==================== song_recorder_flat
===== src/rtl/song_pkg.sv =====
// Shared song-path definitions: default geometry, recorder state encoding,
// and the layout of one note word {keys[7:0], octave[3:0]}.
// Imported by the recorder, its bus interface and the playback side.
package song_pkg;

  localparam int ENCODING_LEN = 12;
  localparam int ADDR_W       = 6;
  localparam int SONG_MAX     = 64;

  // Field offsets inside a note word.
  localparam int KEYS_LSB = 4;
  localparam int OCT_LSB  = 0;

  typedef enum logic [1:0] {
    IDLE   = 2'd0,
    ARMED  = 2'd1,
    RECORD = 2'd2,
    DONE   = 2'd3
  } state_e;

  function automatic logic [ENCODING_LEN-1:0] pack_note(input logic [7:0] keys,
                                                        input logic [3:0] octave);
    logic [ENCODING_LEN-1:0] note;
    note                 = '0;
    note[KEYS_LSB +: 8]  = keys;
    note[OCT_LSB  +: 4]  = octave;
    return note;
  endfunction

endpackage


===== src/rtl/song_recorder_if.sv =====
// Bus between the keyboard/tempo front end (master) and the song recorder (slave).
// master drives start/stop/tick/keys/octave; slave drives the song memory write
// port (wr_en/wr_addr/wr_data) and status (recording, done, rec_len).
interface song_recorder_if #(
  parameter int ENCODING_LEN = song_pkg::ENCODING_LEN,
  parameter int ADDR_W       = song_pkg::ADDR_W
);
  logic                    start;
  logic                    stop;
  logic                    tick;
  logic [7:0]              keys;
  logic [3:0]              octave;
  logic                    wr_en;
  logic [ADDR_W-1:0]       wr_addr;
  logic [ENCODING_LEN-1:0] wr_data;
  logic                    recording;
  logic                    done;
  logic [ADDR_W:0]         rec_len;

  modport master (
    output start, stop, tick, keys, octave,
    input  wr_en, wr_addr, wr_data, recording, done, rec_len
  );

  modport slave (
    input  start, stop, tick, keys, octave,
    output wr_en, wr_addr, wr_data, recording, done, rec_len
  );
endinterface


===== src/rtl/song_recorder_key_sync.sv =====
// key_sync: two-flop synchronizer for a bundle of slow GPIO bits.
// Latency: 2 cycles, q reflects d as seen two clocks earlier. No backpressure.
// Ports: clk, rst_n (async, active-low, clears both stages), d in, q out.
module key_sync #(
  parameter int W = 12
) (
  input  logic         clk,
  input  logic         rst_n,
  input  logic [W-1:0] d,
  output logic [W-1:0] q
);
  logic [W-1:0] meta;

  always_ff @(posedge clk or negedge rst_n) begin
    if (!rst_n) begin
      meta <= '0;
      q    <= '0;
    end else begin
      meta <= d;
      q    <= meta;
    end
  end
endmodule


===== src/rtl/song_recorder.sv =====
// song_recorder: captures {keys, octave} once per metronome tick into song memory.
// Latency: the write for a tick in cycle N appears at N+1 (one-cycle wr_en strobe).
// Backpressure: none; memory accepts one write per cycle, ticks are never stalled.
// Ports: clk, rst_n (async active-low); bus (song_recorder_if.slave) carrying
//   start/stop/tick/keys/octave in and wr_en/wr_addr/wr_data/recording/done/rec_len out.
// Option: define SONG_RECORDER_SYNC_EN to pass keys/octave through key_sync first
//   (sample at tick N then reflects the pins at N-2; write timing is unchanged).
// SONG_MAX must satisfy 1 <= SONG_MAX <= 2**ADDR_W.
module song_recorder #(
  parameter int ENCODING_LEN = song_pkg::ENCODING_LEN,
  parameter int ADDR_W       = song_pkg::ADDR_W,
  parameter int SONG_MAX     = song_pkg::SONG_MAX
) (
  input logic            clk,
  input logic            rst_n,
  song_recorder_if.slave bus
);
  import song_pkg::*;

  localparam int CNT_W = ADDR_W + 1;

  logic [ENCODING_LEN-1:0] pin_note;
  logic [ENCODING_LEN-1:0] smp_note;
  state_e                  state;
  logic [CNT_W-1:0]        cnt;       // write pointer, doubles as take length
  logic                    wr_en_q;
  logic [ADDR_W-1:0]       wr_addr_q;
  logic [ENCODING_LEN-1:0] wr_data_q;
  logic                    recording_q;
  logic                    done_q;
  logic                    last_note;

  assign pin_note = pack_note(bus.keys, bus.octave);

`ifdef SONG_RECORDER_SYNC_EN
  key_sync #(.W(ENCODING_LEN)) u_key_sync (
    .clk   (clk),
    .rst_n (rst_n),
    .d     (pin_note),
    .q     (smp_note)
  );
`else
  assign smp_note = pin_note;
`endif

  // The tick that writes this note fills the song; no wrap-around.
  assign last_note = (cnt == CNT_W'(SONG_MAX - 1));

  always_ff @(posedge clk or negedge rst_n) begin
    if (!rst_n) begin
      state       <= IDLE;
      cnt         <= '0;
      wr_en_q     <= 1'b0;
      wr_addr_q   <= '0;
      wr_data_q   <= '0;
      recording_q <= 1'b0;
      done_q      <= 1'b0;
    end else begin
      wr_en_q <= 1'b0;
      case (state)
        IDLE, DONE: begin
          // start beats a coincident stop; tick and stop are ignored here.
          if (bus.start) begin
            state       <= ARMED;
            cnt         <= '0;
            recording_q <= 1'b1;
            done_q      <= 1'b0;
          end
        end
        ARMED, RECORD: begin
          // start is ignored while a take is open.
          if (bus.tick) begin
            wr_en_q   <= 1'b1;
            wr_addr_q <= cnt[ADDR_W-1:0];
            wr_data_q <= smp_note;
            cnt       <= cnt + 1'b1;
            state     <= RECORD;
          end
          // A stop alongside a tick still keeps that tick's note.
          if (bus.stop || (bus.tick && last_note)) begin
            state       <= DONE;
            recording_q <= 1'b0;
            done_q      <= 1'b1;
          end
        end
        default: state <= IDLE;
      endcase
    end
  end

  assign bus.wr_en     = wr_en_q;
  assign bus.wr_addr   = wr_addr_q;
  assign bus.wr_data   = wr_data_q;
  assign bus.recording = recording_q;
  assign bus.done      = done_q;
  assign bus.rec_len   = cnt;

endmodule


===== src/flat_wrapper.sv =====
// flat-port wrapper written by rule: the top's interface ports become plain ports
module song_recorder_flat import song_pkg::*;
#(
  parameter int ENCODING_LEN = song_pkg::ENCODING_LEN,
  parameter int ADDR_W       = song_pkg::ADDR_W,
  parameter int SONG_MAX     = song_pkg::SONG_MAX
)
  (clk, rst_n, bus_start, bus_stop, bus_tick, bus_keys, bus_octave, bus_wr_en, bus_wr_addr, bus_wr_data, bus_recording, bus_done, bus_rec_len);
  song_recorder_if #(.ENCODING_LEN(ENCODING_LEN), .ADDR_W(ADDR_W)) bus_i ();
  input logic clk;
  input logic rst_n;
  input wire logic [$bits(bus_i.start)-1:0] bus_start;
  input wire logic [$bits(bus_i.stop)-1:0] bus_stop;
  input wire logic [$bits(bus_i.tick)-1:0] bus_tick;
  input wire logic [$bits(bus_i.keys)-1:0] bus_keys;
  input wire logic [$bits(bus_i.octave)-1:0] bus_octave;
  output wire logic [$bits(bus_i.wr_en)-1:0] bus_wr_en;
  output wire logic [$bits(bus_i.wr_addr)-1:0] bus_wr_addr;
  output wire logic [$bits(bus_i.wr_data)-1:0] bus_wr_data;
  output wire logic [$bits(bus_i.recording)-1:0] bus_recording;
  output wire logic [$bits(bus_i.done)-1:0] bus_done;
  output wire logic [$bits(bus_i.rec_len)-1:0] bus_rec_len;
  assign bus_i.start = bus_start;
  assign bus_i.stop = bus_stop;
  assign bus_i.tick = bus_tick;
  assign bus_i.keys = bus_keys;
  assign bus_i.octave = bus_octave;
  assign bus_wr_en = bus_i.wr_en;
  assign bus_wr_addr = bus_i.wr_addr;
  assign bus_wr_data = bus_i.wr_data;
  assign bus_recording = bus_i.recording;
  assign bus_done = bus_i.done;
  assign bus_rec_len = bus_i.rec_len;
  song_recorder #(.ENCODING_LEN(ENCODING_LEN), .ADDR_W(ADDR_W), .SONG_MAX(SONG_MAX)) u_core (.clk(clk), .rst_n(rst_n), .bus(bus_i));
endmodule

===== config.mk =====
export PLATFORM = sky130hd
export DESIGN_NAME = song_recorder_flat
export DESIGN_NICKNAME = d
export VERILOG_FILES = /design/src/rtl/song_pkg.sv /design/src/rtl/song_recorder_if.sv /design/src/rtl/song_recorder_key_sync.sv /design/src/rtl/song_recorder.sv /design/src/flat_wrapper.sv
export SDC_FILE = /design/constraint.sdc
export NUM_CORES = 1
export LEC_CHECK = 0
export ABC_CLOCK_PERIOD_IN_PS = 2400
export CAP_MARGIN = 20
export CORE_MARGIN = 10
export CORE_UTILIZATION = 50
export CTS_BUF_LIST = sky130_fd_sc_hd__clkbuf_4 sky130_fd_sc_hd__clkbuf_8
export DETAILED_ROUTE_END_ITERATION = 7
export PLACE_DENSITY = 0.87
export SYNTH_ARGS = -nofsm -noshare
export SYNTH_HDL_FRONTEND = slang
export SYNTH_SLANG_ARGS = --single-unit

===== constraint.sdc =====
create_clock -name clk -period 2.4 [get_ports clk]
set_input_delay 0.6 -clock clk [delete_from_list [all_inputs] [get_ports clk]]
set_output_delay 0.6 -clock clk [all_outputs]
set_load 0.01 [all_outputs]

==================== alu_op_collector_flat
$ cat src/rtl/alu_op_collector_if.sv
// Command, operand and ALU-issue channels of the ALU operand collector.
// Handshake rule: a transfer happens on a rising clk edge where VALID and READY are both high; READY never depends on VALID, and an offer made while READY is low is dropped.
interface alu_op_collector_if #(
  parameter int OP_WIDTH  = 8,
  parameter int CMD_WIDTH = 4
);
  logic                 C_VALID;
  logic                 C_READY;
  logic                 MODE_IN;
  logic [CMD_WIDTH-1:0] CMD_IN;
  logic                 CIN_IN;
  logic                 A_VALID;
  logic                 A_READY;
  logic [OP_WIDTH-1:0]  A_DATA;
  logic                 B_VALID;
  logic                 B_READY;
  logic [OP_WIDTH-1:0]  B_DATA;
  logic [1:0]           INP_VALID;
  logic                 MODE;
  logic [CMD_WIDTH-1:0] CMD;
  logic                 CIN;
  logic [OP_WIDTH-1:0]  OPA;
  logic [OP_WIDTH-1:0]  OPB;
  logic                 ISSUE_STB;
  logic                 TIMEOUT_ERR;

  modport master (
    output C_VALID, MODE_IN, CMD_IN, CIN_IN, A_VALID, A_DATA, B_VALID, B_DATA,
    input  C_READY, A_READY, B_READY, INP_VALID, MODE, CMD, CIN, OPA, OPB,
           ISSUE_STB, TIMEOUT_ERR
  );

  modport slave (
    input  C_VALID, MODE_IN, CMD_IN, CIN_IN, A_VALID, A_DATA, B_VALID, B_DATA,
    output C_READY, A_READY, B_READY, INP_VALID, MODE, CMD, CIN, OPA, OPB,
           ISSUE_STB, TIMEOUT_ERR
  );
endinterface

$ cat src/rtl/alu_op_collector.sv
// Collects an ALU command plus the operands it needs, then issues them to the ALU
// as a one-cycle strobe; a bounded wait issues whatever arrived and flags the timeout.
module alu_op_collector #(
  parameter int OP_WIDTH  = 8,
  parameter int CMD_WIDTH = 4,
  parameter int TIMEOUT   = 16
) (
  input  logic              clk,
  input  logic              RST,
  input  logic              CE,
  alu_op_collector_if.slave bus,
  output logic [1:0]        o_dbg_state
);
  localparam int CNT_W = $clog2(TIMEOUT + 1);
  localparam logic [CNT_W-1:0] CNT_MAX = CNT_W'(TIMEOUT);

  typedef enum logic [1:0] { IDLE = 2'd0, COLLECT = 2'd1, ISSUE = 2'd2 } state_t;

  state_t               r_state;
  logic [1:0]           r_need;
  logic [1:0]           r_have;
  logic [CNT_W-1:0]     r_cnt;
  logic                 r_mode_cap;
  logic                 r_cin_cap;
  logic [CMD_WIDTH-1:0] r_cmd_cap;
  logic [OP_WIDTH-1:0]  r_opa_cap;
  logic [OP_WIDTH-1:0]  r_opb_cap;
  logic [1:0]           r_inp_valid;
  logic                 r_issue_stb;
  logic                 r_timeout_err;
  logic                 r_mode;
  logic                 r_cin;
  logic [CMD_WIDTH-1:0] r_cmd;
  logic [OP_WIDTH-1:0]  r_opa;
  logic [OP_WIDTH-1:0]  r_opb;

  logic                 w_c_ready;
  logic                 w_a_ready;
  logic                 w_b_ready;
  logic                 w_c_fire;
  logic                 w_a_fire;
  logic                 w_b_fire;
  logic [1:0]           w_need_in;
  logic [1:0]           w_have_next;
  logic [CNT_W-1:0]     w_cnt_next;
  logic [OP_WIDTH-1:0]  w_opa_next;
  logic [OP_WIDTH-1:0]  w_opb_next;
  logic                 w_done;

  function automatic logic [1:0] need_decode(input logic mode, input logic [CMD_WIDTH-1:0] cmd);
    logic [31:0] c;
    logic [1:0]  n;
    c = 32'(cmd);
    n = 2'b00;
    if (mode) begin
      if (c <= 32'd3 || (c >= 32'd8 && c <= 32'd10)) n = 2'b11;
      else if (c <= 32'd5)                          n = 2'b01;
      else if (c <= 32'd7)                          n = 2'b10;
    end else begin
      if (c <= 32'd5 || c == 32'd12 || c == 32'd13)        n = 2'b11;
      else if (c == 32'd6 || c == 32'd8 || c == 32'd9)     n = 2'b01;
      else if (c == 32'd7 || c == 32'd10 || c == 32'd11)   n = 2'b10;
    end
    return n;
  endfunction

  assign w_c_ready   = CE && (r_state == IDLE);
  assign w_a_ready   = CE && (r_state == COLLECT) && r_need[0] && !r_have[0];
  assign w_b_ready   = CE && (r_state == COLLECT) && r_need[1] && !r_have[1];
  assign w_c_fire    = w_c_ready && bus.C_VALID;
  assign w_a_fire    = w_a_ready && bus.A_VALID;
  assign w_b_fire    = w_b_ready && bus.B_VALID;
  assign w_need_in   = need_decode(bus.MODE_IN, bus.CMD_IN);
  assign w_have_next = r_have | {w_b_fire, w_a_fire};
  assign w_opa_next  = w_a_fire ? bus.A_DATA : r_opa_cap;
  assign w_opb_next  = w_b_fire ? bus.B_DATA : r_opb_cap;
  assign w_cnt_next  = (r_cnt == CNT_MAX) ? r_cnt : r_cnt + CNT_W'(1);
  // A handshake that completes the set on the last allowed cycle wins over the timeout.
  assign w_done      = (w_have_next == r_need) || (w_cnt_next == CNT_MAX);

  always_ff @(posedge clk or negedge RST) begin
    if (!RST) begin
      r_state       <= IDLE;
      r_need        <= 2'b00;
      r_have        <= 2'b00;
      r_cnt         <= '0;
      r_mode_cap    <= 1'b0;
      r_cin_cap     <= 1'b0;
      r_cmd_cap     <= '0;
      r_opa_cap     <= '0;
      r_opb_cap     <= '0;
      r_inp_valid   <= 2'b00;
      r_issue_stb   <= 1'b0;
      r_timeout_err <= 1'b0;
      r_mode        <= 1'b0;
      r_cin         <= 1'b0;
      r_cmd         <= '0;
      r_opa         <= '0;
      r_opb         <= '0;
    end else if (CE) begin
      case (r_state)
        IDLE: begin
          if (w_c_fire) begin
            r_mode_cap <= bus.MODE_IN;
            r_cmd_cap  <= bus.CMD_IN;
            r_cin_cap  <= bus.CIN_IN;
            r_need     <= w_need_in;
            r_have     <= 2'b00;
            r_cnt      <= '0;
            // Invalid opcodes skip collection and issue empty the very next cycle.
            if (w_need_in == 2'b00) begin
              r_state       <= ISSUE;
              r_issue_stb   <= 1'b1;
              r_inp_valid   <= 2'b00;
              r_timeout_err <= 1'b0;
              r_mode        <= bus.MODE_IN;
              r_cmd         <= bus.CMD_IN;
              r_cin         <= bus.CIN_IN;
              r_opa         <= '0;
              r_opb         <= '0;
            end else begin
              r_state <= COLLECT;
            end
          end
        end
        COLLECT: begin
          r_have    <= w_have_next;
          r_opa_cap <= w_opa_next;
          r_opb_cap <= w_opb_next;
          r_cnt     <= w_cnt_next;
          if (w_done) begin
            r_state       <= ISSUE;
            r_issue_stb   <= 1'b1;
            r_inp_valid   <= w_have_next;
            r_timeout_err <= (w_have_next != r_need);
            r_mode        <= r_mode_cap;
            r_cmd         <= r_cmd_cap;
            r_cin         <= r_cin_cap;
            r_opa         <= w_have_next[0] ? w_opa_next : '0;
            r_opb         <= w_have_next[1] ? w_opb_next : '0;
          end
        end
        ISSUE: begin
          r_state       <= IDLE;
          r_issue_stb   <= 1'b0;
          r_inp_valid   <= 2'b00;
          r_timeout_err <= 1'b0;
        end
        default: r_state <= IDLE;
      endcase
    end
  end

  // RST gates C_READY so it reads low for the whole time reset is held.
  assign bus.C_READY     = RST && w_c_ready;
  assign bus.A_READY     = w_a_ready;
  assign bus.B_READY     = w_b_ready;
  assign bus.INP_VALID   = r_inp_valid;
  assign bus.ISSUE_STB   = r_issue_stb;
  assign bus.TIMEOUT_ERR = r_timeout_err;
  assign bus.MODE        = r_mode;
  assign bus.CMD         = r_cmd;
  assign bus.CIN         = r_cin;
  assign bus.OPA         = r_opa;
  assign bus.OPB         = r_opb;
  assign o_dbg_state     = r_state;
endmodule

$ cat src/flat_wrapper.sv
// flat-port wrapper written by rule: the top's interface ports become plain ports
module alu_op_collector_flat 
#(
  parameter int OP_WIDTH  = 8,
  parameter int CMD_WIDTH = 4,
  parameter int TIMEOUT   = 16
)
  (clk, RST, CE, o_dbg_state, bus_C_VALID, bus_MODE_IN, bus_CMD_IN, bus_CIN_IN, bus_A_VALID, bus_A_DATA, bus_B_VALID, bus_B_DATA, bus_C_READY, bus_A_READY, bus_B_READY, bus_INP_VALID, bus_MODE, bus_CMD, bus_CIN, bus_OPA, bus_OPB, bus_ISSUE_STB, bus_TIMEOUT_ERR);
  alu_op_collector_if #(.OP_WIDTH(OP_WIDTH), .CMD_WIDTH(CMD_WIDTH)) bus_i ();
  input  logic clk;
  input  logic RST;
  input  logic CE;
  output logic [1:0] o_dbg_state;
  input wire logic [$bits(bus_i.C_VALID)-1:0] bus_C_VALID;
  input wire logic [$bits(bus_i.MODE_IN)-1:0] bus_MODE_IN;
  input wire logic [$bits(bus_i.CMD_IN)-1:0] bus_CMD_IN;
  input wire logic [$bits(bus_i.CIN_IN)-1:0] bus_CIN_IN;
  input wire logic [$bits(bus_i.A_VALID)-1:0] bus_A_VALID;
  input wire logic [$bits(bus_i.A_DATA)-1:0] bus_A_DATA;
  input wire logic [$bits(bus_i.B_VALID)-1:0] bus_B_VALID;
  input wire logic [$bits(bus_i.B_DATA)-1:0] bus_B_DATA;
  output wire logic [$bits(bus_i.C_READY)-1:0] bus_C_READY;
  output wire logic [$bits(bus_i.A_READY)-1:0] bus_A_READY;
  output wire logic [$bits(bus_i.B_READY)-1:0] bus_B_READY;
  output wire logic [$bits(bus_i.INP_VALID)-1:0] bus_INP_VALID;
  output wire logic [$bits(bus_i.MODE)-1:0] bus_MODE;
  output wire logic [$bits(bus_i.CMD)-1:0] bus_CMD;
  output wire logic [$bits(bus_i.CIN)-1:0] bus_CIN;
  output wire logic [$bits(bus_i.OPA)-1:0] bus_OPA;
  output wire logic [$bits(bus_i.OPB)-1:0] bus_OPB;
  output wire logic [$bits(bus_i.ISSUE_STB)-1:0] bus_ISSUE_STB;
  output wire logic [$bits(bus_i.TIMEOUT_ERR)-1:0] bus_TIMEOUT_ERR;
  assign bus_i.C_VALID = bus_C_VALID;
  assign bus_i.MODE_IN = bus_MODE_IN;
  assign bus_i.CMD_IN = bus_CMD_IN;
  assign bus_i.CIN_IN = bus_CIN_IN;
  assign bus_i.A_VALID = bus_A_VALID;
  assign bus_i.A_DATA = bus_A_DATA;
  assign bus_i.B_VALID = bus_B_VALID;
  assign bus_i.B_DATA = bus_B_DATA;
  assign bus_C_READY = bus_i.C_READY;
  assign bus_A_READY = bus_i.A_READY;
  assign bus_B_READY = bus_i.B_READY;
  assign bus_INP_VALID = bus_i.INP_VALID;
  assign bus_MODE = bus_i.MODE;
  assign bus_CMD = bus_i.CMD;
  assign bus_CIN = bus_i.CIN;
  assign bus_OPA = bus_i.OPA;
  assign bus_OPB = bus_i.OPB;
  assign bus_ISSUE_STB = bus_i.ISSUE_STB;
  assign bus_TIMEOUT_ERR = bus_i.TIMEOUT_ERR;
  alu_op_collector #(.OP_WIDTH(OP_WIDTH), .CMD_WIDTH(CMD_WIDTH), .TIMEOUT(TIMEOUT)) u_core (.clk(clk), .RST(RST), .CE(CE), .bus(bus_i), .o_dbg_state(o_dbg_state));
endmodule
$ cat config.mk
export PLATFORM = sky130hd
export DESIGN_NAME = alu_op_collector_flat
export DESIGN_NICKNAME = d
export VERILOG_FILES = /design/src/rtl/alu_op_collector_if.sv /design/src/rtl/alu_op_collector.sv /design/src/flat_wrapper.sv
export SDC_FILE = /design/constraint.sdc
export NUM_CORES = 1
export LEC_CHECK = 0
export ABC_AREA = 1
export CAP_MARGIN = 15
export CORE_MARGIN = 3
export CORE_UTILIZATION = 42
export CTS_CLUSTER_DIAMETER = 60
export DETAILED_ROUTE_END_ITERATION = 7
export PLACE_DENSITY_LB_ADDON = 0.08
export RECOVER_POWER = 50
export SLEW_MARGIN = 20
export SYNTH_ARGS = -nofsm -noshare
export SYNTH_HDL_FRONTEND = slang
export SYNTH_SLANG_ARGS = --single-unit
$ cat constraint.sdc
create_clock -name clk -period 2.33 [get_ports clk]
set_clock_uncertainty 0.15 [all_clocks]
set_input_delay 0.3495 -clock clk [delete_from_list [all_inputs] [get_ports clk]]
set_output_delay 0.3495 -clock clk [all_outputs]
set_load 0.05 [all_outputs]
### The metal 1 layer, alu_op_collector_flat

Bar = 20 um. Supply wires on this layer in grey.
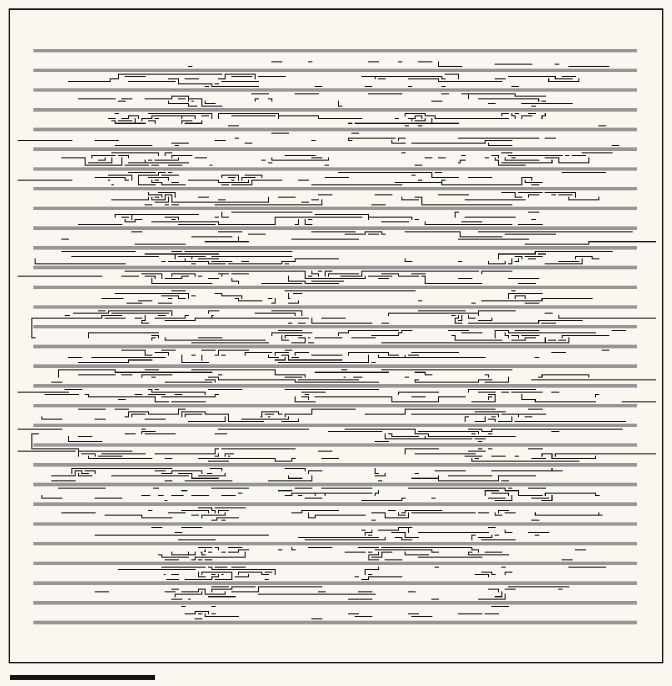
The wires run mostly horizontal. 394 nets have wire on it. The longest straight run is 25.8 um. The layer holds 49% of the routed length. The layer carries 3270 um of wire.

### Clock nets, alu_op_collector_flat

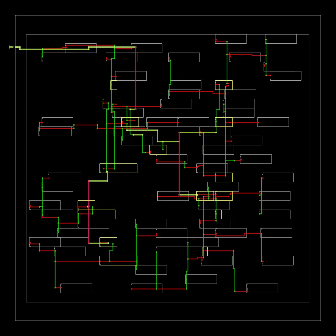
Clk Latency, worst-skew pair: 0.33 ns
power in the clock group: 1140 uW

==> flow_summary.yaml, alu_op_collector_flat <==
# flow metrics
floorplan:
  coreArea_sq_um: 6570
  rows: 29
  initCoreUtil_pct: 45.0
  fp.dieW_um: 89.9
synthesis:
  yosys.area.top_type_share_pct: 49.9
finish:
  top_area_cell_class: "sequential cells"
sta:
  finalCritPeriodShare_pct: 93.8
  slew_viol_final: 0
  relSlewSlack_pct: 4.09
outcome:
  status: "finished, final reports clean"
setup_path:
  crit_type: "flip-flop to output port"
  max_stage_delay_ns: 0.43
  path_depth: 6
power_and_ir_drop:
  maxPowerGroup: "combinational logic"
  seqPwrFrac_pct: 32.7
  p_sw_share_pct: 41.2
  p_sw_uw: 2000
worst_hold_path:
  hold_path_depth: 2
  hold_class: "flip-flop to flip-flop"
global_route:
  antenna_found_initial: 0
job:
  drv_cap: 0
[alu_op_collector_flat: synth_stat cells]
master and count:
ha_1 5, nor3_4 2, inv_2 2, nand3_1 34, inv_1 26, nand2_2 1, a21oi_1 1, nand4_1 5
o21ai_0 21, nand2_1 128, buf_2 2, clkbuf_1 1, a21oi_2 1, dfrtp_1 59, mux2i_1 2, nor2_2 1
buf_4 2, clkinv_4 1, nand2_4 6, nand3b_1 1, o22ai_1 1, nor2_1 9, buf_6 5, nand3_4 1
a21boi_2 1, o21ai_2 23, xor2_1 1
[alu_op_collector_flat: tightest hold or removal path, stage by stage, from the launching register on]
cell	delay, ns
dfrtp_1	0.32
nand2_1	0.05
nand2_1	0.06
[alu_op_collector_flat: routing by layer]
layer | track usage, % | wire length [um] | up-vias
li1 | - | - | 1253
met1 | 24.0 | 3270 | 1143
met2 | 26.6 | 3010 | 61
met3 | 5.01 | 370 | 8
met4 | 4.85 | 55 | 0
met5 | 0 | 0 | -
### Signal wires on met3, song_recorder_flat

Bar = 20 um.
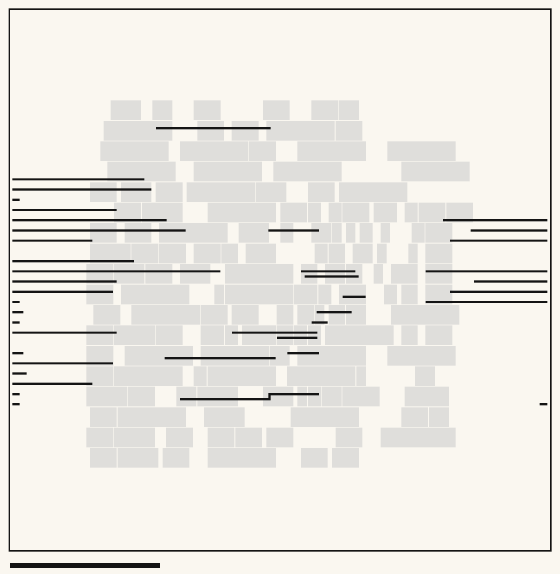
The layer holds 13% of the routed length. The layer carries 405 um of wire. 36 nets have wire on it.

==> flow_summary.yaml, song_recorder_flat <==
# flow metrics
outcome:
  status: "finished, final reports clean"
setup_path:
  startpoint_type: "flip-flop"
  cp.arrival_ns: 1.35
  path_buffers: 1
  cp_max_fo: 5
  setup.worst_path.end: "bus_rec_len[0]"
  rrSetupSlack_ns: 0.61
  r2r_cells: 4
placement:
  placed_cell_area_sq_um: 1780
synthesis:
  synth_adder_area_share_pct: 0.932
  synth-edff-count: 0
  ys_top_logic_family: "multiplexers"
  simple_gate_area_share_pct: 6.99
  syn_inst: 99
  synth_flops: 30
  ys_area_sq_um: 1340
worst_hold_path:
  holdPathEnd: "u_core.bus.rec_len[6]"
routing:
  dr.first_iter.drc_count: 69
  wl_met1_um: 1170
  viasPerCell: 5.40
  wl_per_cell_um: 17.8
  highest_layer: "met4"
job:
  warnings: 26
global_route:
  grt.met1_usage_pct: 13.2
  antenna_found_initial: 0
finish:
  clockNetworkAreaShare_pct: 3.45
  lay_top_count: "clkdlybuf4s50_1"
sta:
  skew_ns: 0.0114
  clock.fmax_ghz: 0.513
-- song_recorder_flat: cell usage after synthesis (2+ instances only) --
cell type   n
nor3_1      2
nand2b_1    2
a21oi_1     2
dfrtp_1    30
mux2i_1     5
nor2_1      2
inv_1       6
nand4_1     4
mux2_2      7
nand2_1     2
o21ai_0     9
mux2_4      8
-- song_recorder_flat: report_power, final --
| group | internal [uW] | switching [uW] |
|---|---|---|
| combinational | 614 | 445 |
| sequential | 694 | 163 |
| clock | 153 | 169 |
| total | 1460 | 776 |
-- song_recorder_flat: per-stage QoR --
stage | power [uW] | utilization [%] | hold WS (ns)
after floorplan | 1480 | - | 0.304
after global placement | 1880 | 70.7 | 0.491
after detailed placement | 1930 | 70.7 | 0.498
after CTS | 2260 | 73.3 | 0.511
after global routing | 2390 | 73.3 | 0.518
final | 2240 | 73.3 | 0.512
-- song_recorder_flat: registers in the layout, summed over array words and instances, names as in the netlist --
signal / flops
u_core.bus.done: 1
u_core.state: 2
u_core.bus.recording: 1
u_core.bus.wr_en: 1
u_core.bus.rec_len: 7
u_core.bus.wr_data: 12
u_core.bus.wr_addr: 6

==> layout pictures side by side <==
Logic cells by family.
picture 1
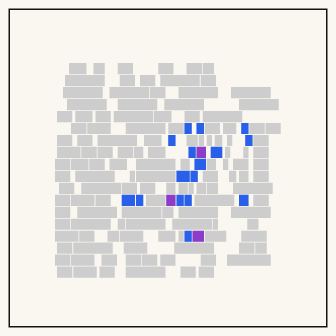
picture 2
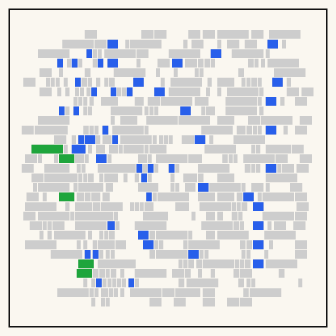
The one with the most cells is picture 2.
| picture | from |
|---|---|
| picture 1 | song_recorder_flat |
| picture 2 | alu_op_collector_flat |

Key to picture 2:
Key: green = fa/ha/maj cells [cells 5]; blue = aoi and oai cells [cells 48]


==================== dma_write_desc_queue
### M2 wires, dma_write_desc_queue

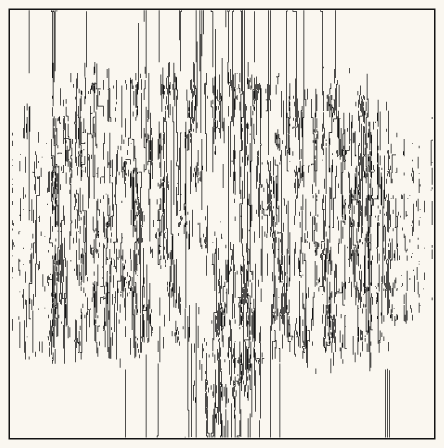

--- config.mk ---
export PLATFORM = sky130hd
export DESIGN_NAME = dma_write_desc_queue
export DESIGN_NICKNAME = d
export VERILOG_FILES = /design/src/rtl/dma_write_desc_queue.sv
export SDC_FILE = /design/constraint.sdc
export NUM_CORES = 1
export LEC_CHECK = 0
export ABC_AREA = 1
export CORE_AREA = 4 4 206 208
export CTS_CLUSTER_DIAMETER = 30
export DETAILED_ROUTE_END_ITERATION = 12
export DIE_AREA = 0 0 210 212
export PLACE_DENSITY = 0.62
export SYNTH_ARGS = -nofsm -noshare
export SYNTH_HDL_FRONTEND = slang
export SYNTH_SLANG_ARGS = --single-unit
--- constraint.sdc ---
create_clock -name M_AXI_ACLK -period 6.52 [get_ports M_AXI_ACLK]
set_clock_uncertainty 0.15 [all_clocks]
set_input_delay 1.304 -clock M_AXI_ACLK [delete_from_list [all_inputs] [get_ports M_AXI_ACLK]]
set_output_delay 1.304 -clock M_AXI_ACLK [all_outputs]
set_load 0.005 [all_outputs]
--- src/rtl/dma_write_desc_queue.sv ---
`timescale 1ns/1ps
// Write-descriptor front-end: descriptor FIFO, one-at-a-time command issue, per-descriptor status return.
// Optional build macro DESC_FLUSH_ON_ERR_EN: after an ABORT record, drain the queue with FLUSHED records.
module dma_write_desc_queue #(
    parameter int AXI_ID_WD   = 2,
    parameter int AXI_ADDR_WD = 32,
    parameter int DESC_DEPTH  = 4
) (
    input  logic                          M_AXI_ACLK,
    input  logic                          M_AXI_ARESET,
    input  logic                          desc_valid,
    output logic                          desc_ready,
    input  logic [AXI_ADDR_WD-1:0]        desc_addr,
    input  logic [AXI_ADDR_WD-1:0]        desc_len,
    input  logic [AXI_ID_WD-1:0]          desc_id,
    input  logic [1:0]                    desc_burst,
    input  logic [2:0]                    desc_size,
    output logic                          w_cmd_valid,
    input  logic                          w_cmd_ready,
    input  logic                          w_cmd_abort,
    output logic [AXI_ADDR_WD-1:0]        w_cmd_addr,
    output logic [AXI_ID_WD-1:0]          w_cmd_id,
    output logic [1:0]                    w_cmd_burst,
    output logic [2:0]                    w_cmd_size,
    output logic [AXI_ADDR_WD-1:0]        w_cmd_len,
    output logic                          done_valid,
    input  logic                          done_ready,
    output logic [AXI_ID_WD-1:0]          done_id,
    output logic [1:0]                    done_resp,
    output logic [$clog2(DESC_DEPTH):0]   queue_level,
    output logic                          busy
);

    localparam int PTR_WD   = $clog2(DESC_DEPTH);
    localparam int LVL_WD   = PTR_WD + 1;
    localparam int ENTRY_WD = 2 * AXI_ADDR_WD + AXI_ID_WD + 5;

    localparam logic [1:0] RESP_OK    = 2'b00;
    localparam logic [1:0] RESP_FLUSH = 2'b01;
    localparam logic [1:0] RESP_ABORT = 2'b10;
    localparam logic [1:0] RESP_ZERO  = 2'b11;

    typedef enum logic [2:0] {
        ST_IDLE,
        ST_ISSUE,
        ST_GUARD,
        ST_WAIT,
        ST_REPORT
`ifdef DESC_FLUSH_ON_ERR_EN
        , ST_FLUSH
`endif
    } state_t;

    state_t state_reg, state_next;

    logic [ENTRY_WD-1:0] fifo_mem [DESC_DEPTH];
    logic [PTR_WD-1:0]   wr_ptr_reg;
    logic [PTR_WD-1:0]   rd_ptr_reg;
    logic [LVL_WD-1:0]   count_reg;
    logic                push;
    logic                pop;

    logic [AXI_ADDR_WD-1:0] head_addr;
    logic [AXI_ADDR_WD-1:0] head_len;
    logic [AXI_ID_WD-1:0]   head_id;
    logic [1:0]             head_burst;
    logic [2:0]             head_size;

    logic                   cmd_valid_reg, cmd_valid_next;
    logic [AXI_ADDR_WD-1:0] cmd_addr_reg, cmd_addr_next;
    logic [AXI_ADDR_WD-1:0] cmd_len_reg, cmd_len_next;
    logic [AXI_ID_WD-1:0]   cmd_id_reg, cmd_id_next;
    logic [1:0]             cmd_burst_reg, cmd_burst_next;
    logic [2:0]             cmd_size_reg, cmd_size_next;
    logic                   err_reg, err_next;

    logic                   done_valid_reg, done_valid_next;
    logic [AXI_ID_WD-1:0]   done_id_reg, done_id_next;
    logic [1:0]             done_resp_reg, done_resp_next;

    // Ready depends only on registered state, never on desc_valid.
`ifdef DESC_FLUSH_ON_ERR_EN
    assign desc_ready = (count_reg != LVL_WD'(DESC_DEPTH)) && (state_reg != ST_FLUSH);
`else
    assign desc_ready = (count_reg != LVL_WD'(DESC_DEPTH));
`endif

    assign push = desc_valid && desc_ready;

    always_ff @(posedge M_AXI_ACLK) begin
        if (push) begin
            fifo_mem[wr_ptr_reg] <= {desc_addr, desc_len, desc_id, desc_burst, desc_size};
        end
    end

    assign {head_addr, head_len, head_id, head_burst, head_size} = fifo_mem[rd_ptr_reg];

    always_comb begin
        state_next      = state_reg;
        pop             = 1'b0;
        cmd_valid_next  = cmd_valid_reg;
        cmd_addr_next   = cmd_addr_reg;
        cmd_len_next    = cmd_len_reg;
        cmd_id_next     = cmd_id_reg;
        cmd_burst_next  = cmd_burst_reg;
        cmd_size_next   = cmd_size_reg;
        err_next        = err_reg;
        done_valid_next = done_valid_reg;
        done_id_next    = done_id_reg;
        done_resp_next  = done_resp_reg;

        case (state_reg)
            ST_IDLE: begin
                if (count_reg != '0) begin
                    pop            = 1'b1;
                    cmd_addr_next  = head_addr;
                    cmd_len_next   = head_len;
                    cmd_id_next    = head_id;
                    cmd_burst_next = head_burst;
                    cmd_size_next  = head_size;
                    err_next       = 1'b0;
                    // Zero-length work completes locally and never reaches the master.
                    if (head_len == '0) begin
                        done_valid_next = 1'b1;
                        done_id_next    = head_id;
                        done_resp_next  = RESP_ZERO;
                        state_next      = ST_REPORT;
                    end else begin
                        cmd_valid_next = 1'b1;
                        state_next     = ST_ISSUE;
                    end
                end
            end
            ST_ISSUE: begin
                if (w_cmd_ready && !w_cmd_abort) begin
                    cmd_valid_next = 1'b0;
                    state_next     = ST_GUARD;
                end
            end
            ST_GUARD: begin
                // Master's ready still reflects pre-accept idle this cycle.
                err_next   = err_reg | w_cmd_abort;
                state_next = ST_WAIT;
            end
            ST_WAIT: begin
                err_next = err_reg | w_cmd_abort;
                if (w_cmd_ready && !w_cmd_abort) begin
                    done_valid_next = 1'b1;
                    done_id_next    = cmd_id_reg;
                    done_resp_next  = err_reg ? RESP_ABORT : RESP_OK;
                    state_next      = ST_REPORT;
                end
            end
            ST_REPORT: begin
                if (done_ready) begin
                    done_valid_next = 1'b0;
`ifdef DESC_FLUSH_ON_ERR_EN
                    state_next = (done_resp_reg == RESP_ABORT) ? ST_FLUSH : ST_IDLE;
`else
                    state_next = ST_IDLE;
`endif
                end
            end
`ifdef DESC_FLUSH_ON_ERR_EN
            ST_FLUSH: begin
                if (!done_valid_reg || done_ready) begin
                    if (count_reg != '0) begin
                        pop             = 1'b1;
                        done_valid_next = 1'b1;
                        done_id_next    = head_id;
                        done_resp_next  = RESP_FLUSH;
                    end else begin
                        done_valid_next = 1'b0;
                        state_next      = ST_IDLE;
                    end
                end
            end
`endif
            default: state_next = ST_IDLE;
        endcase
    end

    always_ff @(posedge M_AXI_ACLK) begin
        if (M_AXI_ARESET) begin
            state_reg      <= ST_IDLE;
            wr_ptr_reg     <= '0;
            rd_ptr_reg     <= '0;
            count_reg      <= '0;
            cmd_valid_reg  <= 1'b0;
            cmd_addr_reg   <= '0;
            cmd_len_reg    <= '0;
            cmd_id_reg     <= '0;
            cmd_burst_reg  <= '0;
            cmd_size_reg   <= '0;
            err_reg        <= 1'b0;
            done_valid_reg <= 1'b0;
            done_id_reg    <= '0;
            done_resp_reg  <= '0;
        end else begin
            state_reg      <= state_next;
            if (push) begin
                wr_ptr_reg <= wr_ptr_reg + 1'b1;
            end
            if (pop) begin
                rd_ptr_reg <= rd_ptr_reg + 1'b1;
            end
            count_reg      <= count_reg + LVL_WD'(push) - LVL_WD'(pop);
            cmd_valid_reg  <= cmd_valid_next;
            cmd_addr_reg   <= cmd_addr_next;
            cmd_len_reg    <= cmd_len_next;
            cmd_id_reg     <= cmd_id_next;
            cmd_burst_reg  <= cmd_burst_next;
            cmd_size_reg   <= cmd_size_next;
            err_reg        <= err_next;
            done_valid_reg <= done_valid_next;
            done_id_reg    <= done_id_next;
            done_resp_reg  <= done_resp_next;
        end
    end

    assign w_cmd_valid = cmd_valid_reg;
    assign w_cmd_addr  = cmd_addr_reg;
    assign w_cmd_len   = cmd_len_reg;
    assign w_cmd_id    = cmd_id_reg;
    assign w_cmd_burst = cmd_burst_reg;
    assign w_cmd_size  = cmd_size_reg;
    assign done_valid  = done_valid_reg;
    assign done_id     = done_id_reg;
    assign done_resp   = done_resp_reg;
    assign queue_level = count_reg;
    assign busy        = (state_reg != ST_IDLE) || (count_reg != '0);

endmodule

==================== dmem_arbiter
--- config.mk ---
export PLATFORM = sky130hd
export DESIGN_NAME = dmem_arbiter
export DESIGN_NICKNAME = d
export VERILOG_FILES = /design/src/rtl/dmem_arbiter_pkg.sv /design/src/rtl/rr_arb2.sv /design/src/rtl/dmem_arbiter.sv
export SDC_FILE = /design/constraint.sdc
export NUM_CORES = 1
export LEC_CHECK = 0
export ABC_AREA = 0
export CAP_MARGIN = 20
export CORE_AREA = 2 2 117 119
export CTS_CLUSTER_SIZE = 12
export DETAILED_ROUTE_END_ITERATION = 7
export DIE_AREA = 0 0 119 121
export GPL_TIMING_DRIVEN = 0
export PLACE_DENSITY = 0.73
export SYNTH_ARGS = -nofsm -noshare
export SYNTH_HDL_FRONTEND = slang
export SYNTH_SLANG_ARGS = --single-unit
--- constraint.sdc ---
create_clock -name clk -period 5.7 [get_ports clk]
set_clock_uncertainty 0.15 [all_clocks]
set_input_delay 1.71 -clock clk [delete_from_list [all_inputs] [get_ports clk]]
set_output_delay 1.71 -clock clk [all_outputs]
set_load 0.02 [all_outputs]
--- src/rtl/dmem_arbiter_pkg.sv ---
// dmem_arbiter_pkg: shared state encoding and port indices for the data memory arbiter
package dmem_arbiter_pkg;
  typedef enum logic {ST_IDLE = 1'b0, ST_RD_WAIT = 1'b1} stateE;
  localparam logic PORT_CORE = 1'b0;
  localparam logic PORT_LDR = 1'b1;
endpackage

--- src/rtl/rr_arb2.sv ---
// rr_arb2: two-way round-robin or fixed-priority grant with a last-grant register
module rr_arb2
  import dmem_arbiter_pkg::*;
#(
  parameter int FIXED_PRIO = 0
) (
  input  logic       clk,
  input  logic       reset,
  input  logic [1:0] req,
  output logic [1:0] gnt
);
  logic lastGrant;
  // port 0 wins when alone, under fixed priority, or when port 1 had the last turn
  always_comb begin
    gnt[0] = req[0] && (!req[1] || FIXED_PRIO != 0 || lastGrant == PORT_LDR);
    gnt[1] = req[1] && !gnt[0];
  end
  // remember the winner; reset to the loader so the core wins the first tie
  always_ff @(posedge clk) begin
    if (reset) lastGrant <= PORT_LDR;
    else if (|gnt) lastGrant <= gnt[1];
  end
endmodule

--- src/rtl/dmem_arbiter.sv ---
// dmem_arbiter: shares the single-port data memory between the core and the loader
module dmem_arbiter
  import dmem_arbiter_pkg::*;
#(
  parameter int ADDR_W = 32,
  parameter int DATA_W = 32,
  parameter int FIXED_PRIO = 0
) (
  input  logic              clk,
  input  logic              reset,
  input  logic              req0_valid,
  output logic              req0_ready,
  input  logic              req0_we,
  input  logic [ADDR_W-1:0] req0_addr,
  input  logic [DATA_W-1:0] req0_wdata,
  output logic              rsp0_valid,
  output logic [DATA_W-1:0] rsp0_rdata,
  input  logic              req1_valid,
  output logic              req1_ready,
  input  logic              req1_we,
  input  logic [ADDR_W-1:0] req1_addr,
  input  logic [DATA_W-1:0] req1_wdata,
  output logic              rsp1_valid,
  output logic [DATA_W-1:0] rsp1_rdata,
  output logic              mem_en,
  output logic              mem_we,
  output logic [ADDR_W-1:0] mem_addr,
  output logic [DATA_W-1:0] mem_wdata,
  input  logic [DATA_W-1:0] mem_rdata
);
  stateE state, stateNext;
  logic rdOwner, anyGnt, win, selWe, rspValid;
  logic [1:0] req, gnt;
  logic [ADDR_W-1:0] selAddr, addrQ;
  logic [DATA_W-1:0] selWdata, wdataQ;
  assign req = {req1_valid, req0_valid} & {2{state == ST_IDLE && !reset}};
  rr_arb2 #(.FIXED_PRIO(FIXED_PRIO)) uArb (
    .clk(clk),
    .reset(reset),
    .req(req),
    .gnt(gnt)
  );
  // winner mux, next state and response routing
  always_comb begin
    anyGnt = |gnt;
    win = gnt[1];
    selWe = win ? req1_we : req0_we;
    selAddr = win ? req1_addr : req0_addr;
    selWdata = win ? req1_wdata : req0_wdata;
    stateNext = (anyGnt && !selWe) ? ST_RD_WAIT : ST_IDLE;
    req0_ready = gnt[0];
    req1_ready = gnt[1];
    mem_en = anyGnt;
    mem_we = anyGnt && selWe;
    mem_addr = anyGnt ? selAddr : addrQ;
    mem_wdata = anyGnt ? selWdata : wdataQ;
    rspValid = state == ST_RD_WAIT && !reset;
    rsp0_valid = rspValid && rdOwner == PORT_CORE;
    rsp1_valid = rspValid && rdOwner == PORT_LDR;
    rsp0_rdata = rsp0_valid ? mem_rdata : '0;
    rsp1_rdata = rsp1_valid ? mem_rdata : '0;
  end
  // state, read owner and held memory address/data
  always_ff @(posedge clk) begin
    if (reset) begin
      state <= ST_IDLE;
      rdOwner <= PORT_CORE;
      addrQ <= '0;
      wdataQ <= '0;
    end else begin
      state <= stateNext;
      if (anyGnt && !selWe) rdOwner <= win;
      if (anyGnt) addrQ <= selAddr;
      if (anyGnt) wdataQ <= selWdata;
    end
  end
endmodule

==================== tx_port_scheduler_flat
--- src/rtl/tx_port_scheduler_if.sv ---
// TX port arbitration bundle: requester queues on one side, the port scheduler on the other.
// The scheduler drives pops, grants and port status; the queues drive requests and end-of-frame flags.
interface tx_port_scheduler_if #(
    parameter int P_NUM_REQ = 3
);
    logic [P_NUM_REQ-1:0] req_i;
    logic [P_NUM_REQ-1:0] eof_i;
    logic [P_NUM_REQ-1:0] rd_en_o;
    logic [P_NUM_REQ-1:0] grant_o;
    logic                 tx_ctrl_o;
    logic                 busy_o;
    logic                 timeout_o;

    modport master (
        input  req_i, eof_i,
        output rd_en_o, grant_o, tx_ctrl_o, busy_o, timeout_o
    );

    modport slave (
        output req_i, eof_i,
        input  rd_en_o, grant_o, tx_ctrl_o, busy_o, timeout_o
    );
endinterface

--- src/rtl/tx_port_scheduler.sv ---
// Round-robin owner of one TX port: grant 1 cycle after request, pops until eof or byte watchdog, then IFG.
// No backpressure from the port; requesters are held off by grant/rd_en, and tx_ctrl lags rd_en by one cycle.
module tx_port_scheduler #(
    parameter int P_NUM_REQ    = 3,
    parameter int P_IFG_CYCLES = 12,
    parameter int P_MAX_BYTES  = 1518
) (
    input  logic                  clk_i,
    input  logic                  rst_i,
    tx_port_scheduler_if.master   sched
);
    localparam int IDX_W = (P_NUM_REQ > 1) ? $clog2(P_NUM_REQ) : 1;
    localparam int CNT_W = $clog2(P_MAX_BYTES + 1);
    localparam int GAP_W = (P_IFG_CYCLES > 1) ? $clog2(P_IFG_CYCLES) : 1;

    typedef enum logic [1:0] {
        S_IDLE = 2'd0,
        S_XFER = 2'd1,
        S_GAP  = 2'd2
    } state_t;

    state_t               state_q, state_d;
    logic [P_NUM_REQ-1:0] grant_q, grant_d;
    logic [IDX_W-1:0]     ptr_q, ptr_d;
    logic [CNT_W-1:0]     byte_cnt_q, byte_cnt_d;
    logic [GAP_W-1:0]     gap_cnt_q, gap_cnt_d;
    logic                 tx_ctrl_q;
    logic                 timeout_q, timeout_d;

    logic [P_NUM_REQ-1:0] req_rot;
    logic [P_NUM_REQ-1:0] sel_onehot;
    logic [IDX_W-1:0]     sel_idx;
    logic                 sel_vld;
    int                   sel_sum;

    logic [P_NUM_REQ-1:0] rd_en;
    logic                 eof_hit;
    logic                 last_pop;

    // Rotate so bit 0 is the requester just after the last winner; the first set bit wins.
    assign req_rot = P_NUM_REQ'({sched.req_i, sched.req_i} >> (int'(ptr_q) + 1));

    always_comb begin
        sel_vld    = 1'b0;
        sel_sum    = 0;
        sel_idx    = '0;
        sel_onehot = '0;
        for (int i = 0; i < P_NUM_REQ; i++) begin
            if (!sel_vld && req_rot[i]) begin
                sel_vld = 1'b1;
                sel_sum = int'(ptr_q) + 1 + i;
            end
        end
        if (sel_sum >= P_NUM_REQ) begin
            sel_sum = sel_sum - P_NUM_REQ;
        end
        sel_idx = IDX_W'(sel_sum);
        for (int j = 0; j < P_NUM_REQ; j++) begin
            sel_onehot[j] = sel_vld && (sel_idx == IDX_W'(j));
        end
    end

    assign rd_en    = (state_q == S_XFER) ? grant_q : '0;
    assign eof_hit  = |(sched.eof_i & rd_en);
    assign last_pop = (byte_cnt_q == CNT_W'(P_MAX_BYTES - 1));

    always_comb begin
        state_d    = state_q;
        grant_d    = grant_q;
        ptr_d      = ptr_q;
        byte_cnt_d = byte_cnt_q;
        gap_cnt_d  = gap_cnt_q;
        timeout_d  = 1'b0;
        case (state_q)
            S_IDLE: begin
                if (sel_vld) begin
                    grant_d    = sel_onehot;
                    ptr_d      = sel_idx;
                    byte_cnt_d = '0;
                    state_d    = S_XFER;
                end
            end
            S_XFER: begin
                byte_cnt_d = byte_cnt_q + 1'b1;
                // A pop that is both the last allowed byte and eof is a clean end, not an abort.
                if (eof_hit || last_pop) begin
                    state_d   = S_GAP;
                    grant_d   = '0;
                    gap_cnt_d = GAP_W'(P_IFG_CYCLES - 1);
                    timeout_d = !eof_hit;
                end
            end
            S_GAP: begin
                if (gap_cnt_q == '0) begin
                    state_d = S_IDLE;
                end else begin
                    gap_cnt_d = gap_cnt_q - 1'b1;
                end
            end
            default: begin
                state_d = S_IDLE;
                grant_d = '0;
            end
        endcase
    end

    always_ff @(posedge clk_i) begin
        if (rst_i) begin
            state_q    <= S_IDLE;
            grant_q    <= '0;
            ptr_q      <= IDX_W'(P_NUM_REQ - 1);
            byte_cnt_q <= '0;
            gap_cnt_q  <= '0;
            tx_ctrl_q  <= 1'b0;
            timeout_q  <= 1'b0;
        end else begin
            state_q    <= state_d;
            grant_q    <= grant_d;
            ptr_q      <= ptr_d;
            byte_cnt_q <= byte_cnt_d;
            gap_cnt_q  <= gap_cnt_d;
            tx_ctrl_q  <= |rd_en;
            timeout_q  <= timeout_d;
        end
    end

    assign sched.rd_en_o   = rd_en;
    assign sched.grant_o   = grant_q;
    assign sched.tx_ctrl_o = tx_ctrl_q;
    assign sched.busy_o    = (state_q != S_IDLE);
    assign sched.timeout_o = timeout_q;

endmodule

--- src/flat_wrapper.sv ---
// flat-port wrapper written by rule: the top's interface ports become plain ports
module tx_port_scheduler_flat 
#(
    parameter int P_NUM_REQ    = 3,
    parameter int P_IFG_CYCLES = 12,
    parameter int P_MAX_BYTES  = 1518
)
  (clk_i, rst_i, sched_req_i, sched_eof_i, sched_rd_en_o, sched_grant_o, sched_tx_ctrl_o, sched_busy_o, sched_timeout_o);
  tx_port_scheduler_if #(.P_NUM_REQ(P_NUM_REQ)) sched_i ();
  input  logic clk_i;
  input  logic rst_i;
  input wire logic [$bits(sched_i.req_i)-1:0] sched_req_i;
  input wire logic [$bits(sched_i.eof_i)-1:0] sched_eof_i;
  output wire logic [$bits(sched_i.rd_en_o)-1:0] sched_rd_en_o;
  output wire logic [$bits(sched_i.grant_o)-1:0] sched_grant_o;
  output wire logic [$bits(sched_i.tx_ctrl_o)-1:0] sched_tx_ctrl_o;
  output wire logic [$bits(sched_i.busy_o)-1:0] sched_busy_o;
  output wire logic [$bits(sched_i.timeout_o)-1:0] sched_timeout_o;
  assign sched_i.req_i = sched_req_i;
  assign sched_i.eof_i = sched_eof_i;
  assign sched_rd_en_o = sched_i.rd_en_o;
  assign sched_grant_o = sched_i.grant_o;
  assign sched_tx_ctrl_o = sched_i.tx_ctrl_o;
  assign sched_busy_o = sched_i.busy_o;
  assign sched_timeout_o = sched_i.timeout_o;
  tx_port_scheduler #(.P_NUM_REQ(P_NUM_REQ), .P_IFG_CYCLES(P_IFG_CYCLES), .P_MAX_BYTES(P_MAX_BYTES)) u_core (.clk_i(clk_i), .rst_i(rst_i), .sched(sched_i));
endmodule
--- config.mk ---
export PLATFORM = sky130hd
export DESIGN_NAME = tx_port_scheduler_flat
export DESIGN_NICKNAME = d
export VERILOG_FILES = /design/src/rtl/tx_port_scheduler_if.sv /design/src/rtl/tx_port_scheduler.sv /design/src/flat_wrapper.sv
export SDC_FILE = /design/constraint.sdc
export NUM_CORES = 1
export LEC_CHECK = 0
export CORE_ASPECT_RATIO = 0.9
export CORE_MARGIN = 2
export CORE_UTILIZATION = 50
export DETAILED_ROUTE_END_ITERATION = 10
export PLACE_DENSITY = 0.75
export SYNTH_ARGS = -nofsm -noshare
export SYNTH_HDL_FRONTEND = slang
export SYNTH_SLANG_ARGS = --single-unit
--- constraint.sdc ---
create_clock -name clk_i -period 2.2 [get_ports clk_i]
set_clock_uncertainty 0.15 [all_clocks]
set_input_delay 0.33 -clock clk_i [delete_from_list [all_inputs] [get_ports clk_i]]
set_output_delay 0.33 -clock clk_i [all_outputs]
set_load 0.005 [all_outputs]
==================== note_lane_manager
<file path="src/rtl/note_lane_manager.sv">
// note_lane_manager
//   Multi-slot falling-note engine. Up to NUM_SLOTS notes fall concurrently
//   across 2^COL_W columns. Notes spawn on divider ticks when the random word
//   beats a threshold and a minimum spawn spacing has elapsed. Player presses
//   are judged against a y hit window. Notes reaching Y_MAX are retired as
//   missed.
//
//   Optional feature macro: NOTE_LANE_STATS_EN adds saturating hit/miss
//   counters (hit_count, miss_count). With the macro undefined those ports and
//   counters are absent.
//
// Ports
//   clk          system clock
//   rst          asynchronous active-high reset
//   start        run enable; low freezes state and clears event pulses
//   speed[19:0]  tick divider, a tick occurs every speed+1 cycles
//   rand_word    16-bit random word, sampled on tick cycles only
//   hit_valid    one-cycle player press
//   hit_column   pressed column
//   note_active  per-slot valid
//   note_col     packed columns, slot i at [i*COL_W +: COL_W]
//   note_y       packed y positions, slot i at [i*Y_W +: Y_W]
//   spawned, hit_ok, hit_bad, note_missed  registered one-cycle event pulses
//   hit_count, miss_count  (NOTE_LANE_STATS_EN only) saturating event counters
module note_lane_manager #(
  parameter int          NUM_SLOTS       = 4,
  parameter int          COL_W           = 2,
  parameter int          Y_W             = 10,
  parameter int          Y_MAX           = 480,
  parameter int          HIT_LO          = 440,
  parameter int          HIT_HI          = 470,
  parameter logic [15:0] SPAWN_THRESHOLD = 16'h8000,
  parameter int          MIN_GAP         = 8
) (
  input  logic                       clk,
  input  logic                       rst,
  input  logic                       start,
  input  logic [19:0]                speed,
  input  logic [15:0]                rand_word,
  input  logic                       hit_valid,
  input  logic [COL_W-1:0]           hit_column,
  output logic [NUM_SLOTS-1:0]       note_active,
  output logic [NUM_SLOTS*COL_W-1:0] note_col,
  output logic [NUM_SLOTS*Y_W-1:0]   note_y,
  output logic                       spawned,
  output logic                       hit_ok,
  output logic                       hit_bad,
  output logic                       note_missed
`ifdef NOTE_LANE_STATS_EN
  ,
  output logic [15:0]                hit_count,
  output logic [15:0]                miss_count
`endif
);

  localparam int             GAP_W    = (MIN_GAP < 1) ? 1 : $clog2(MIN_GAP + 1);
  localparam logic [GAP_W-1:0] GAP_FULL = GAP_W'(MIN_GAP);
  localparam logic [Y_W-1:0] Y_RETIRE = Y_W'(Y_MAX);
  localparam logic [Y_W-1:0] HIT_LO_Y = Y_W'(HIT_LO);
  localparam logic [Y_W-1:0] HIT_HI_Y = Y_W'(HIT_HI);

  logic [19:0]          counter_reg, counter_next;
  logic [GAP_W-1:0]     gap_reg, gap_next;
  logic [NUM_SLOTS-1:0] active_reg, active_next;
  logic [COL_W-1:0]     col_reg [NUM_SLOTS];
  logic [COL_W-1:0]     col_next [NUM_SLOTS];
  logic [Y_W-1:0]       y_reg [NUM_SLOTS];
  logic [Y_W-1:0]       y_next [NUM_SLOTS];
  logic                 spawned_reg, spawned_next;
  logic                 hit_ok_reg, hit_ok_next;
  logic                 hit_bad_reg, hit_bad_next;
  logic                 missed_reg, missed_next;

  logic                 tick;
  logic                 spawn;
  logic                 hit_any;
  logic                 free_any;
  logic [Y_W-1:0]       hit_best_y;
  logic [NUM_SLOTS-1:0] hit_mask;
  logic [NUM_SLOTS-1:0] free_mask;

  always_comb begin
    tick         = start && (counter_reg >= speed);
    counter_next = counter_reg;
    if (tick) begin
      counter_next = '0;
    end else if (start) begin
      counter_next = counter_reg + 20'd1;
    end

    // Hit candidate search and lowest free slot, both on pre-edge state.
    // Strict '>' keeps the lowest index on equal y.
    hit_any    = 1'b0;
    hit_best_y = '0;
    hit_mask   = '0;
    free_any   = 1'b0;
    free_mask  = '0;
    for (int i = 0; i < NUM_SLOTS; i++) begin
      if (start && hit_valid && active_reg[i] && (col_reg[i] == hit_column)
          && (y_reg[i] >= HIT_LO_Y) && (y_reg[i] <= HIT_HI_Y)
          && (!hit_any || (y_reg[i] > hit_best_y))) begin
        hit_any     = 1'b1;
        hit_best_y  = y_reg[i];
        hit_mask    = '0;
        hit_mask[i] = 1'b1;
      end
      if (!active_reg[i] && !free_any) begin
        free_any     = 1'b1;
        free_mask[i] = 1'b1;
      end
    end

    spawn = tick && (rand_word > SPAWN_THRESHOLD) && (gap_reg == GAP_FULL) && free_any;

    gap_next = gap_reg;
    if (spawn) begin
      gap_next = '0;
    end else if (tick && (gap_reg < GAP_FULL)) begin
      gap_next = gap_reg + GAP_W'(1);
    end

    active_next  = active_reg;
    col_next     = col_reg;
    y_next       = y_reg;
    missed_next  = 1'b0;
    spawned_next = spawn;
    hit_ok_next  = hit_any;
    hit_bad_next = start && hit_valid && !hit_any;

    // Per slot: hit clear beats retirement beats advance. The spawn target was
    // free before the edge, so it never collides with a clear in this cycle.
    for (int i = 0; i < NUM_SLOTS; i++) begin
      if (hit_mask[i]) begin
        active_next[i] = 1'b0;
        y_next[i]      = '0;
        col_next[i]    = '0;
      end else if (tick && active_reg[i]) begin
        if (y_reg[i] >= Y_RETIRE) begin
          active_next[i] = 1'b0;
          y_next[i]      = '0;
          col_next[i]    = '0;
          missed_next    = 1'b1;
        end else begin
          y_next[i] = y_reg[i] + Y_W'(1);
        end
      end
      if (spawn && free_mask[i]) begin
        active_next[i] = 1'b1;
        y_next[i]      = '0;
        col_next[i]    = rand_word[COL_W-1:0];
      end
    end
  end

  always_ff @(posedge clk or posedge rst) begin
    if (rst) begin
      counter_reg <= '0;
      gap_reg     <= GAP_FULL;
      active_reg  <= '0;
      for (int i = 0; i < NUM_SLOTS; i++) begin
        col_reg[i] <= '0;
        y_reg[i]   <= '0;
      end
      spawned_reg <= 1'b0;
      hit_ok_reg  <= 1'b0;
      hit_bad_reg <= 1'b0;
      missed_reg  <= 1'b0;
    end else begin
      counter_reg <= counter_next;
      gap_reg     <= gap_next;
      active_reg  <= active_next;
      col_reg     <= col_next;
      y_reg       <= y_next;
      spawned_reg <= spawned_next;
      hit_ok_reg  <= hit_ok_next;
      hit_bad_reg <= hit_bad_next;
      missed_reg  <= missed_next;
    end
  end

  assign note_active = active_reg;
  assign spawned     = spawned_reg;
  assign hit_ok      = hit_ok_reg;
  assign hit_bad     = hit_bad_reg;
  assign note_missed = missed_reg;

  for (genvar gi = 0; gi < NUM_SLOTS; gi++) begin : g_pack
    assign note_col[gi*COL_W +: COL_W] = col_reg[gi];
    assign note_y[gi*Y_W +: Y_W]       = y_reg[gi];
  end

`ifdef NOTE_LANE_STATS_EN
  logic [15:0] hit_count_reg;
  logic [15:0] miss_count_reg;
  logic [16:0] miss_sum;

  // A retirement and a bad press can land in the same cycle: add both.
  assign miss_sum = {1'b0, miss_count_reg} + 17'(hit_bad_next) + 17'(missed_next);

  always_ff @(posedge clk or posedge rst) begin
    if (rst) begin
      hit_count_reg  <= '0;
      miss_count_reg <= '0;
    end else begin
      if (hit_ok_next && (hit_count_reg != 16'hFFFF)) begin
        hit_count_reg <= hit_count_reg + 16'd1;
      end
      miss_count_reg <= miss_sum[16] ? 16'hFFFF : miss_sum[15:0];
    end
  end

  assign hit_count  = hit_count_reg;
  assign miss_count = miss_count_reg;
`endif

endmodule

</file>
<file path="config.mk">
export PLATFORM = sky130hd
export DESIGN_NAME = note_lane_manager
export DESIGN_NICKNAME = d
export VERILOG_FILES = /design/src/rtl/note_lane_manager.sv
export SDC_FILE = /design/constraint.sdc
export NUM_CORES = 1
export LEC_CHECK = 0
export ABC_AREA = 1
export CORE_ASPECT_RATIO = 0.6
export CORE_MARGIN = 5
export CORE_UTILIZATION = 55
export DETAILED_ROUTE_END_ITERATION = 10
export MAX_ROUTING_LAYER = met4
export PLACE_DENSITY = 0.8
export SETUP_SLACK_MARGIN = 0.2
export SLEW_MARGIN = 20
export SYNTH_ARGS = -nofsm -noshare
export SYNTH_HDL_FRONTEND = slang
export SYNTH_SLANG_ARGS = --single-unit
export TNS_END_PERCENT = 10
</file>
<file path="constraint.sdc">
create_clock -name clk -period 7 [get_ports clk]
set_input_delay 0.7 -clock clk [delete_from_list [all_inputs] [get_ports clk]]
set_output_delay 0.7 -clock clk [all_outputs]
set_load 0.005 [all_outputs]
</file>
### Logic cells by family, tx_port_scheduler_flat

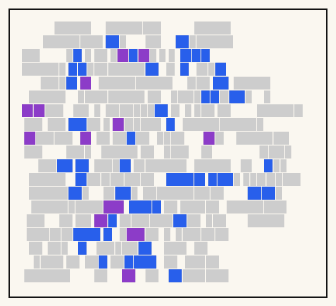
Key: blue = aoi and oai cells [cells 46]; purple = and/or cells [cells 13]

==> flow_summary.yaml, tx_port_scheduler_flat <==
# flow metrics
clock_tree:
  cts_root_buf: "clkbuf_4"
  clock-sinks: 24
  cts_setup_buffers: 0
  cts_buffer_depth: 2
  numCtsBuffers: 3
routing:
  dr.first_iter.drc_count: 92
  wl_met2_um: 1820
  drcViolationCount: 0
  wl_met1_um: 1740
  ant_nets: 0
global_route:
  top_usage_layer: "met2"
  grt.met1_usage_pct: 31.7
  grt_pass1_vias: 1526
synthesis:
  synth_flops: 24
  async_flop_share_pct: 0
  avgSynthCellArea_sq_um: 8.01
placement:
  dp.cells: 268
  placed_cell_area_sq_um: 1920
  hpwl_um: 2920
floorplan:
  coreArea_sq_um: 3000
setup_path:
  startpoint_type: "flip-flop"
  crit_type: "flip-flop to output port"
finish:
  largest_reg_flops: 11
  postLayoutCellArea_sq_um: 1990
  regMostFlops: "u_core.byte_cnt_q"
power_and_ir_drop:
  ir_worst_vdd_v: 0.000722
job:
  drv_cap: 0
outcome:
  status: "finished, final reports clean"
sta:
  relSlewSlack_pct: 69.3
  final_hold_viol_count: 0
## tx_port_scheduler_flat: layout by cell type (no fill, tap or decap), types with 3 or more instances in the layout
| master | netlist | routed |
|---|---|---|
| clkdlybuf4s50_1 | 0 | 13 |
| clkbuf_4 | 0 | 3 |
| o21ai_0 | 10 | 9 |
| a31oi_1 | 6 | 5 |
| dlymetal6s2s_1 | 0 | 3 |
| nand2_1 | 9 | 9 |
| nand2b_1 | 4 | 4 |
| a21oi_1 | 9 | 9 |
| a311oi_1 | 4 | 3 |
| buf_4 | 1 | 28 |
| and2_1 | 4 | 4 |
| ha_1 | 6 | 5 |
| nand3_1 | 4 | 4 |
| nor2_1 | 30 | 30 |
| nor3_1 | 7 | 7 |
| dfxtp_1 | 24 | 23 |
| inv_1 | 10 | 10 |
| and3_1 | 4 | 4 |
| a22oi_1 | 3 | 3 |
| o211ai_1 | 3 | 3 |
## tx_port_scheduler_flat: power by group through the flow
stage / sequential [uW] / clock [uW] / combinational (uW)
2_1_floorplan: 582 / 0 / 687
3_3_place_gp: 574 / 0 / 1050
3_5_place_dp: 580 / 0 / 1100
4_1_cts: 572 / 196 / 1110
5_1_grt: 582 / 208 / 1270
6_report: 573 / 193 / 1170
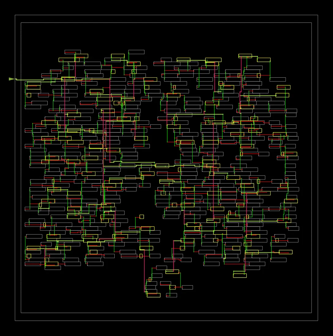
*Clock nets, dma_write_desc_queue*
Seq Cell Count: 374
CTS Buf Count: 78
clock buffers: 101

### The metal 1 layer, dma_write_desc_queue

Bar = 50 um. Supply wires on this layer in grey.
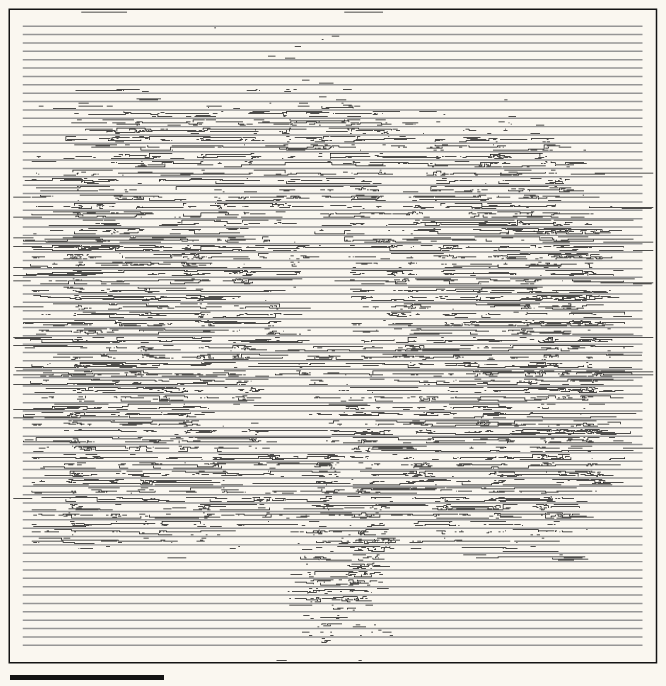
The layer carries 15900 um of wire. 1322 nets have wire on it. The wires run mostly horizontal. The longest straight run is 72.7 um. The layer holds 45% of the routed length.

About 'M2 wires' of dma_write_desc_queue:
The layer holds 46% of the routed length. 1090 nets have wire on it.

==> flow_summary.yaml, dma_write_desc_queue <==
# flow metrics
outcome:
  status: "finished, final reports clean"
global_route:
  grt_max_degree: 93
setup_path:
  path_depth: 5
  cp_cell_sequence: "clkdlybuf4s50_1, inv_2, buf_4, nand2_1, o21ai_0"
  setup.worst_path.end: "w_cmd_len[27]"
  worstPathRequired_ns: 6.82
synthesis:
  synth_adder_area_share_pct: 0.677
  avgSynthCellArea_sq_um: 11.8
  aoi_share_pct: 8.00
  ys_area_sq_um: 14000
  fp_nets: 1270
  ys_cells: 1186
  yosys_warnings: 0
placement:
  place_congestion: 0.798
sta:
  fin_tns_setup_ns: 0
  worst_slack_ns: 2.75
clock_tree:
  cts_root_buf: "clkbuf_16"
  holdBufCountCts: 0
power_and_ir_drop:
  pg_seq_uw: 3230
  pwr-share-comb_pct: 23.1
  p_per_area_nw_per_um2: 497
  p_sw_uw: 2810
finish:
  largest_reg_flops: 284
  postLayoutCellArea_sq_um: 18800
  fin_cells: 1963
floorplan:
  dieArea_sq_um: 44500
==> dma_write_desc_queue: final cells by class <==
cell class / count / area, sq um / area share (%)
Tap cell: 532 / 666 / 3.55
Sequential cell: 374 / 10300 / 55.1
Inverter: 28 / 109 / 0.580
Clock buffer: 101 / 2200 / 11.7
Clock inverter: 41 / 480 / 2.56
Antenna cell: 1 / 2.50 / 0.0133
Multi-Input combinational cell: 715 / 3290 / 17.6
Timing Repair Buffer: 171 / 1680 / 8.95
==> dma_write_desc_queue: Yosys cell counts <==
cell type	instances	share of area, %
a211oi_1	1	0.053
a21oi_1	19	0.68
a21oi_2	1	0.062
a31oi_1	37	1.6
a32o_1	2	0.14
buf_1	8	0.21
buf_2	21	0.75
buf_4	4	0.21
buf_6	5	0.40
clkbuf_1	31	0.83
clkinv_2	1	0.036
dfxtp_1	90	13
edfxtp_1	284	61
fa_1	1	0.14
ha_1	6	0.53
inv_1	25	0.67
inv_2	1	0.027
inv_4	1	0.045
nand2_1	212	5.7
nand2_2	1	0.045
nand2_4	2	0.16
nand3_1	103	3.7
nor2_1	170	4.5
nor2_2	1	0.045
nor2_4	3	0.24
nor3_1	2	0.071
o21ai_0	145	5.2
o21ai_1	7	0.25
xnor2_1	2	0.12
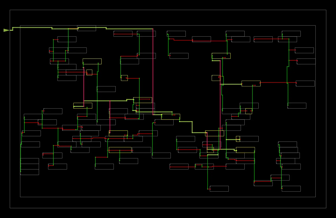
*Clock nets, note_lane_manager*
power in the clock group: 488 uW
Layout Skew: 0.00496 ns

==> flow_summary.yaml, note_lane_manager <==
# flow metrics
sta:
  setup_violations: 0
  clock.fmax_ghz: 0.160
  finalCritPeriodShare_pct: 89.4
  slew_viol_final: 0
  worst_slack_ns: 0.744
job:
  drv_cap: 0
setup_path:
  startpoint_type: "input port"
  crit_slowest_cell: "clkdlybuf4s50_1"
  crit_top_cell: "nand2_1"
power_and_ir_drop:
  power.total_uw: 1140
  p_per_area_nw_per_um2: 135
  internal_power_uw: 826
synthesis:
  syn_area_sq_um: 7000
  synth_adder_area_share_pct: 10.9
  avgSynthCellArea_sq_um: 6.88
outcome:
  status: "finished, final reports clean"
placement:
  dp.cells: 1263
clock_tree:
  numCtsBuffers: 9
==> note_lane_manager: cell usage after synthesis (15+ instances only) <==
cell type / count
inv_1: 133
nand4_1: 66
nand2_2: 15
dfrtp_1: 79
xor2_1: 29
ha_1: 61
nand2_1: 259
nand3_1: 72
nor2_1: 124
o21ai_0: 19
nor3_1: 19
a21oi_1: 31
==> note_lane_manager: cell families (layout without fill, tap and decap cells) <==
kind of cell,after synthesis,after routing
flops,80,80
xor+xnor,35,35
other cells,1,3
simple gates,591,591
compound gates,86,86
buf+inv,163,258
fa+ha+maj,61,61
==> note_lane_manager: final cells by class <==
cell class,count,area [sq um]
Fill cell,1067,3850
Sequential cell,80,2000
Inverter,142,534
Timing Repair Buffer,100,997
Tap cell,165,206
Clock buffer,9,225
Multi-Input combinational cell,776,4360
Clock inverter,7,80.1
==> note_lane_manager: final timing paths <==
kind                                    to  slack, ns
setup / recovery                note_y[20]       0.74
hold / removal                 note_col[5]       0.53
setup reg to reg                note_y[20]       1.03
hold reg to reg                note_col[5]       0.53
max in group asynchronous   counter_reg[7]       5.56
min in group asynchronous  counter_reg[17]       0.55
### The metal 1 layer, dmem_arbiter

Bar = 20 um. Supply wires on this layer in grey.
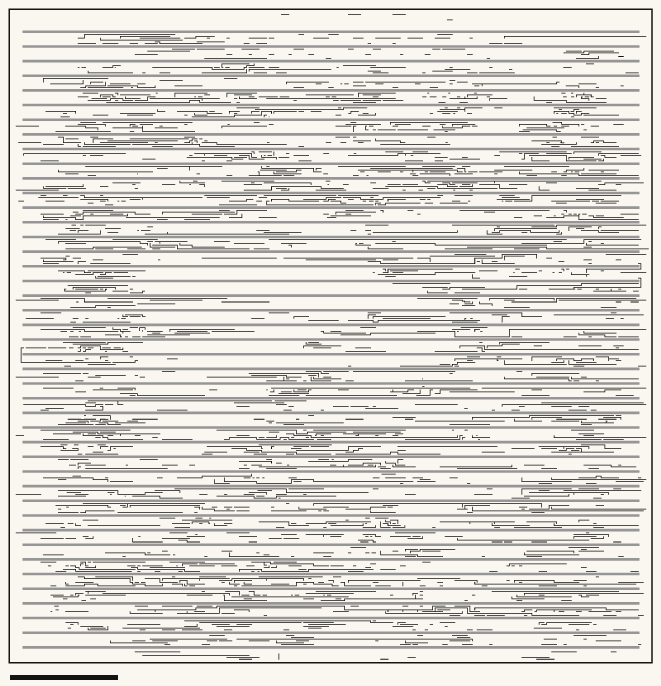
The longest straight run is 55.2 um. The layer holds 41% of the routed length. The layer carries 7430 um of wire. 888 nets have wire on it. The wires run mostly horizontal.

==> flow_summary.yaml, dmem_arbiter <==
# flow metrics
outcome:
  status: "finished, final reports clean"
setup_path:
  cp_max_fo: 10
  cp_cell_sequence: "clkdlybuf4s50_1, or3b_1, clkbuf_1, buf_6, buf_6, mux2i_1, mux2i_1, dlygate4sd2_1"
  worstReg2RegStart: "state"
  worstPathRequired_ns: 3.84
  rrSetupSlack_ns: 3.85
  path_buffers: 5
  cp.arrival_ns: 3.74
clock_tree:
  numCtsBuffers: 9
  clock-sinks: 67
  cts_setup_buffers: 0
  path_clk_slew_ns: 0.06
power_and_ir_drop:
  pwr-share-comb_pct: 35.6
  p_sw_uw: 532
routing:
  wl_met2_um: 9160
sta:
  finalCritPeriodShare_pct: 98.3
finish:
  lay_top_cells: "clkdlybuf4s50_1 (231), mux2i_1 (116), dfxtp_1 (67), inv_1 (66), a21oi_1 (65)"
  logic_gates: 338
placement:
  placed_cell_area_sq_um: 7670
-- dmem_arbiter: synthesized netlist by cell type --
library cell,number,share of area [%]
and2_1,64,9.0
nand2b_1,2,0.28
o21ai_1,1,0.11
buf_6,8,2.0
inv_2,1,0.084
o31ai_1,64,11
and3_1,1,0.14
nor2b_1,1,0.14
o311ai_0,1,0.20
nand2_1,3,0.25
clkbuf_1,27,2.3
buf_2,15,1.7
nor2_1,1,0.084
or3b_1,1,0.20
dfxtp_1,67,30
or3_1,1,0.14
inv_1,66,5.6
nor3b_1,3,0.51
mux2i_1,130,29
a21oi_1,65,7.3
-- dmem_arbiter: registers in the layout (all words and copies together), names as in the netlist --
| name | flops |
|---|---|
| rdOwner | 1 |
| addrQ | 32 |
| wdataQ | 32 |
| uArb.lastGrant | 1 |
| state | 1 |
-- dmem_arbiter: kinds of logic after synthesis --
group	Yosys count	share of synthesized area, %
flops	67	30.1
compound gates	131	18.4
simple gates	77	10.7
mux	130	29.2
buf+inv	117	11.6
-- dmem_arbiter: power by group through the flow --
stage	Sequential, uW	Combinational, uW	Clock, uW
floorplan	527	304	0
global placement	529	611	0
detailed placement	531	619	0
CTS	521	580	534
global route	526	621	554
finish	523	580	524

## Gallery

Signal wires on met3.
Plate I
Bar = 50 um.
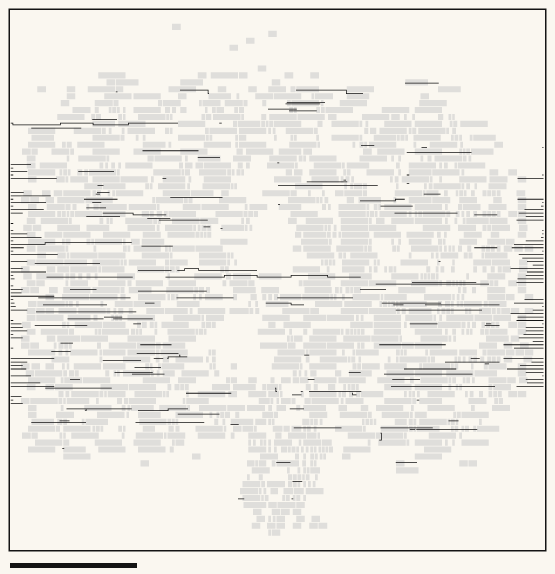
Plate II
Bar = 20 um.
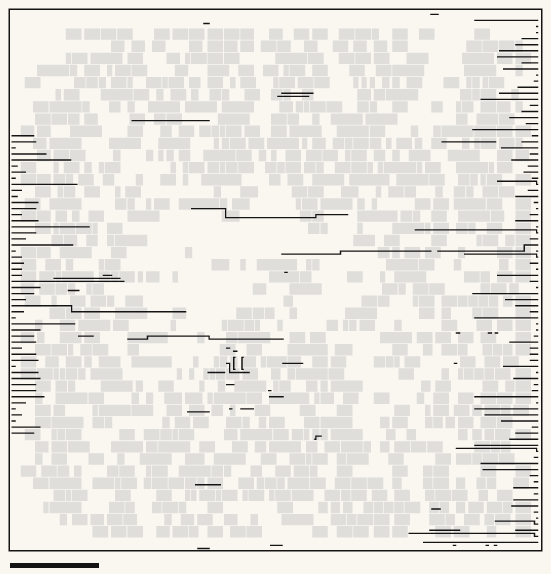
Plate III
Bar = 50 um.
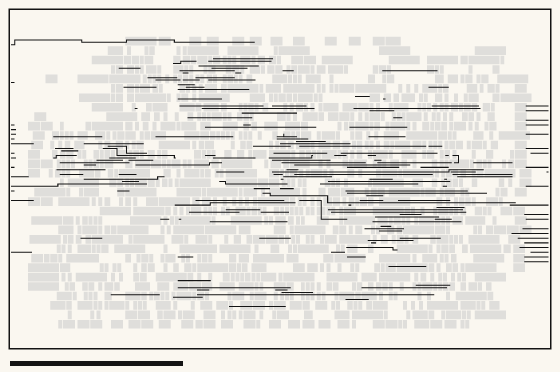
Plate IV
Bar = 20 um.
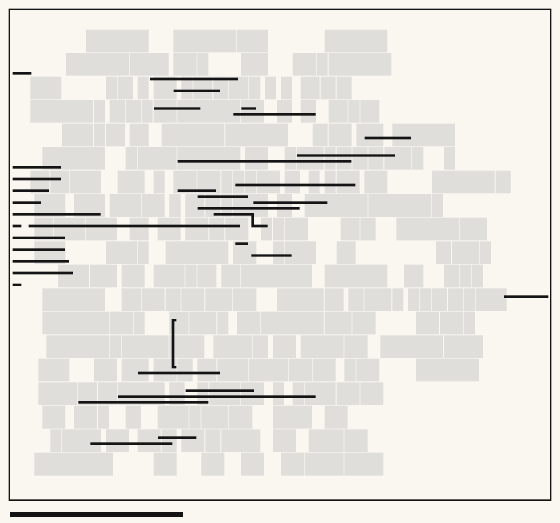
For tx_port_scheduler_flat, see Plate IV.
For dmem_arbiter, see Plate II.
For note_lane_manager, see Plate III.
For dma_write_desc_queue, see Plate I.


==================== rf_write_arbiter
==> src/rtl/rf_write_arbiter.sv <==
// Register-file write-port arbiter: WB stage vs. a buffered long-latency unit.
// Unit results queue in a FIFO and drain into idle port cycles, or steal the port after starvation.
module rf_write_arbiter #(
  parameter int QDEPTH     = 2,
  parameter int STARVE_MAX = 4
) (
  input  logic                      clk,
  input  logic                      rst,
  input  logic                      wbEn,
  input  logic [4:0]                wbAddr,
  input  logic [31:0]               wbData,
  output logic                      wbStall,
  input  logic                      muValid,
  input  logic [4:0]                muAddr,
  input  logic [31:0]               muData,
  output logic                      muReady,
  output logic                      rfWe,
  output logic [4:0]                rfAddr,
  output logic [31:0]               rfData,
  output logic [$clog2(QDEPTH):0]   qCount
);

  localparam int PW = $clog2(QDEPTH);
  localparam int CW = PW + 1;
  localparam int SW = $clog2(STARVE_MAX + 1);
  localparam logic [CW-1:0] FULL_CNT   = CW'(QDEPTH);
  localparam logic [SW-1:0] STARVE_LIM = SW'(STARVE_MAX);

  logic [4:0]    addr_mem_q [QDEPTH];
  logic [31:0]   data_mem_q [QDEPTH];
  logic [PW-1:0] wr_ptr_q, wr_ptr_d;
  logic [PW-1:0] rd_ptr_q, rd_ptr_d;
  logic [CW-1:0] count_q, count_d;
  logic [SW-1:0] starve_q, starve_d;

  logic          empty_s;
  logic          head_grant_s;
  logic          enq_s;
  logic          mu_ready_s;
  logic          wb_stall_s;
  logic          rf_we_s;
  logic [4:0]    rf_addr_s;
  logic [31:0]   rf_data_s;
  logic [CW-1:0] q_count_s;
  logic [4:0]    head_addr_s;
  logic [31:0]   head_data_s;

  assign head_addr_s = addr_mem_q[rd_ptr_q];
  assign head_data_s = data_mem_q[rd_ptr_q];
  assign empty_s     = (count_q == {CW{1'b0}});

  // Port grant and output muxing; reset forces every output to zero
  always_comb begin
    mu_ready_s   = 1'b0;
    head_grant_s = 1'b0;
    wb_stall_s   = 1'b0;
    rf_we_s      = 1'b0;
    rf_addr_s    = 5'd0;
    rf_data_s    = 32'd0;
    q_count_s    = {CW{1'b0}};
    if (!rst) begin
      mu_ready_s = (count_q < FULL_CNT);
      q_count_s  = count_q;
      if (empty_s) begin
        rf_we_s   = wbEn && (wbAddr != 5'd0);
        rf_addr_s = wbAddr;
        rf_data_s = wbData;
      end else if (!wbEn || (starve_q == STARVE_LIM)) begin
        // Head takes the port; a pending WB write is held off for one cycle
        head_grant_s = 1'b1;
        wb_stall_s   = wbEn;
        rf_we_s      = (head_addr_s != 5'd0);
        rf_addr_s    = head_addr_s;
        rf_data_s    = head_data_s;
      end else begin
        rf_we_s   = (wbAddr != 5'd0);
        rf_addr_s = wbAddr;
        rf_data_s = wbData;
      end
    end else begin
      mu_ready_s = 1'b0;
    end
  end

  assign enq_s = muValid && mu_ready_s;

  // Next-state for pointers, occupancy and starvation counter
  always_comb begin
    wr_ptr_d = wr_ptr_q;
    rd_ptr_d = rd_ptr_q;
    count_d  = count_q;
    starve_d = starve_q;
    if (enq_s) begin
      wr_ptr_d = wr_ptr_q + PW'(1);
    end else begin
      wr_ptr_d = wr_ptr_q;
    end
    if (head_grant_s) begin
      rd_ptr_d = rd_ptr_q + PW'(1);
    end else begin
      rd_ptr_d = rd_ptr_q;
    end
    case ({enq_s, head_grant_s})
      2'b10:   count_d = count_q + CW'(1);
      2'b01:   count_d = count_q - CW'(1);
      default: count_d = count_q;
    endcase
    if (empty_s || head_grant_s) begin
      starve_d = {SW{1'b0}};
    end else if (starve_q != STARVE_LIM) begin
      starve_d = starve_q + SW'(1);
    end else begin
      starve_d = starve_q;
    end
  end

  // Control state registers with synchronous reset
  always_ff @(posedge clk) begin
    if (rst) begin
      wr_ptr_q <= {PW{1'b0}};
      rd_ptr_q <= {PW{1'b0}};
      count_q  <= {CW{1'b0}};
      starve_q <= {SW{1'b0}};
    end else begin
      wr_ptr_q <= wr_ptr_d;
      rd_ptr_q <= rd_ptr_d;
      count_q  <= count_d;
      starve_q <= starve_d;
    end
  end

  // FIFO storage; contents are don't-care until written
  always_ff @(posedge clk) begin
    if (!rst && enq_s) begin
      addr_mem_q[wr_ptr_q] <= muAddr;
      data_mem_q[wr_ptr_q] <= muData;
    end
  end

  assign wbStall = wb_stall_s;
  assign muReady = mu_ready_s;
  assign rfWe    = rf_we_s;
  assign rfAddr  = rf_addr_s;
  assign rfData  = rf_data_s;
  assign qCount  = q_count_s;

endmodule

==> config.mk <==
export PLATFORM = sky130hd
export DESIGN_NAME = rf_write_arbiter
export DESIGN_NICKNAME = d
export VERILOG_FILES = /design/src/rtl/rf_write_arbiter.sv
export SDC_FILE = /design/constraint.sdc
export NUM_CORES = 1
export LEC_CHECK = 0
export CORE_MARGIN = 1.5
export CORE_UTILIZATION = 40
export CTS_CLUSTER_DIAMETER = 80
export DETAILED_ROUTE_END_ITERATION = 16
export GPL_ROUTABILITY_DRIVEN = 0
export PLACE_DENSITY = 0.7
export SETUP_SLACK_MARGIN = 0.5
export SYNTH_ARGS = -nofsm -noshare
export SYNTH_HDL_FRONTEND = slang
export SYNTH_SLANG_ARGS = --single-unit
==> constraint.sdc <==
create_clock -name clk -period 7.1 [get_ports clk]
set_input_delay 1.065 -clock clk [delete_from_list [all_inputs] [get_ports clk]]
set_output_delay 1.065 -clock clk [all_outputs]
set_load 0.01 [all_outputs]
==================== program_counter
**src/rtl/program_counter.sv**
```systemverilog
// Program counter: 12-bit instruction address register that either steps by
// one or loads a branch target. Optional build macro PC_LINK_EN adds link_addr.
module program_counter #(
    parameter int ADDR_W     = 12,
    parameter int RESET_ADDR = 0
) (
    input  logic              clk,
    input  logic              rst,
    input  logic [1:0]        jump_control,
    input  logic              eq_flag,
    input  logic [ADDR_W-1:0] load_data,
    input  logic              roll_over,
    output logic [ADDR_W-1:0] addr_out
`ifdef PC_LINK_EN
    ,
    output logic [ADDR_W-1:0] link_addr
`endif
);

    localparam logic [ADDR_W-1:0] RESET_VAL = ADDR_W'(RESET_ADDR);

    typedef enum logic [1:0] {
        JC_SEQ  = 2'b00,
        JC_JUMP = 2'b01,
        JC_BEQ  = 2'b10,
        JC_BNE  = 2'b11
    } jump_code_e;

    logic [ADDR_W-1:0] pc_q;
    logic [ADDR_W-1:0] pc_d;
    logic [ADDR_W-1:0] pc_inc;
    logic              take_jump;

    // Decode the jump code; a loop roll-over overrides every kind of jump.
    always_comb begin
        take_jump = 1'b0;
        case (jump_code_e'(jump_control))
            JC_SEQ:  take_jump = 1'b0;
            JC_JUMP: take_jump = 1'b1;
            JC_BEQ:  take_jump = eq_flag;
            JC_BNE:  take_jump = ~eq_flag;
            default: take_jump = 1'b0;
        endcase
        if (roll_over) begin
            take_jump = 1'b0;
        end
    end

    always_comb begin
        pc_inc = pc_q + ADDR_W'(1);
        pc_d   = take_jump ? load_data : pc_inc;
    end

    always_ff @(posedge clk) begin
        if (!rst) begin
            pc_q <= RESET_VAL;
        end else begin
            pc_q <= pc_d;
        end
    end

    assign addr_out = pc_q;

`ifdef PC_LINK_EN
    logic [ADDR_W-1:0] link_q;
    logic [ADDR_W-1:0] link_d;

    // Return address captures the sequential successor of the jumping pc.
    always_comb begin
        link_d = take_jump ? pc_inc : link_q;
    end

    always_ff @(posedge clk) begin
        if (!rst) begin
            link_q <= '0;
        end else begin
            link_q <= link_d;
        end
    end

    assign link_addr = link_q;
`endif

endmodule

```
**config.mk**
```make
export PLATFORM = sky130hd
export DESIGN_NAME = program_counter
export DESIGN_NICKNAME = d
export VERILOG_FILES = /design/src/rtl/program_counter.sv
export SDC_FILE = /design/constraint.sdc
export NUM_CORES = 1
export LEC_CHECK = 0
export ABC_AREA = 1
export CAP_MARGIN = 20
export CORE_ASPECT_RATIO = 0.5
export CORE_UTILIZATION = 25
export DETAILED_ROUTE_END_ITERATION = 16
export PLACE_DENSITY = 0.54
export SLEW_MARGIN = 5
export SYNTH_ARGS = -nofsm -noshare
export SYNTH_HDL_FRONTEND = slang
export SYNTH_SLANG_ARGS = --single-unit
```
**constraint.sdc**
```tcl
create_clock -name clk -period 1.6 [get_ports clk]
set_input_delay 0.32 -clock clk [delete_from_list [all_inputs] [get_ports clk]]
set_output_delay 0.32 -clock clk [all_outputs]
set_load 0.1 [all_outputs]
```
==================== periph_rsp_buffer
<file path="src/rtl/periph_rsp_pkg.sv">
// Shared response types for periph_rsp_buffer and its response FIFO.
package periph_rsp_pkg;

   localparam int unsigned DATA_WIDTH         = 32;
   localparam int unsigned ID_WIDTH           = 5;
   localparam int unsigned PERIPH_RSP_LATENCY = 1;

   typedef struct packed {
      logic [DATA_WIDTH-1:0] rdata;
      logic [ID_WIDTH-1:0]   id;
      logic                  opc;
   } periph_rsp_t;

endpackage

</file>
<file path="src/rtl/periph_rsp_fifo.sv">
// DEPTH-entry response FIFO with registered storage; data_o reads zero while empty.
module periph_rsp_fifo
   import periph_rsp_pkg::*;
#(
   parameter  int unsigned DEPTH = 2,
   localparam int unsigned CNT_W = $clog2(DEPTH + 1),
   localparam int unsigned PTR_W = (DEPTH > 1) ? $clog2(DEPTH) : 1
) (
   input  logic             clk_i,
   input  logic             rst_ni,
   input  logic             push_i,
   input  periph_rsp_t      data_i,
   input  logic             pop_i,
   output periph_rsp_t      data_o,
   output logic [CNT_W-1:0] count_o,
   output logic             full_o,
   output logic             empty_o
);

   periph_rsp_t      mem_q [DEPTH];
   periph_rsp_t      mem_d [DEPTH];
   logic [PTR_W-1:0] wptr_q, wptr_d;
   logic [PTR_W-1:0] rptr_q, rptr_d;
   logic [CNT_W-1:0] count_q, count_d;
   logic             do_push;
   logic             do_pop;

   // Pointers wrap modulo DEPTH, which need not be a power of two.
   function automatic logic [PTR_W-1:0] ptr_inc(input logic [PTR_W-1:0] p);
      return (p == PTR_W'(DEPTH - 1)) ? '0 : p + 1'b1;
   endfunction

   assign empty_o = (count_q == '0);
   assign full_o  = (count_q == CNT_W'(DEPTH));
   assign do_push = push_i & ~full_o;
   assign do_pop  = pop_i & ~empty_o;
   assign count_o = count_q;
   assign data_o  = empty_o ? '0 : mem_q[rptr_q];

   always_comb begin
      mem_d   = mem_q;
      wptr_d  = wptr_q;
      rptr_d  = rptr_q;
      count_d = count_q;
      if (do_push) begin
         mem_d[wptr_q] = data_i;
         wptr_d        = ptr_inc(wptr_q);
      end
      if (do_pop) begin
         rptr_d = ptr_inc(rptr_q);
      end
      case ({do_push, do_pop})
         2'b10:   count_d = count_q + 1'b1;
         2'b01:   count_d = count_q - 1'b1;
         default: count_d = count_q;
      endcase
   end

   always_ff @(posedge clk_i or negedge rst_ni) begin
      if (!rst_ni) begin
         wptr_q  <= '0;
         rptr_q  <= '0;
         count_q <= '0;
      end else begin
         wptr_q  <= wptr_d;
         rptr_q  <= rptr_d;
         count_q <= count_d;
      end
   end

   always_ff @(posedge clk_i) begin
      mem_q <= mem_d;
   end

endmodule

</file>
<file path="src/rtl/periph_rsp_buffer.sv">
// Credit-based adapter from a backpressured initiator to the fixed-latency peripheral bus.
// Define PERIPH_RSP_BYPASS_EN to forward responses combinationally when the FIFO is empty.
module periph_rsp_buffer #(
   parameter int unsigned ADDR_WIDTH = 32,
   parameter int unsigned DATA_WIDTH = 32,
   parameter int unsigned ID_WIDTH   = 5,
   parameter int unsigned DEPTH      = 2
) (
   input  logic                    clk_i,
   input  logic                    rst_ni,
   input  logic                    req_i,
   input  logic [ADDR_WIDTH-1:0]   add_i,
   input  logic                    wen_i,
   input  logic [DATA_WIDTH/8-1:0] be_i,
   input  logic [DATA_WIDTH-1:0]   wdata_i,
   input  logic [ID_WIDTH-1:0]     id_i,
   output logic                    gnt_o,
   output logic                    rsp_valid_o,
   input  logic                    rsp_ready_i,
   output logic [DATA_WIDTH-1:0]   rsp_rdata_o,
   output logic [ID_WIDTH-1:0]     rsp_id_o,
   output logic                    rsp_opc_o,
   output logic                    slv_req_o,
   output logic [ADDR_WIDTH-1:0]   slv_add_o,
   output logic                    slv_wen_o,
   output logic [DATA_WIDTH/8-1:0] slv_be_o,
   output logic [DATA_WIDTH-1:0]   slv_wdata_o,
   output logic [ID_WIDTH-1:0]     slv_id_o,
   input  logic                    slv_gnt_i,
   input  logic                    slv_r_valid_i,
   input  logic [DATA_WIDTH-1:0]   slv_r_rdata_i,
   input  logic [ID_WIDTH-1:0]     slv_r_id_i,
   input  logic                    slv_r_opc_i,
   output logic                    err_o
);

   import periph_rsp_pkg::*;

   localparam int unsigned CNT_W = $clog2(DEPTH + 1);

   if (DEPTH < 1 || DEPTH > 8) begin : g_bad_depth
      $error("periph_rsp_buffer: DEPTH must be in 1..8");
   end
   if (DATA_WIDTH != periph_rsp_pkg::DATA_WIDTH || ID_WIDTH != periph_rsp_pkg::ID_WIDTH)
   begin : g_bad_width
      $error("periph_rsp_buffer: DATA_WIDTH/ID_WIDTH must match periph_rsp_pkg");
   end

   logic [CNT_W-1:0] outstanding_q, outstanding_d;
   logic             err_q, err_d;
   logic [CNT_W-1:0] fifo_count;
   logic             fifo_full;
   logic             fifo_empty;
   logic             fifo_push;
   logic             fifo_pop;
   logic [CNT_W:0]   used;
   logic             credit_ok;
   logic             rsp_expected;
   logic             rsp_unexpected;
   logic             bypass;
   periph_rsp_t      slv_rsp;
   periph_rsp_t      fifo_rsp;
   periph_rsp_t      rsp_sel;

   // Credit uses registered occupancy only, keeping rsp_ready_i out of the gnt_o cone.
   assign used      = (CNT_W + 1)'(fifo_count) + (CNT_W + 1)'(outstanding_q);
   assign credit_ok = (used < (CNT_W + 1)'(DEPTH));

   assign slv_req_o   = req_i & credit_ok;
   assign gnt_o       = slv_req_o & slv_gnt_i;
   assign slv_add_o   = add_i;
   assign slv_wen_o   = wen_i;
   assign slv_be_o    = be_i;
   assign slv_wdata_o = wdata_i;
   assign slv_id_o    = id_i;

   assign rsp_expected   = slv_r_valid_i & (outstanding_q != '0);
   assign rsp_unexpected = slv_r_valid_i & (outstanding_q == '0);

   always_comb begin
      slv_rsp       = '0;
      slv_rsp.rdata = slv_r_rdata_i;
      slv_rsp.id    = slv_r_id_i;
      slv_rsp.opc   = slv_r_opc_i;
   end

`ifdef PERIPH_RSP_BYPASS_EN
   assign bypass = rsp_expected & fifo_empty & rsp_ready_i;
`else
   assign bypass = 1'b0;
`endif

   assign fifo_push   = rsp_expected & ~bypass;
   assign fifo_pop    = ~fifo_empty & rsp_ready_i;
   assign rsp_valid_o = ~fifo_empty | bypass;
   assign rsp_sel     = bypass ? slv_rsp : fifo_rsp;
   assign rsp_rdata_o = rsp_sel.rdata;
   assign rsp_id_o    = rsp_sel.id;
   assign rsp_opc_o   = rsp_sel.opc;
   assign err_o       = err_q;

   always_comb begin
      outstanding_d = outstanding_q;
      case ({gnt_o, rsp_expected})
         2'b10:   outstanding_d = outstanding_q + 1'b1;
         2'b01:   outstanding_d = outstanding_q - 1'b1;
         default: outstanding_d = outstanding_q;
      endcase
      err_d = err_q | rsp_unexpected;
   end

   always_ff @(posedge clk_i or negedge rst_ni) begin
      if (!rst_ni) begin
         outstanding_q <= '0;
         err_q         <= 1'b0;
      end else begin
         outstanding_q <= outstanding_d;
         err_q         <= err_d;
      end
   end

   periph_rsp_fifo #(
      .DEPTH (DEPTH)
   ) u_fifo (
      .clk_i   (clk_i),
      .rst_ni  (rst_ni),
      .push_i  (fifo_push),
      .data_i  (slv_rsp),
      .pop_i   (fifo_pop),
      .data_o  (fifo_rsp),
      .count_o (fifo_count),
      .full_o  (fifo_full),
      .empty_o (fifo_empty)
   );

   // The credit rule guarantees a free slot for every expected response.
   a_no_overflow: assert property (@(posedge clk_i) disable iff (!rst_ni)
      !(fifo_push && fifo_full));

endmodule

</file>
<file path="config.mk">
export PLATFORM = sky130hd
export DESIGN_NAME = periph_rsp_buffer
export DESIGN_NICKNAME = d
export VERILOG_FILES = /design/src/rtl/periph_rsp_pkg.sv /design/src/rtl/periph_rsp_fifo.sv /design/src/rtl/periph_rsp_buffer.sv
export SDC_FILE = /design/constraint.sdc
export NUM_CORES = 1
export LEC_CHECK = 0
export CELL_PAD_IN_SITES_DETAIL_PLACEMENT = 1
export CELL_PAD_IN_SITES_GLOBAL_PLACEMENT = 1
export CORE_MARGIN = 5
export CORE_UTILIZATION = 31
export CTS_CLUSTER_SIZE = 16
export DETAILED_ROUTE_END_ITERATION = 16
export PLACE_DENSITY_LB_ADDON = 0.25
export SLEW_MARGIN = 40
export SYNTH_ARGS = -nofsm -noshare
export SYNTH_HDL_FRONTEND = slang
export SYNTH_SLANG_ARGS = --single-unit
export TNS_END_PERCENT = 100
</file>
<file path="constraint.sdc">
create_clock -name clk_i -period 8.55 [get_ports clk_i]
set_input_delay 2.565 -clock clk_i [delete_from_list [all_inputs] [get_ports clk_i]]
set_output_delay 2.565 -clock clk_i [all_outputs]
set_load 0.02 [all_outputs]
</file>

==> gallery <==
Signal wires on met3.
Bar = 20 um.
(a)
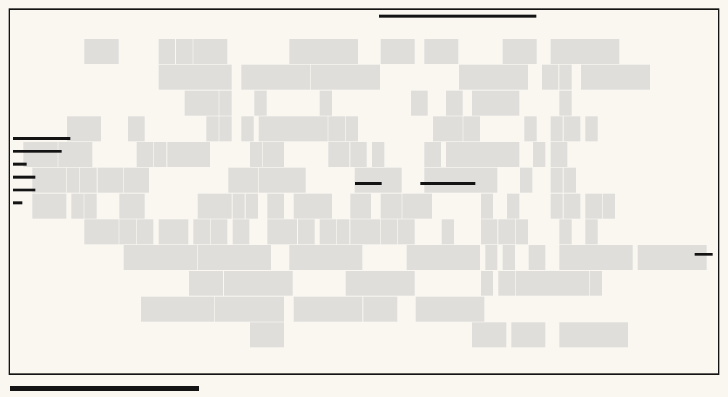
(b)
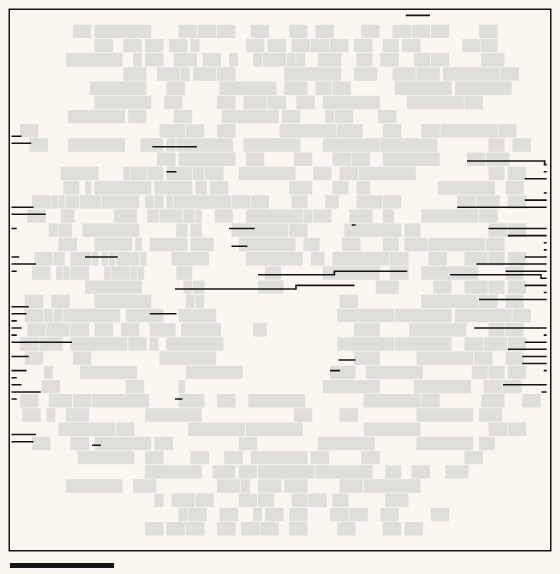
(c)
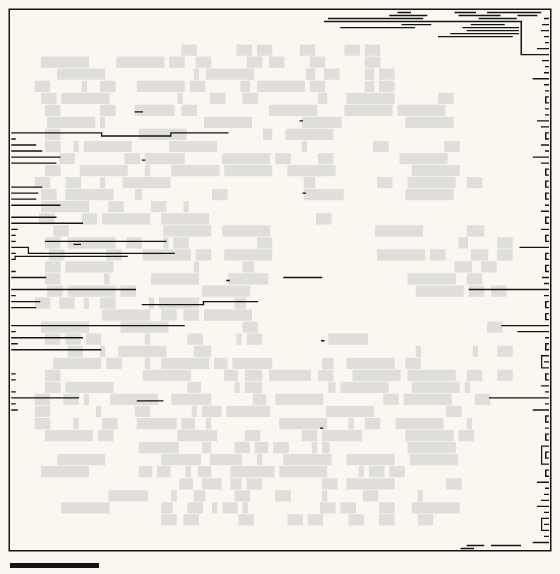
The one with the smallest die is (a).
The one with the largest die is (c).
(a) comes from program_counter.
(b) comes from rf_write_arbiter.
(c) comes from periph_rsp_buffer.

### Logic cells by family, rf_write_arbiter

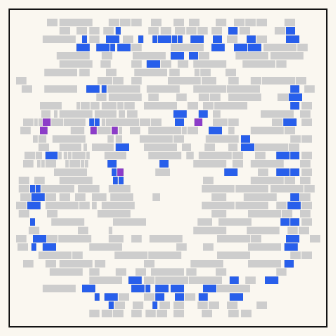
Key: blue = aoi and oai cells [cells 82, where spread over the die]; purple = and/or cells [cells 6]

==> flow_summary.yaml, rf_write_arbiter <==
# flow metrics
outcome:
  status: "finished, final reports clean"
power_and_ir_drop:
  leakagePower_uw: 0.00168
  ir_worst_vdd_v: 0.000125
  p_per_area_nw_per_um2: 223
  clkPwrFrac_pct: 30.5
synthesis:
  synth_adder_area_share_pct: 0.931
  syn_inst: 266
  aoi_share_pct: 19.9
  synth-edff-count: 74
  ys_types: 39
sta:
  setup_violations: 0
  grt_setup_unrepaired: "no"
global_route:
  grt_pass1_wl_um: 13300
  gr-usage-met2_pct: 28.1
floorplan:
  die_h_um: 103
setup_path:
  crit_slowest_cell: "a21bo_2"
  startpoint_type: "input port"
  max_stage_delay_ns: 0.96
  worstPathRequired_ns: 6.03
finish:
  drive_gt1_share_pct: 23.1
  postLayoutCellArea_sq_um: 5420
clock_tree:
  clock-sinks: 82
[rf_write_arbiter: sequential cells by signal, summed over array words and instances, names as in the netlist, named ones only]
name	count
starve_q	3
wr_ptr_q	1
data_mem_q	64
rd_ptr_q	1
count_q	2
addr_mem_q	10
[rf_write_arbiter: power groups by stage]
stage,clock (uW),sequential [uW],combinational [uW]
final,368,568,270
after global routing,393,572,290
after CTS,372,569,273
after detailed placement,0,580,272
after global placement,0,579,267
after floorplan,0,572,180
[rf_write_arbiter: routing by layer]
layer  vias up  share of wire, %
met1      1251                44
met3        11               3.8
met2        67                51
li1       1258                 -
met5         -                 0
met4         0               1.4
[rf_write_arbiter: final cells by class]
cell class	count	area [sq um]
tap	133	166
clock inverter	5	77.6
sequential	82	2380
inverter	3	11.3
multi-input combinational	159	1440
fill	841	4360
timing repair buffer	121	1200
clock buffer	11	141
[rf_write_arbiter: path summary, 6_finish.rpt]
path	from	endpoint	slack [ns]	depth (start not counted)
setup / recovery	wbEn	rfData[5]	2.53	5
setup reg to reg	starve_q[0]	count_q[1]	4.41	8
hold / removal	starve_q[0]	starve_q[0]	0.46	1
hold reg to reg	starve_q[0]	starve_q[0]	0.46	1
### Clock nets, program_counter

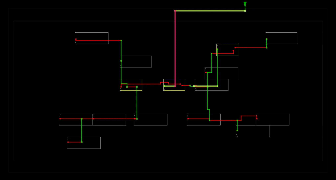
Layout Skew: 0.00173 ns
Seq Cell Count: 12

### The metal 1 layer, program_counter

Bar = 20 um. Supply wires on this layer in grey.
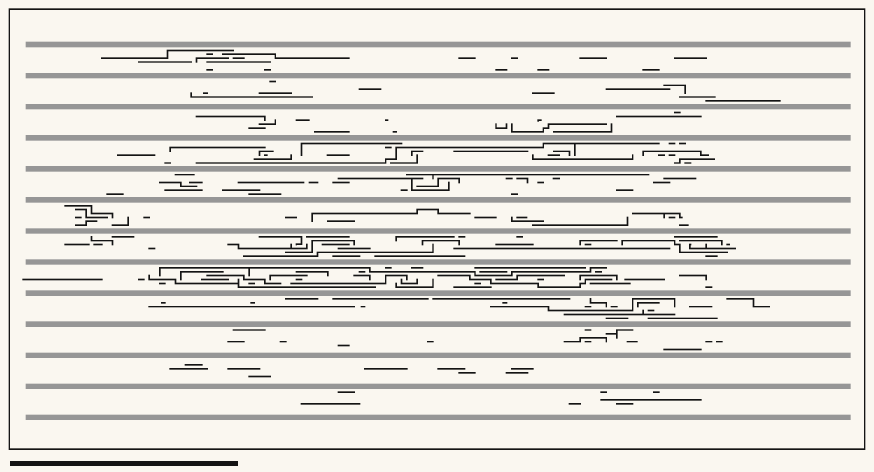
128 nets have wire on it. The layer carries 795 um of wire. The longest straight run is 21.2 um. The layer holds 53% of the routed length. The wires run mostly horizontal.

==> flow_summary.yaml, program_counter <==
# flow metrics
sta:
  period_minus_slack_ns: 1.28
routing:
  drt_wl_total_um: 1510
synthesis:
  synth-main-ff-cell: "dfxtp_1"
  synth-edff-count: 0
  top_cell: "nand2_1"
  avgSynthCellArea_sq_um: 6.89
floorplan:
  coreArea_sq_um: 2360
finish:
  drive_gt1_share_pct: 25.2
  syn_to_final_growth_pct: 76.9
  largest_reg_flops: 12
outcome:
  status: "finished, final reports clean"
setup_path:
  crit_top_cell: "nand2_1"
  crit_type: "input port to flip-flop"
  worstReg2RegStart: "addr_out[0]"
  crit_slowest_cell: "clkdlybuf4s50_1"
job:
  warnings: 26
global_route:
  grt_usage_pct: 12.4
  grt_pass1_vias: 547
clock_tree:
  cts_max_level: 1
power_and_ir_drop:
  ir_worst_vdd_v: 0.000321
  p_per_area_nw_per_um2: 916
placement:
  hpwl_um: 1250
  place_congestion: 0.733
-- program_counter: layout make-up --
type | count | area, sq um
flip-flops and latches | 12 | 253
clock buffers | 3 | 41.3
well taps | 35 | 43.8
multi-input cells | 71 | 370
repair buffers | 31 | 425
fillers | 236 | 1190
inverters | 10 | 37.5
-- program_counter: path summary, 6_finish.rpt --
| path | to | cells after the start |
|---|---|---|
| max | addr_out[8] | 7 |
| min | addr_out[0] | 1 |
| max reg2reg | addr_out[8] | 6 |
| min reg2reg | addr_out[0] | 1 |
-- program_counter: where the power goes --
group / internal, uW / switching (uW) / total, uW
logic: 171 / 256 / 427
registers: 332 / 46.1 / 378
clock network: 165 / 103 / 269
total: 668 / 405 / 1070
-- program_counter: critical path: cells and delay by family --
family / cells / cell delay, ns
compound gates: 1 / 0.17
buf+inv: 2 / 0.65
simple gates: 4 / 0.25
-- program_counter: kinds of logic after synthesis --
family	share of synthesized area, %
adder cells (fa/ha/maj)	1.89
XOR/XNOR	7.94
AND/OR/NAND/NOR	29.5
AND-OR/OR-AND	16.6
buffers and inverters	7.75
flip-flops	36.3
### The metal 1 layer, periph_rsp_buffer

Bar = 20 um. Supply wires on this layer in grey.
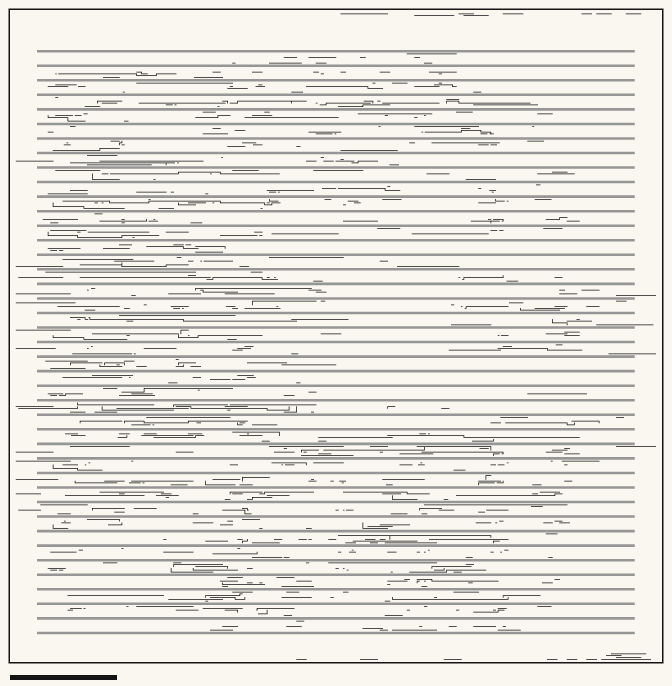
The longest straight run is 28.5 um. The wires run mostly horizontal. The layer carries 2980 um of wire.

==> flow_summary.yaml, periph_rsp_buffer <==
# flow metrics
placement:
  pre_cts_slack_ns: 1.91
  port_buffers: 85
power_and_ir_drop:
  seqPwrFrac_pct: 34.7
  pwr-share-comb_pct: 44.4
  p_sw_share_pct: 35.3
routing:
  viasPerCell: 4.35
  drtPass1Iterations: 4
  dr.first_iter.drc_count: 52
floorplan:
  rows: 40
  initCoreUtil_pct: 31.9
synthesis:
  ys_cells: 270
  async_flop_share_pct: 8.43
sta:
  skew_ns: 0.00698
global_route:
  grt_max_degree: 25
outcome:
  status: "finished, final reports clean"
clock_tree:
  clock-sinks: 83
  cts_max_level: 3
-- periph_rsp_buffer: power by group through the flow --
stage                     logic (uW)  registers (uW)  clock network (uW)
after floorplan                  546             597                   0
after global placement           780             620                   0
after detailed placement         806             625                   0
after CTS                        811             618                 386
after global routing             854             626                 404
final                            787             614                 371
-- periph_rsp_buffer: layout make-up --
type | instances | area (sq um)
Fill cell | 1251 | 7490
Sequential cell | 83 | 2460
Timing Repair Buffer | 90 | 928
Multi-Input combinational cell | 100 | 773
Clock buffer | 10 | 229
Tap cell | 168 | 210
Clock inverter | 6 | 56.3
Inverter | 4 | 15.0
-- periph_rsp_buffer: metal layers --
metal	up-vias	wire length, um	global-route usage (%)
li1	893	-	-
met1	967	2980	11.7
met2	105	3710	17.2
met3	41	818	4.97
met4	0	357	7.84
met5	-	0	0
-- periph_rsp_buffer: sequential cells by signal, indices dropped and copies added (netlist names) --
register	cells
u_fifo.mem_q	76
outstanding_q	2
u_fifo.count_o	2
err_o	1
u_fifo.rptr_q	1
u_fifo.wptr_q	1

==================== edge_stream_feeder_flat
<file path="src/rtl/edge_stream_feeder_if.sv">
// -----------------------------------------------------------------------------
// edge_stream_feeder_if
//   Bundles everything the edge feeder exchanges with its neighbours:
//   - command side : start, base_addr, num_edges, control_in, busy
//   - memory side  : mem_req_addr/valid/ready, mem_rsp_data/valid
//   - BFS side     : word_out, word_out_valid, word_out_th, last_out, control_out
//   master : the feeder itself (drives requests, the output stream and busy)
//   slave  : the environment (command source, memory, BFS consumer)
// -----------------------------------------------------------------------------
interface edge_stream_feeder_if;
    logic         start;
    logic [31:0]  base_addr;
    logic [31:0]  num_edges;
    logic [1:0]   control_in;
    logic         busy;

    logic [31:0]  mem_req_addr;
    logic         mem_req_valid;
    logic         mem_req_ready;
    logic [511:0] mem_rsp_data;
    logic         mem_rsp_valid;

    logic [511:0] word_out;
    logic         word_out_valid;
    logic [31:0]  word_out_th;
    logic         last_out;
    logic [1:0]   control_out;

    modport master (
        input  start, base_addr, num_edges, control_in,
        input  mem_req_ready, mem_rsp_data, mem_rsp_valid,
        output busy, mem_req_addr, mem_req_valid,
        output word_out, word_out_valid, word_out_th, last_out, control_out
    );

    modport slave (
        output start, base_addr, num_edges, control_in,
        output mem_req_ready, mem_rsp_data, mem_rsp_valid,
        input  busy, mem_req_addr, mem_req_valid,
        input  word_out, word_out_valid, word_out_th, last_out, control_out
    );
endinterface

</file>
<file path="src/rtl/edge_stream_feeder.sv">
// -----------------------------------------------------------------------------
// edge_stream_feeder
//   Reads one partition's edge list from memory as 512-bit words and streams
//   them to the BFS array. Each output word carries its valid-edge count and a
//   last marker; lanes beyond the count in the final word are zeroed.
//   Read issue is credit limited (outstanding + FIFO occupancy < depth) so the
//   response FIFO can never overflow, since the BFS side cannot stall us.
//
//   Ports:
//     clk  - rising-edge clock
//     rst  - synchronous active-low reset
//     bus  - edge_stream_feeder_if.master (command, memory and BFS signals)
// -----------------------------------------------------------------------------
module edge_stream_feeder #(
    parameter int FIFO_AW        = 3,
    parameter int EDGES_PER_WORD = 16
) (
    input  logic                 clk,
    input  logic                 rst,
    edge_stream_feeder_if.master bus
);

    localparam int DEPTH = 1 << FIFO_AW;
    localparam int CW    = FIFO_AW + 1;

    typedef logic [CW-1:0]      cnt_t;
    typedef logic [FIFO_AW-1:0] ptr_t;

    localparam cnt_t          CNT_ZERO     = cnt_t'(0);
    localparam cnt_t          CNT_ONE      = cnt_t'(1);
    localparam ptr_t          PTR_ONE      = ptr_t'(1);
    localparam logic [CW:0]   CREDIT_LIMIT = (CW+1)'(DEPTH);
    localparam logic [4:0]    FULL_TH      = 5'(EDGES_PER_WORD);

    typedef enum logic [1:0] {
        ST_IDLE   = 2'd0,
        ST_FETCH  = 2'd1,
        ST_DRAIN  = 2'd2,
        ST_FINISH = 2'd3
    } state_t;

    // Zero every 32-bit lane whose index is at or above the edge count.
    function automatic logic [511:0] mask_lanes(input logic [511:0] w, input logic [4:0] th);
        logic [511:0] m;
        m = w;
        for (int i = 0; i < EDGES_PER_WORD; i++) begin
            if (5'(i) >= th) begin
                m[i*32 +: 32] = 32'd0;
            end else begin
                m[i*32 +: 32] = w[i*32 +: 32];
            end
        end
        return m;
    endfunction

    // Registered state
    state_t       state_q;
    logic [31:0]  base_q;
    logic [27:0]  num_words_q;
    logic [4:0]   last_th_q;
    logic [27:0]  req_idx_q;
    logic [27:0]  out_idx_q;
    cnt_t         outstanding_q;
    cnt_t         count_q;
    ptr_t         wr_ptr_q;
    ptr_t         rd_ptr_q;
    logic         req_valid_q;
    logic [31:0]  req_addr_q;
    logic [511:0] word_q;
    logic         word_valid_q;
    logic [4:0]   th_q;
    logic         last_q;
    logic [1:0]   ctrl_q;
    logic         busy_q;
    logic [511:0] fifo_mem_q [DEPTH];

    // Combinational next-state and datapath signals
    logic         req_fire_s;
    logic         rsp_ok_s;
    logic         fifo_nonempty_s;
    logic         push_s;
    logic         pop_s;
    logic         bypass_s;
    logic         out_fire_s;
    logic [511:0] out_data_s;
    logic         is_last_s;
    logic [4:0]   out_th_s;
    logic [511:0] word_d;
    cnt_t         outstanding_d;
    cnt_t         count_d;
    ptr_t         wr_ptr_d;
    ptr_t         rd_ptr_d;
    logic [27:0]  req_idx_d;
    logic [CW:0]  credit_sum_s;
    logic         req_valid_d;
    logic [31:0]  req_addr_d;
    logic [27:0]  start_num_words_s;
    logic [4:0]   start_last_th_s;

    // Handshakes, credit accounting, FIFO pointers and output word selection.
    always_comb begin
        req_fire_s      = req_valid_q & bus.mem_req_ready;
        // A response with nothing outstanding is stale (e.g. from before a reset).
        rsp_ok_s        = bus.mem_rsp_valid & (outstanding_q != CNT_ZERO);
        fifo_nonempty_s = (count_q != CNT_ZERO);
        // With an empty FIFO the response goes straight to the output register,
        // otherwise it queues behind the head word popped this cycle.
        push_s          = rsp_ok_s & fifo_nonempty_s;
        pop_s           = fifo_nonempty_s;
        bypass_s        = rsp_ok_s & ~fifo_nonempty_s;
        out_fire_s      = pop_s | bypass_s;
        if (fifo_nonempty_s) begin
            out_data_s = fifo_mem_q[rd_ptr_q];
        end else begin
            out_data_s = bus.mem_rsp_data;
        end
        is_last_s = (out_idx_q == (num_words_q - 28'd1));
        if (is_last_s) begin
            out_th_s = last_th_q;
        end else begin
            out_th_s = FULL_TH;
        end
        word_d = mask_lanes(out_data_s, out_th_s);

        case ({req_fire_s, rsp_ok_s})
            2'b10:   outstanding_d = outstanding_q + CNT_ONE;
            2'b01:   outstanding_d = outstanding_q - CNT_ONE;
            default: outstanding_d = outstanding_q;
        endcase
        case ({push_s, pop_s})
            2'b10:   count_d = count_q + CNT_ONE;
            2'b01:   count_d = count_q - CNT_ONE;
            default: count_d = count_q;
        endcase
        if (push_s) begin
            wr_ptr_d = wr_ptr_q + PTR_ONE;
        end else begin
            wr_ptr_d = wr_ptr_q;
        end
        if (pop_s) begin
            rd_ptr_d = rd_ptr_q + PTR_ONE;
        end else begin
            rd_ptr_d = rd_ptr_q;
        end

        if (req_fire_s) begin
            req_idx_d = req_idx_q + 28'd1;
        end else begin
            req_idx_d = req_idx_q;
        end
        // Credit is evaluated on next-cycle values so a registered request is
        // only raised when it already fits in the FIFO budget.
        credit_sum_s = {1'b0, outstanding_d} + {1'b0, count_d};
        req_valid_d  = (req_idx_d < num_words_q) && (credit_sum_s < CREDIT_LIMIT);
        req_addr_d   = base_q + {req_idx_d[25:0], 6'd0};

        start_num_words_s = bus.num_edges[31:4] + {27'd0, |bus.num_edges[3:0]};
        if (bus.num_edges[3:0] == 4'd0) begin
            start_last_th_s = FULL_TH;
        end else begin
            start_last_th_s = {1'b0, bus.num_edges[3:0]};
        end
    end

    // FIFO storage; contents need no reset because the pointers gate them.
    always_ff @(posedge clk) begin
        if (push_s) begin
            fifo_mem_q[wr_ptr_q] <= bus.mem_rsp_data;
        end
    end

    // Control FSM, counters and all registered outputs.
    always_ff @(posedge clk) begin
        if (!rst) begin
            state_q       <= ST_IDLE;
            base_q        <= 32'd0;
            num_words_q   <= 28'd0;
            last_th_q     <= 5'd0;
            req_idx_q     <= 28'd0;
            out_idx_q     <= 28'd0;
            outstanding_q <= CNT_ZERO;
            count_q       <= CNT_ZERO;
            wr_ptr_q      <= '0;
            rd_ptr_q      <= '0;
            req_valid_q   <= 1'b0;
            req_addr_q    <= 32'd0;
            word_q        <= 512'd0;
            word_valid_q  <= 1'b0;
            th_q          <= 5'd0;
            last_q        <= 1'b0;
            ctrl_q        <= 2'd0;
            busy_q        <= 1'b0;
        end else begin
            outstanding_q <= outstanding_d;
            count_q       <= count_d;
            wr_ptr_q      <= wr_ptr_d;
            rd_ptr_q      <= rd_ptr_d;
            req_idx_q     <= req_idx_d;
            word_valid_q  <= out_fire_s;
            last_q        <= out_fire_s & is_last_s;
            if (out_fire_s) begin
                word_q    <= word_d;
                th_q      <= out_th_s;
                out_idx_q <= out_idx_q + 28'd1;
            end

            case (state_q)
                ST_IDLE: begin
                    req_valid_q <= 1'b0;
                    if (bus.start) begin
                        base_q      <= bus.base_addr;
                        num_words_q <= start_num_words_s;
                        last_th_q   <= start_last_th_s;
                        ctrl_q      <= bus.control_in;
                        req_idx_q   <= 28'd0;
                        out_idx_q   <= 28'd0;
                        busy_q      <= 1'b1;
                        if (bus.num_edges != 32'd0) begin
                            state_q     <= ST_FETCH;
                            req_valid_q <= 1'b1;
                            req_addr_q  <= bus.base_addr;
                        end else begin
                            // Empty partition: a bare last marker with no data.
                            state_q <= ST_FINISH;
                            last_q  <= 1'b1;
                            th_q    <= 5'd0;
                        end
                    end
                end
                ST_FETCH: begin
                    req_valid_q <= req_valid_d;
                    req_addr_q  <= req_addr_d;
                    if (out_fire_s && is_last_s) begin
                        state_q <= ST_FINISH;
                    end else if (req_fire_s && (req_idx_d == num_words_q)) begin
                        state_q <= ST_DRAIN;
                    end
                end
                ST_DRAIN: begin
                    req_valid_q <= 1'b0;
                    if (out_fire_s && is_last_s) begin
                        state_q <= ST_FINISH;
                    end
                end
                ST_FINISH: begin
                    req_valid_q <= 1'b0;
                    busy_q      <= 1'b0;
                    state_q     <= ST_IDLE;
                end
                default: begin
                    req_valid_q <= 1'b0;
                    busy_q      <= 1'b0;
                    state_q     <= ST_IDLE;
                end
            endcase
        end
    end

    assign bus.mem_req_addr   = req_addr_q;
    assign bus.mem_req_valid  = req_valid_q;
    assign bus.word_out       = word_q;
    assign bus.word_out_valid = word_valid_q;
    assign bus.word_out_th    = {27'd0, th_q};
    assign bus.last_out       = last_q;
    assign bus.control_out    = ctrl_q;
    assign bus.busy           = busy_q;

endmodule

</file>
<file path="src/flat_wrapper.sv">
// flat-port wrapper written by rule: the top's interface ports become plain ports
module edge_stream_feeder_flat 
#(
    parameter int FIFO_AW        = 3,
    parameter int EDGES_PER_WORD = 16
)
  (clk, rst, bus_start, bus_base_addr, bus_num_edges, bus_control_in, bus_mem_req_ready, bus_mem_rsp_data, bus_mem_rsp_valid, bus_busy, bus_mem_req_addr, bus_mem_req_valid, bus_word_out, bus_word_out_valid, bus_word_out_th, bus_last_out, bus_control_out);
  edge_stream_feeder_if bus_i ();
  input  logic clk;
  input  logic rst;
  input wire logic [$bits(bus_i.start)-1:0] bus_start;
  input wire logic [$bits(bus_i.base_addr)-1:0] bus_base_addr;
  input wire logic [$bits(bus_i.num_edges)-1:0] bus_num_edges;
  input wire logic [$bits(bus_i.control_in)-1:0] bus_control_in;
  input wire logic [$bits(bus_i.mem_req_ready)-1:0] bus_mem_req_ready;
  input wire logic [$bits(bus_i.mem_rsp_data)-1:0] bus_mem_rsp_data;
  input wire logic [$bits(bus_i.mem_rsp_valid)-1:0] bus_mem_rsp_valid;
  output wire logic [$bits(bus_i.busy)-1:0] bus_busy;
  output wire logic [$bits(bus_i.mem_req_addr)-1:0] bus_mem_req_addr;
  output wire logic [$bits(bus_i.mem_req_valid)-1:0] bus_mem_req_valid;
  output wire logic [$bits(bus_i.word_out)-1:0] bus_word_out;
  output wire logic [$bits(bus_i.word_out_valid)-1:0] bus_word_out_valid;
  output wire logic [$bits(bus_i.word_out_th)-1:0] bus_word_out_th;
  output wire logic [$bits(bus_i.last_out)-1:0] bus_last_out;
  output wire logic [$bits(bus_i.control_out)-1:0] bus_control_out;
  assign bus_i.start = bus_start;
  assign bus_i.base_addr = bus_base_addr;
  assign bus_i.num_edges = bus_num_edges;
  assign bus_i.control_in = bus_control_in;
  assign bus_i.mem_req_ready = bus_mem_req_ready;
  assign bus_i.mem_rsp_data = bus_mem_rsp_data;
  assign bus_i.mem_rsp_valid = bus_mem_rsp_valid;
  assign bus_busy = bus_i.busy;
  assign bus_mem_req_addr = bus_i.mem_req_addr;
  assign bus_mem_req_valid = bus_i.mem_req_valid;
  assign bus_word_out = bus_i.word_out;
  assign bus_word_out_valid = bus_i.word_out_valid;
  assign bus_word_out_th = bus_i.word_out_th;
  assign bus_last_out = bus_i.last_out;
  assign bus_control_out = bus_i.control_out;
  edge_stream_feeder #(.FIFO_AW(FIFO_AW), .EDGES_PER_WORD(EDGES_PER_WORD)) u_core (.clk(clk), .rst(rst), .bus(bus_i));
endmodule
</file>
<file path="config.mk">
export PLATFORM = sky130hd
export DESIGN_NAME = edge_stream_feeder_flat
export DESIGN_NICKNAME = d
export VERILOG_FILES = /design/src/rtl/edge_stream_feeder_if.sv /design/src/rtl/edge_stream_feeder.sv /design/src/flat_wrapper.sv
export SDC_FILE = /design/constraint.sdc
export NUM_CORES = 2
export LEC_CHECK = 0
export CORE_UTILIZATION = 30
export CTS_CLUSTER_DIAMETER = 200
export DETAILED_ROUTE_END_ITERATION = 12
export GPL_ROUTABILITY_DRIVEN = 0
export PLACE_DENSITY = 0.57
export RECOVER_POWER = 25
export SLEW_MARGIN = 20
export SYNTH_ARGS = -nofsm -noshare
export SYNTH_HDL_FRONTEND = slang
export SYNTH_SLANG_ARGS = --single-unit
</file>
<file path="constraint.sdc">
create_clock -name clk -period 64.4 [get_ports clk]
set_clock_uncertainty 0.2 [all_clocks]
set_input_delay 12.88 -clock clk [delete_from_list [all_inputs] [get_ports clk]]
set_output_delay 12.88 -clock clk [all_outputs]
set_load 0.05 [all_outputs]
</file>
### The metal 1 layer, edge_stream_feeder_flat

Bar = 200 um. Supply wires on this layer in grey.
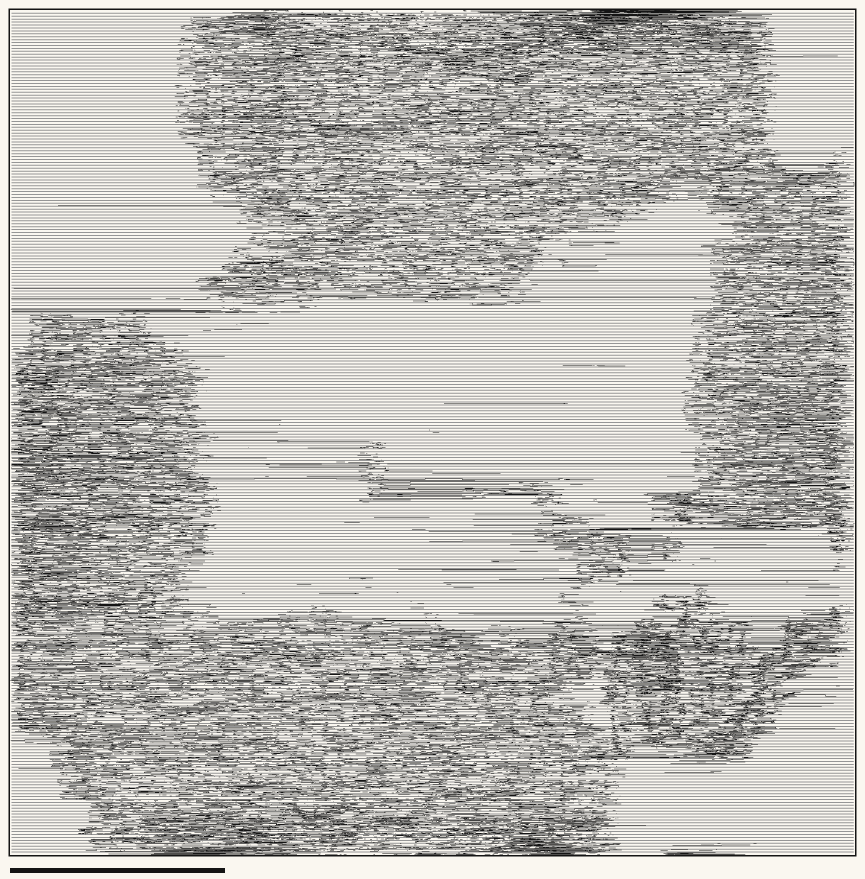
11484 nets have wire on it. The layer carries 216 mm of wire. The wires run mostly horizontal.

==> flow_summary.yaml <==
# flow metrics
finish:
  lay_top_cells: "edfxtp_1 (4096), mux4_2 (1024), clkdlybuf4s50_1 (828), dfxtp_1 (692), nand2_1 (672)"
synthesis:
  avgSynthCellArea_sq_um: 18.2
  ys_types: 83
floorplan:
  coreArea_sq_um: 612000
  die_h_um: 786
global_route:
  top_usage_layer: "met2"
  grt_pass1_wl_um: 741000
routing:
  wl_met1_um: 216000
  vias: 98679
  dr.first_iter.drc_count: 7787
  wl_met3_um: 29600
  wl_per_cell_um: 26.2
sta:
  relSlewSlack_pct: 24.4
  clock.fmax_ghz: 0.0542
setup_path:
  r2r_cells: 11
  worstPathRequired_ns: 64.78
  path_buffers: 7
  r2r-end: "u_core.bus.word_out[52]"
  crit_family: "buffers and inverters"
  cp_max_fo: 44
  max_stage_delay_ns: 0.79
outcome:
  status: "finished, final reports clean"
job:
  drv_cap: 0
## Yosys cell counts (19+ instances only)
library cell  number
buf_1            160
nand3_1           54
mux2i_1          533
ha_1              72
nor2_1           627
inv_1             45
nor2b_1           37
o21ai_0          400
or3_1             19
o31ai_1          167
and3_1            26
clkbuf_1         429
a21o_1            30
mux4_2          1024
a21oi_1          556
nand4_1           31
a32o_1            32
a211oi_1          46
dfxtp_1          695
xnor2_1           72
nor3_1            35
edfxtp_1        4096
nand2_1          676
xor2_1            63
buf_4             27
a31oi_1           39
## power by group
part / internal (uW) / switching, uW
logic: 1070 / 2020
registers: 3630 / 177
clock network: 1710 / 1280
total: 6410 / 3480
## per-stage QoR
step / hold slack [ns] / utilization, %
CTS: 0.256 / 36.4
global placement: 0.236 / 33.6
finish: 0.250 / 36.5
floorplan: 0.236 / -
global route: 0.269 / 36.5
detailed placement: 0.242 / 33.6
## layout make-up
type	instances	area, sq um
diodes	81	203
clock buffers	706	14400
clock inverters	266	2900
fillers	56891	389000
inverters	47	184
multi-input cells	4718	45400
flip-flops and latches	4791	137000
well taps	8092	10100
repair buffers	1336	13100


## Gallery

The metal 4 layer.
Supply wires on this layer in grey.
shot_01.png
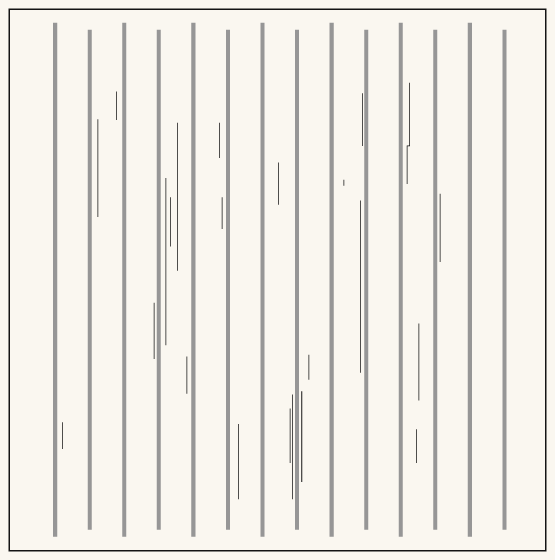
shot_02.png
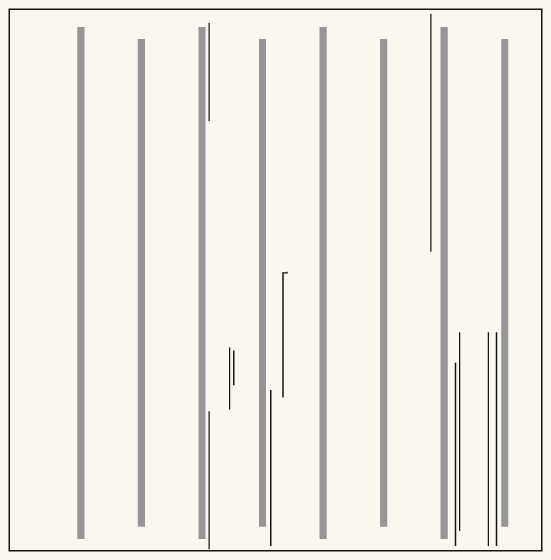
shot_03.png
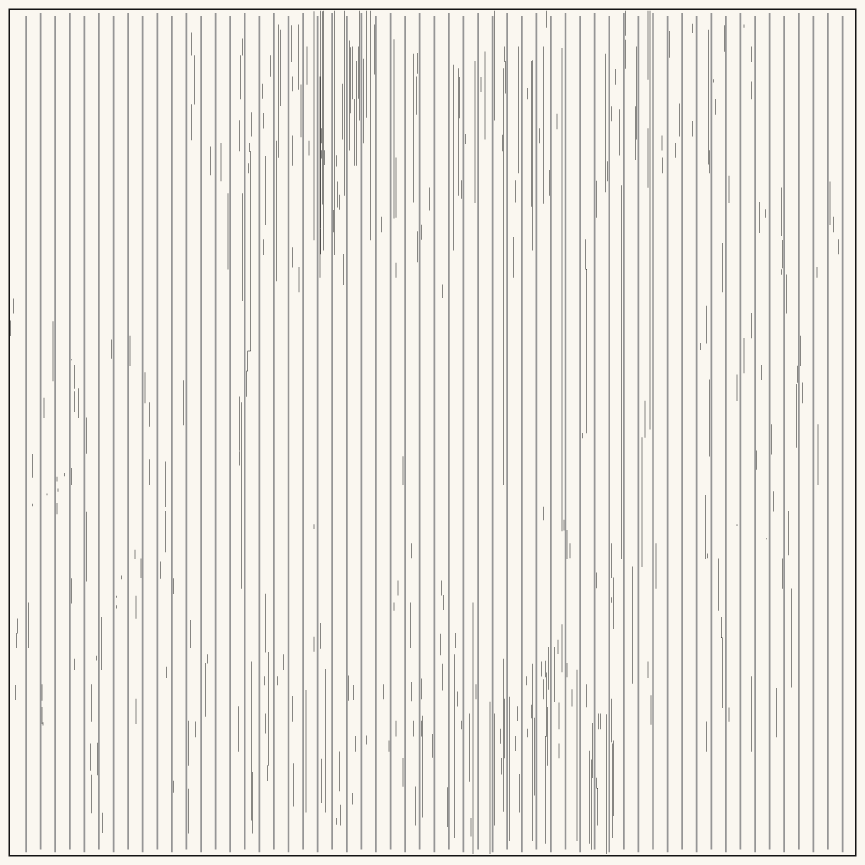
shot_04.png
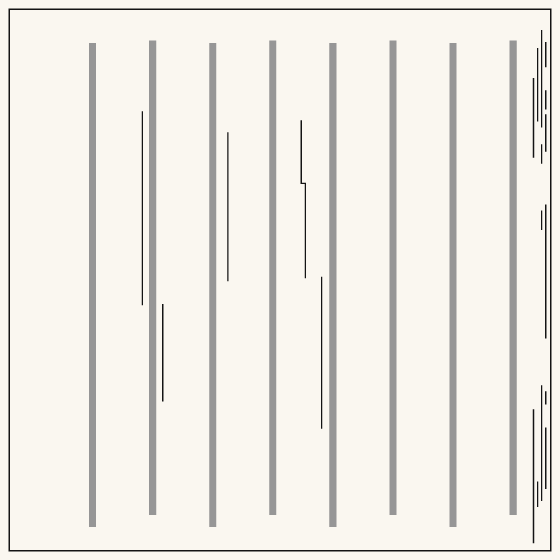
shot_05.png
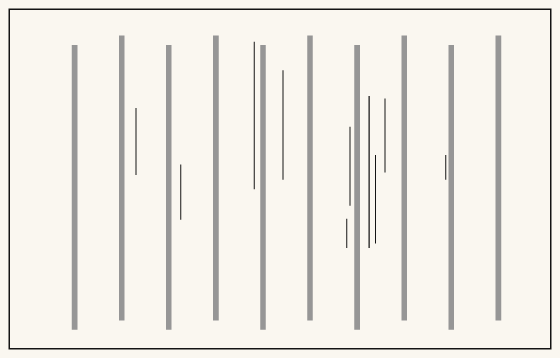
shot_02.png comes from dmem_arbiter.
shot_05.png comes from note_lane_manager.
shot_03.png comes from edge_stream_feeder_flat.
shot_01.png comes from dma_write_desc_queue.
shot_04.png comes from periph_rsp_buffer.

Key to shot_04.png:
The layer holds 4.6% of the routed length. The layer carries 358 um of wire. The longest straight run is 43.5 um. The wires run mostly vertical.


==> screenshots <==
M2 wires.
image #1
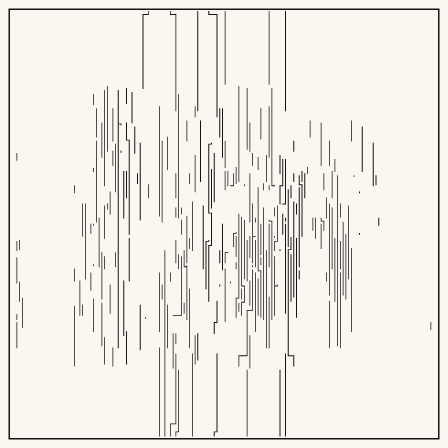
image #2
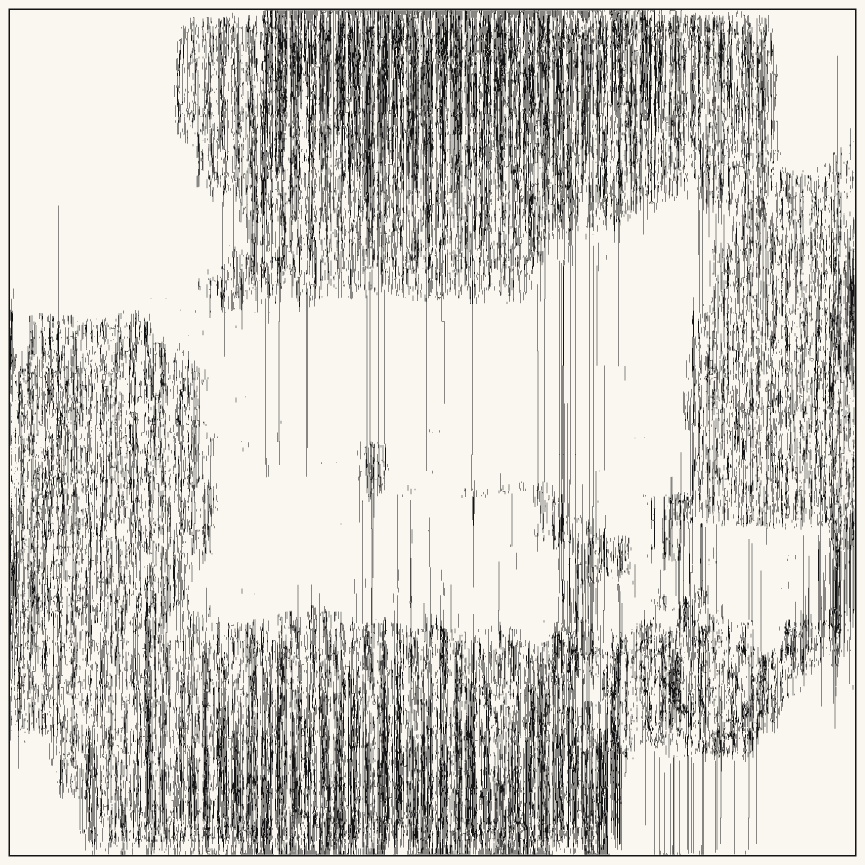
image #3
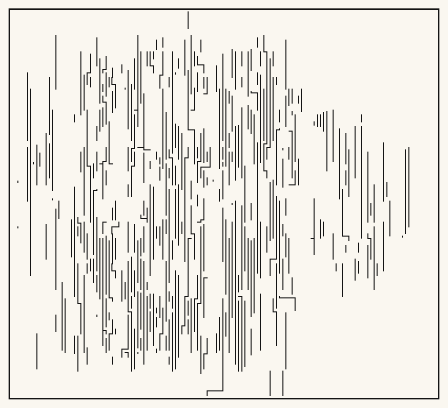
image #4
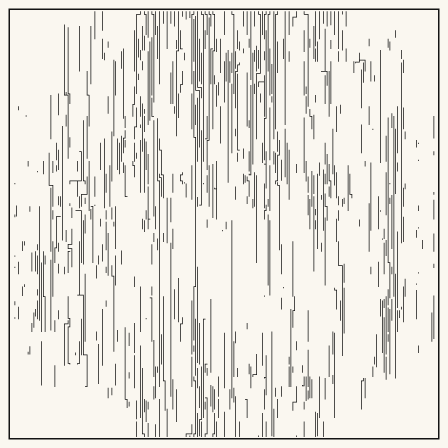
image #5
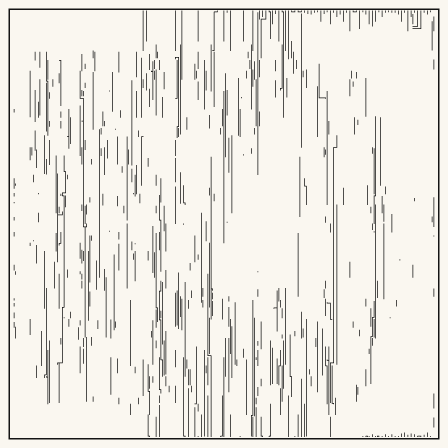
image #6
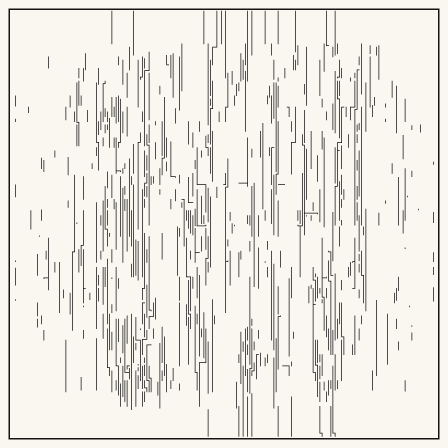
edge_stream_feeder_flat is image #2.
tx_port_scheduler_flat is image #3.
rf_write_arbiter is image #4.
alu_op_collector_flat is image #6.
periph_rsp_buffer is image #5.
song_recorder_flat is image #1.

Power is estimated from default activity; no workload was simulated.
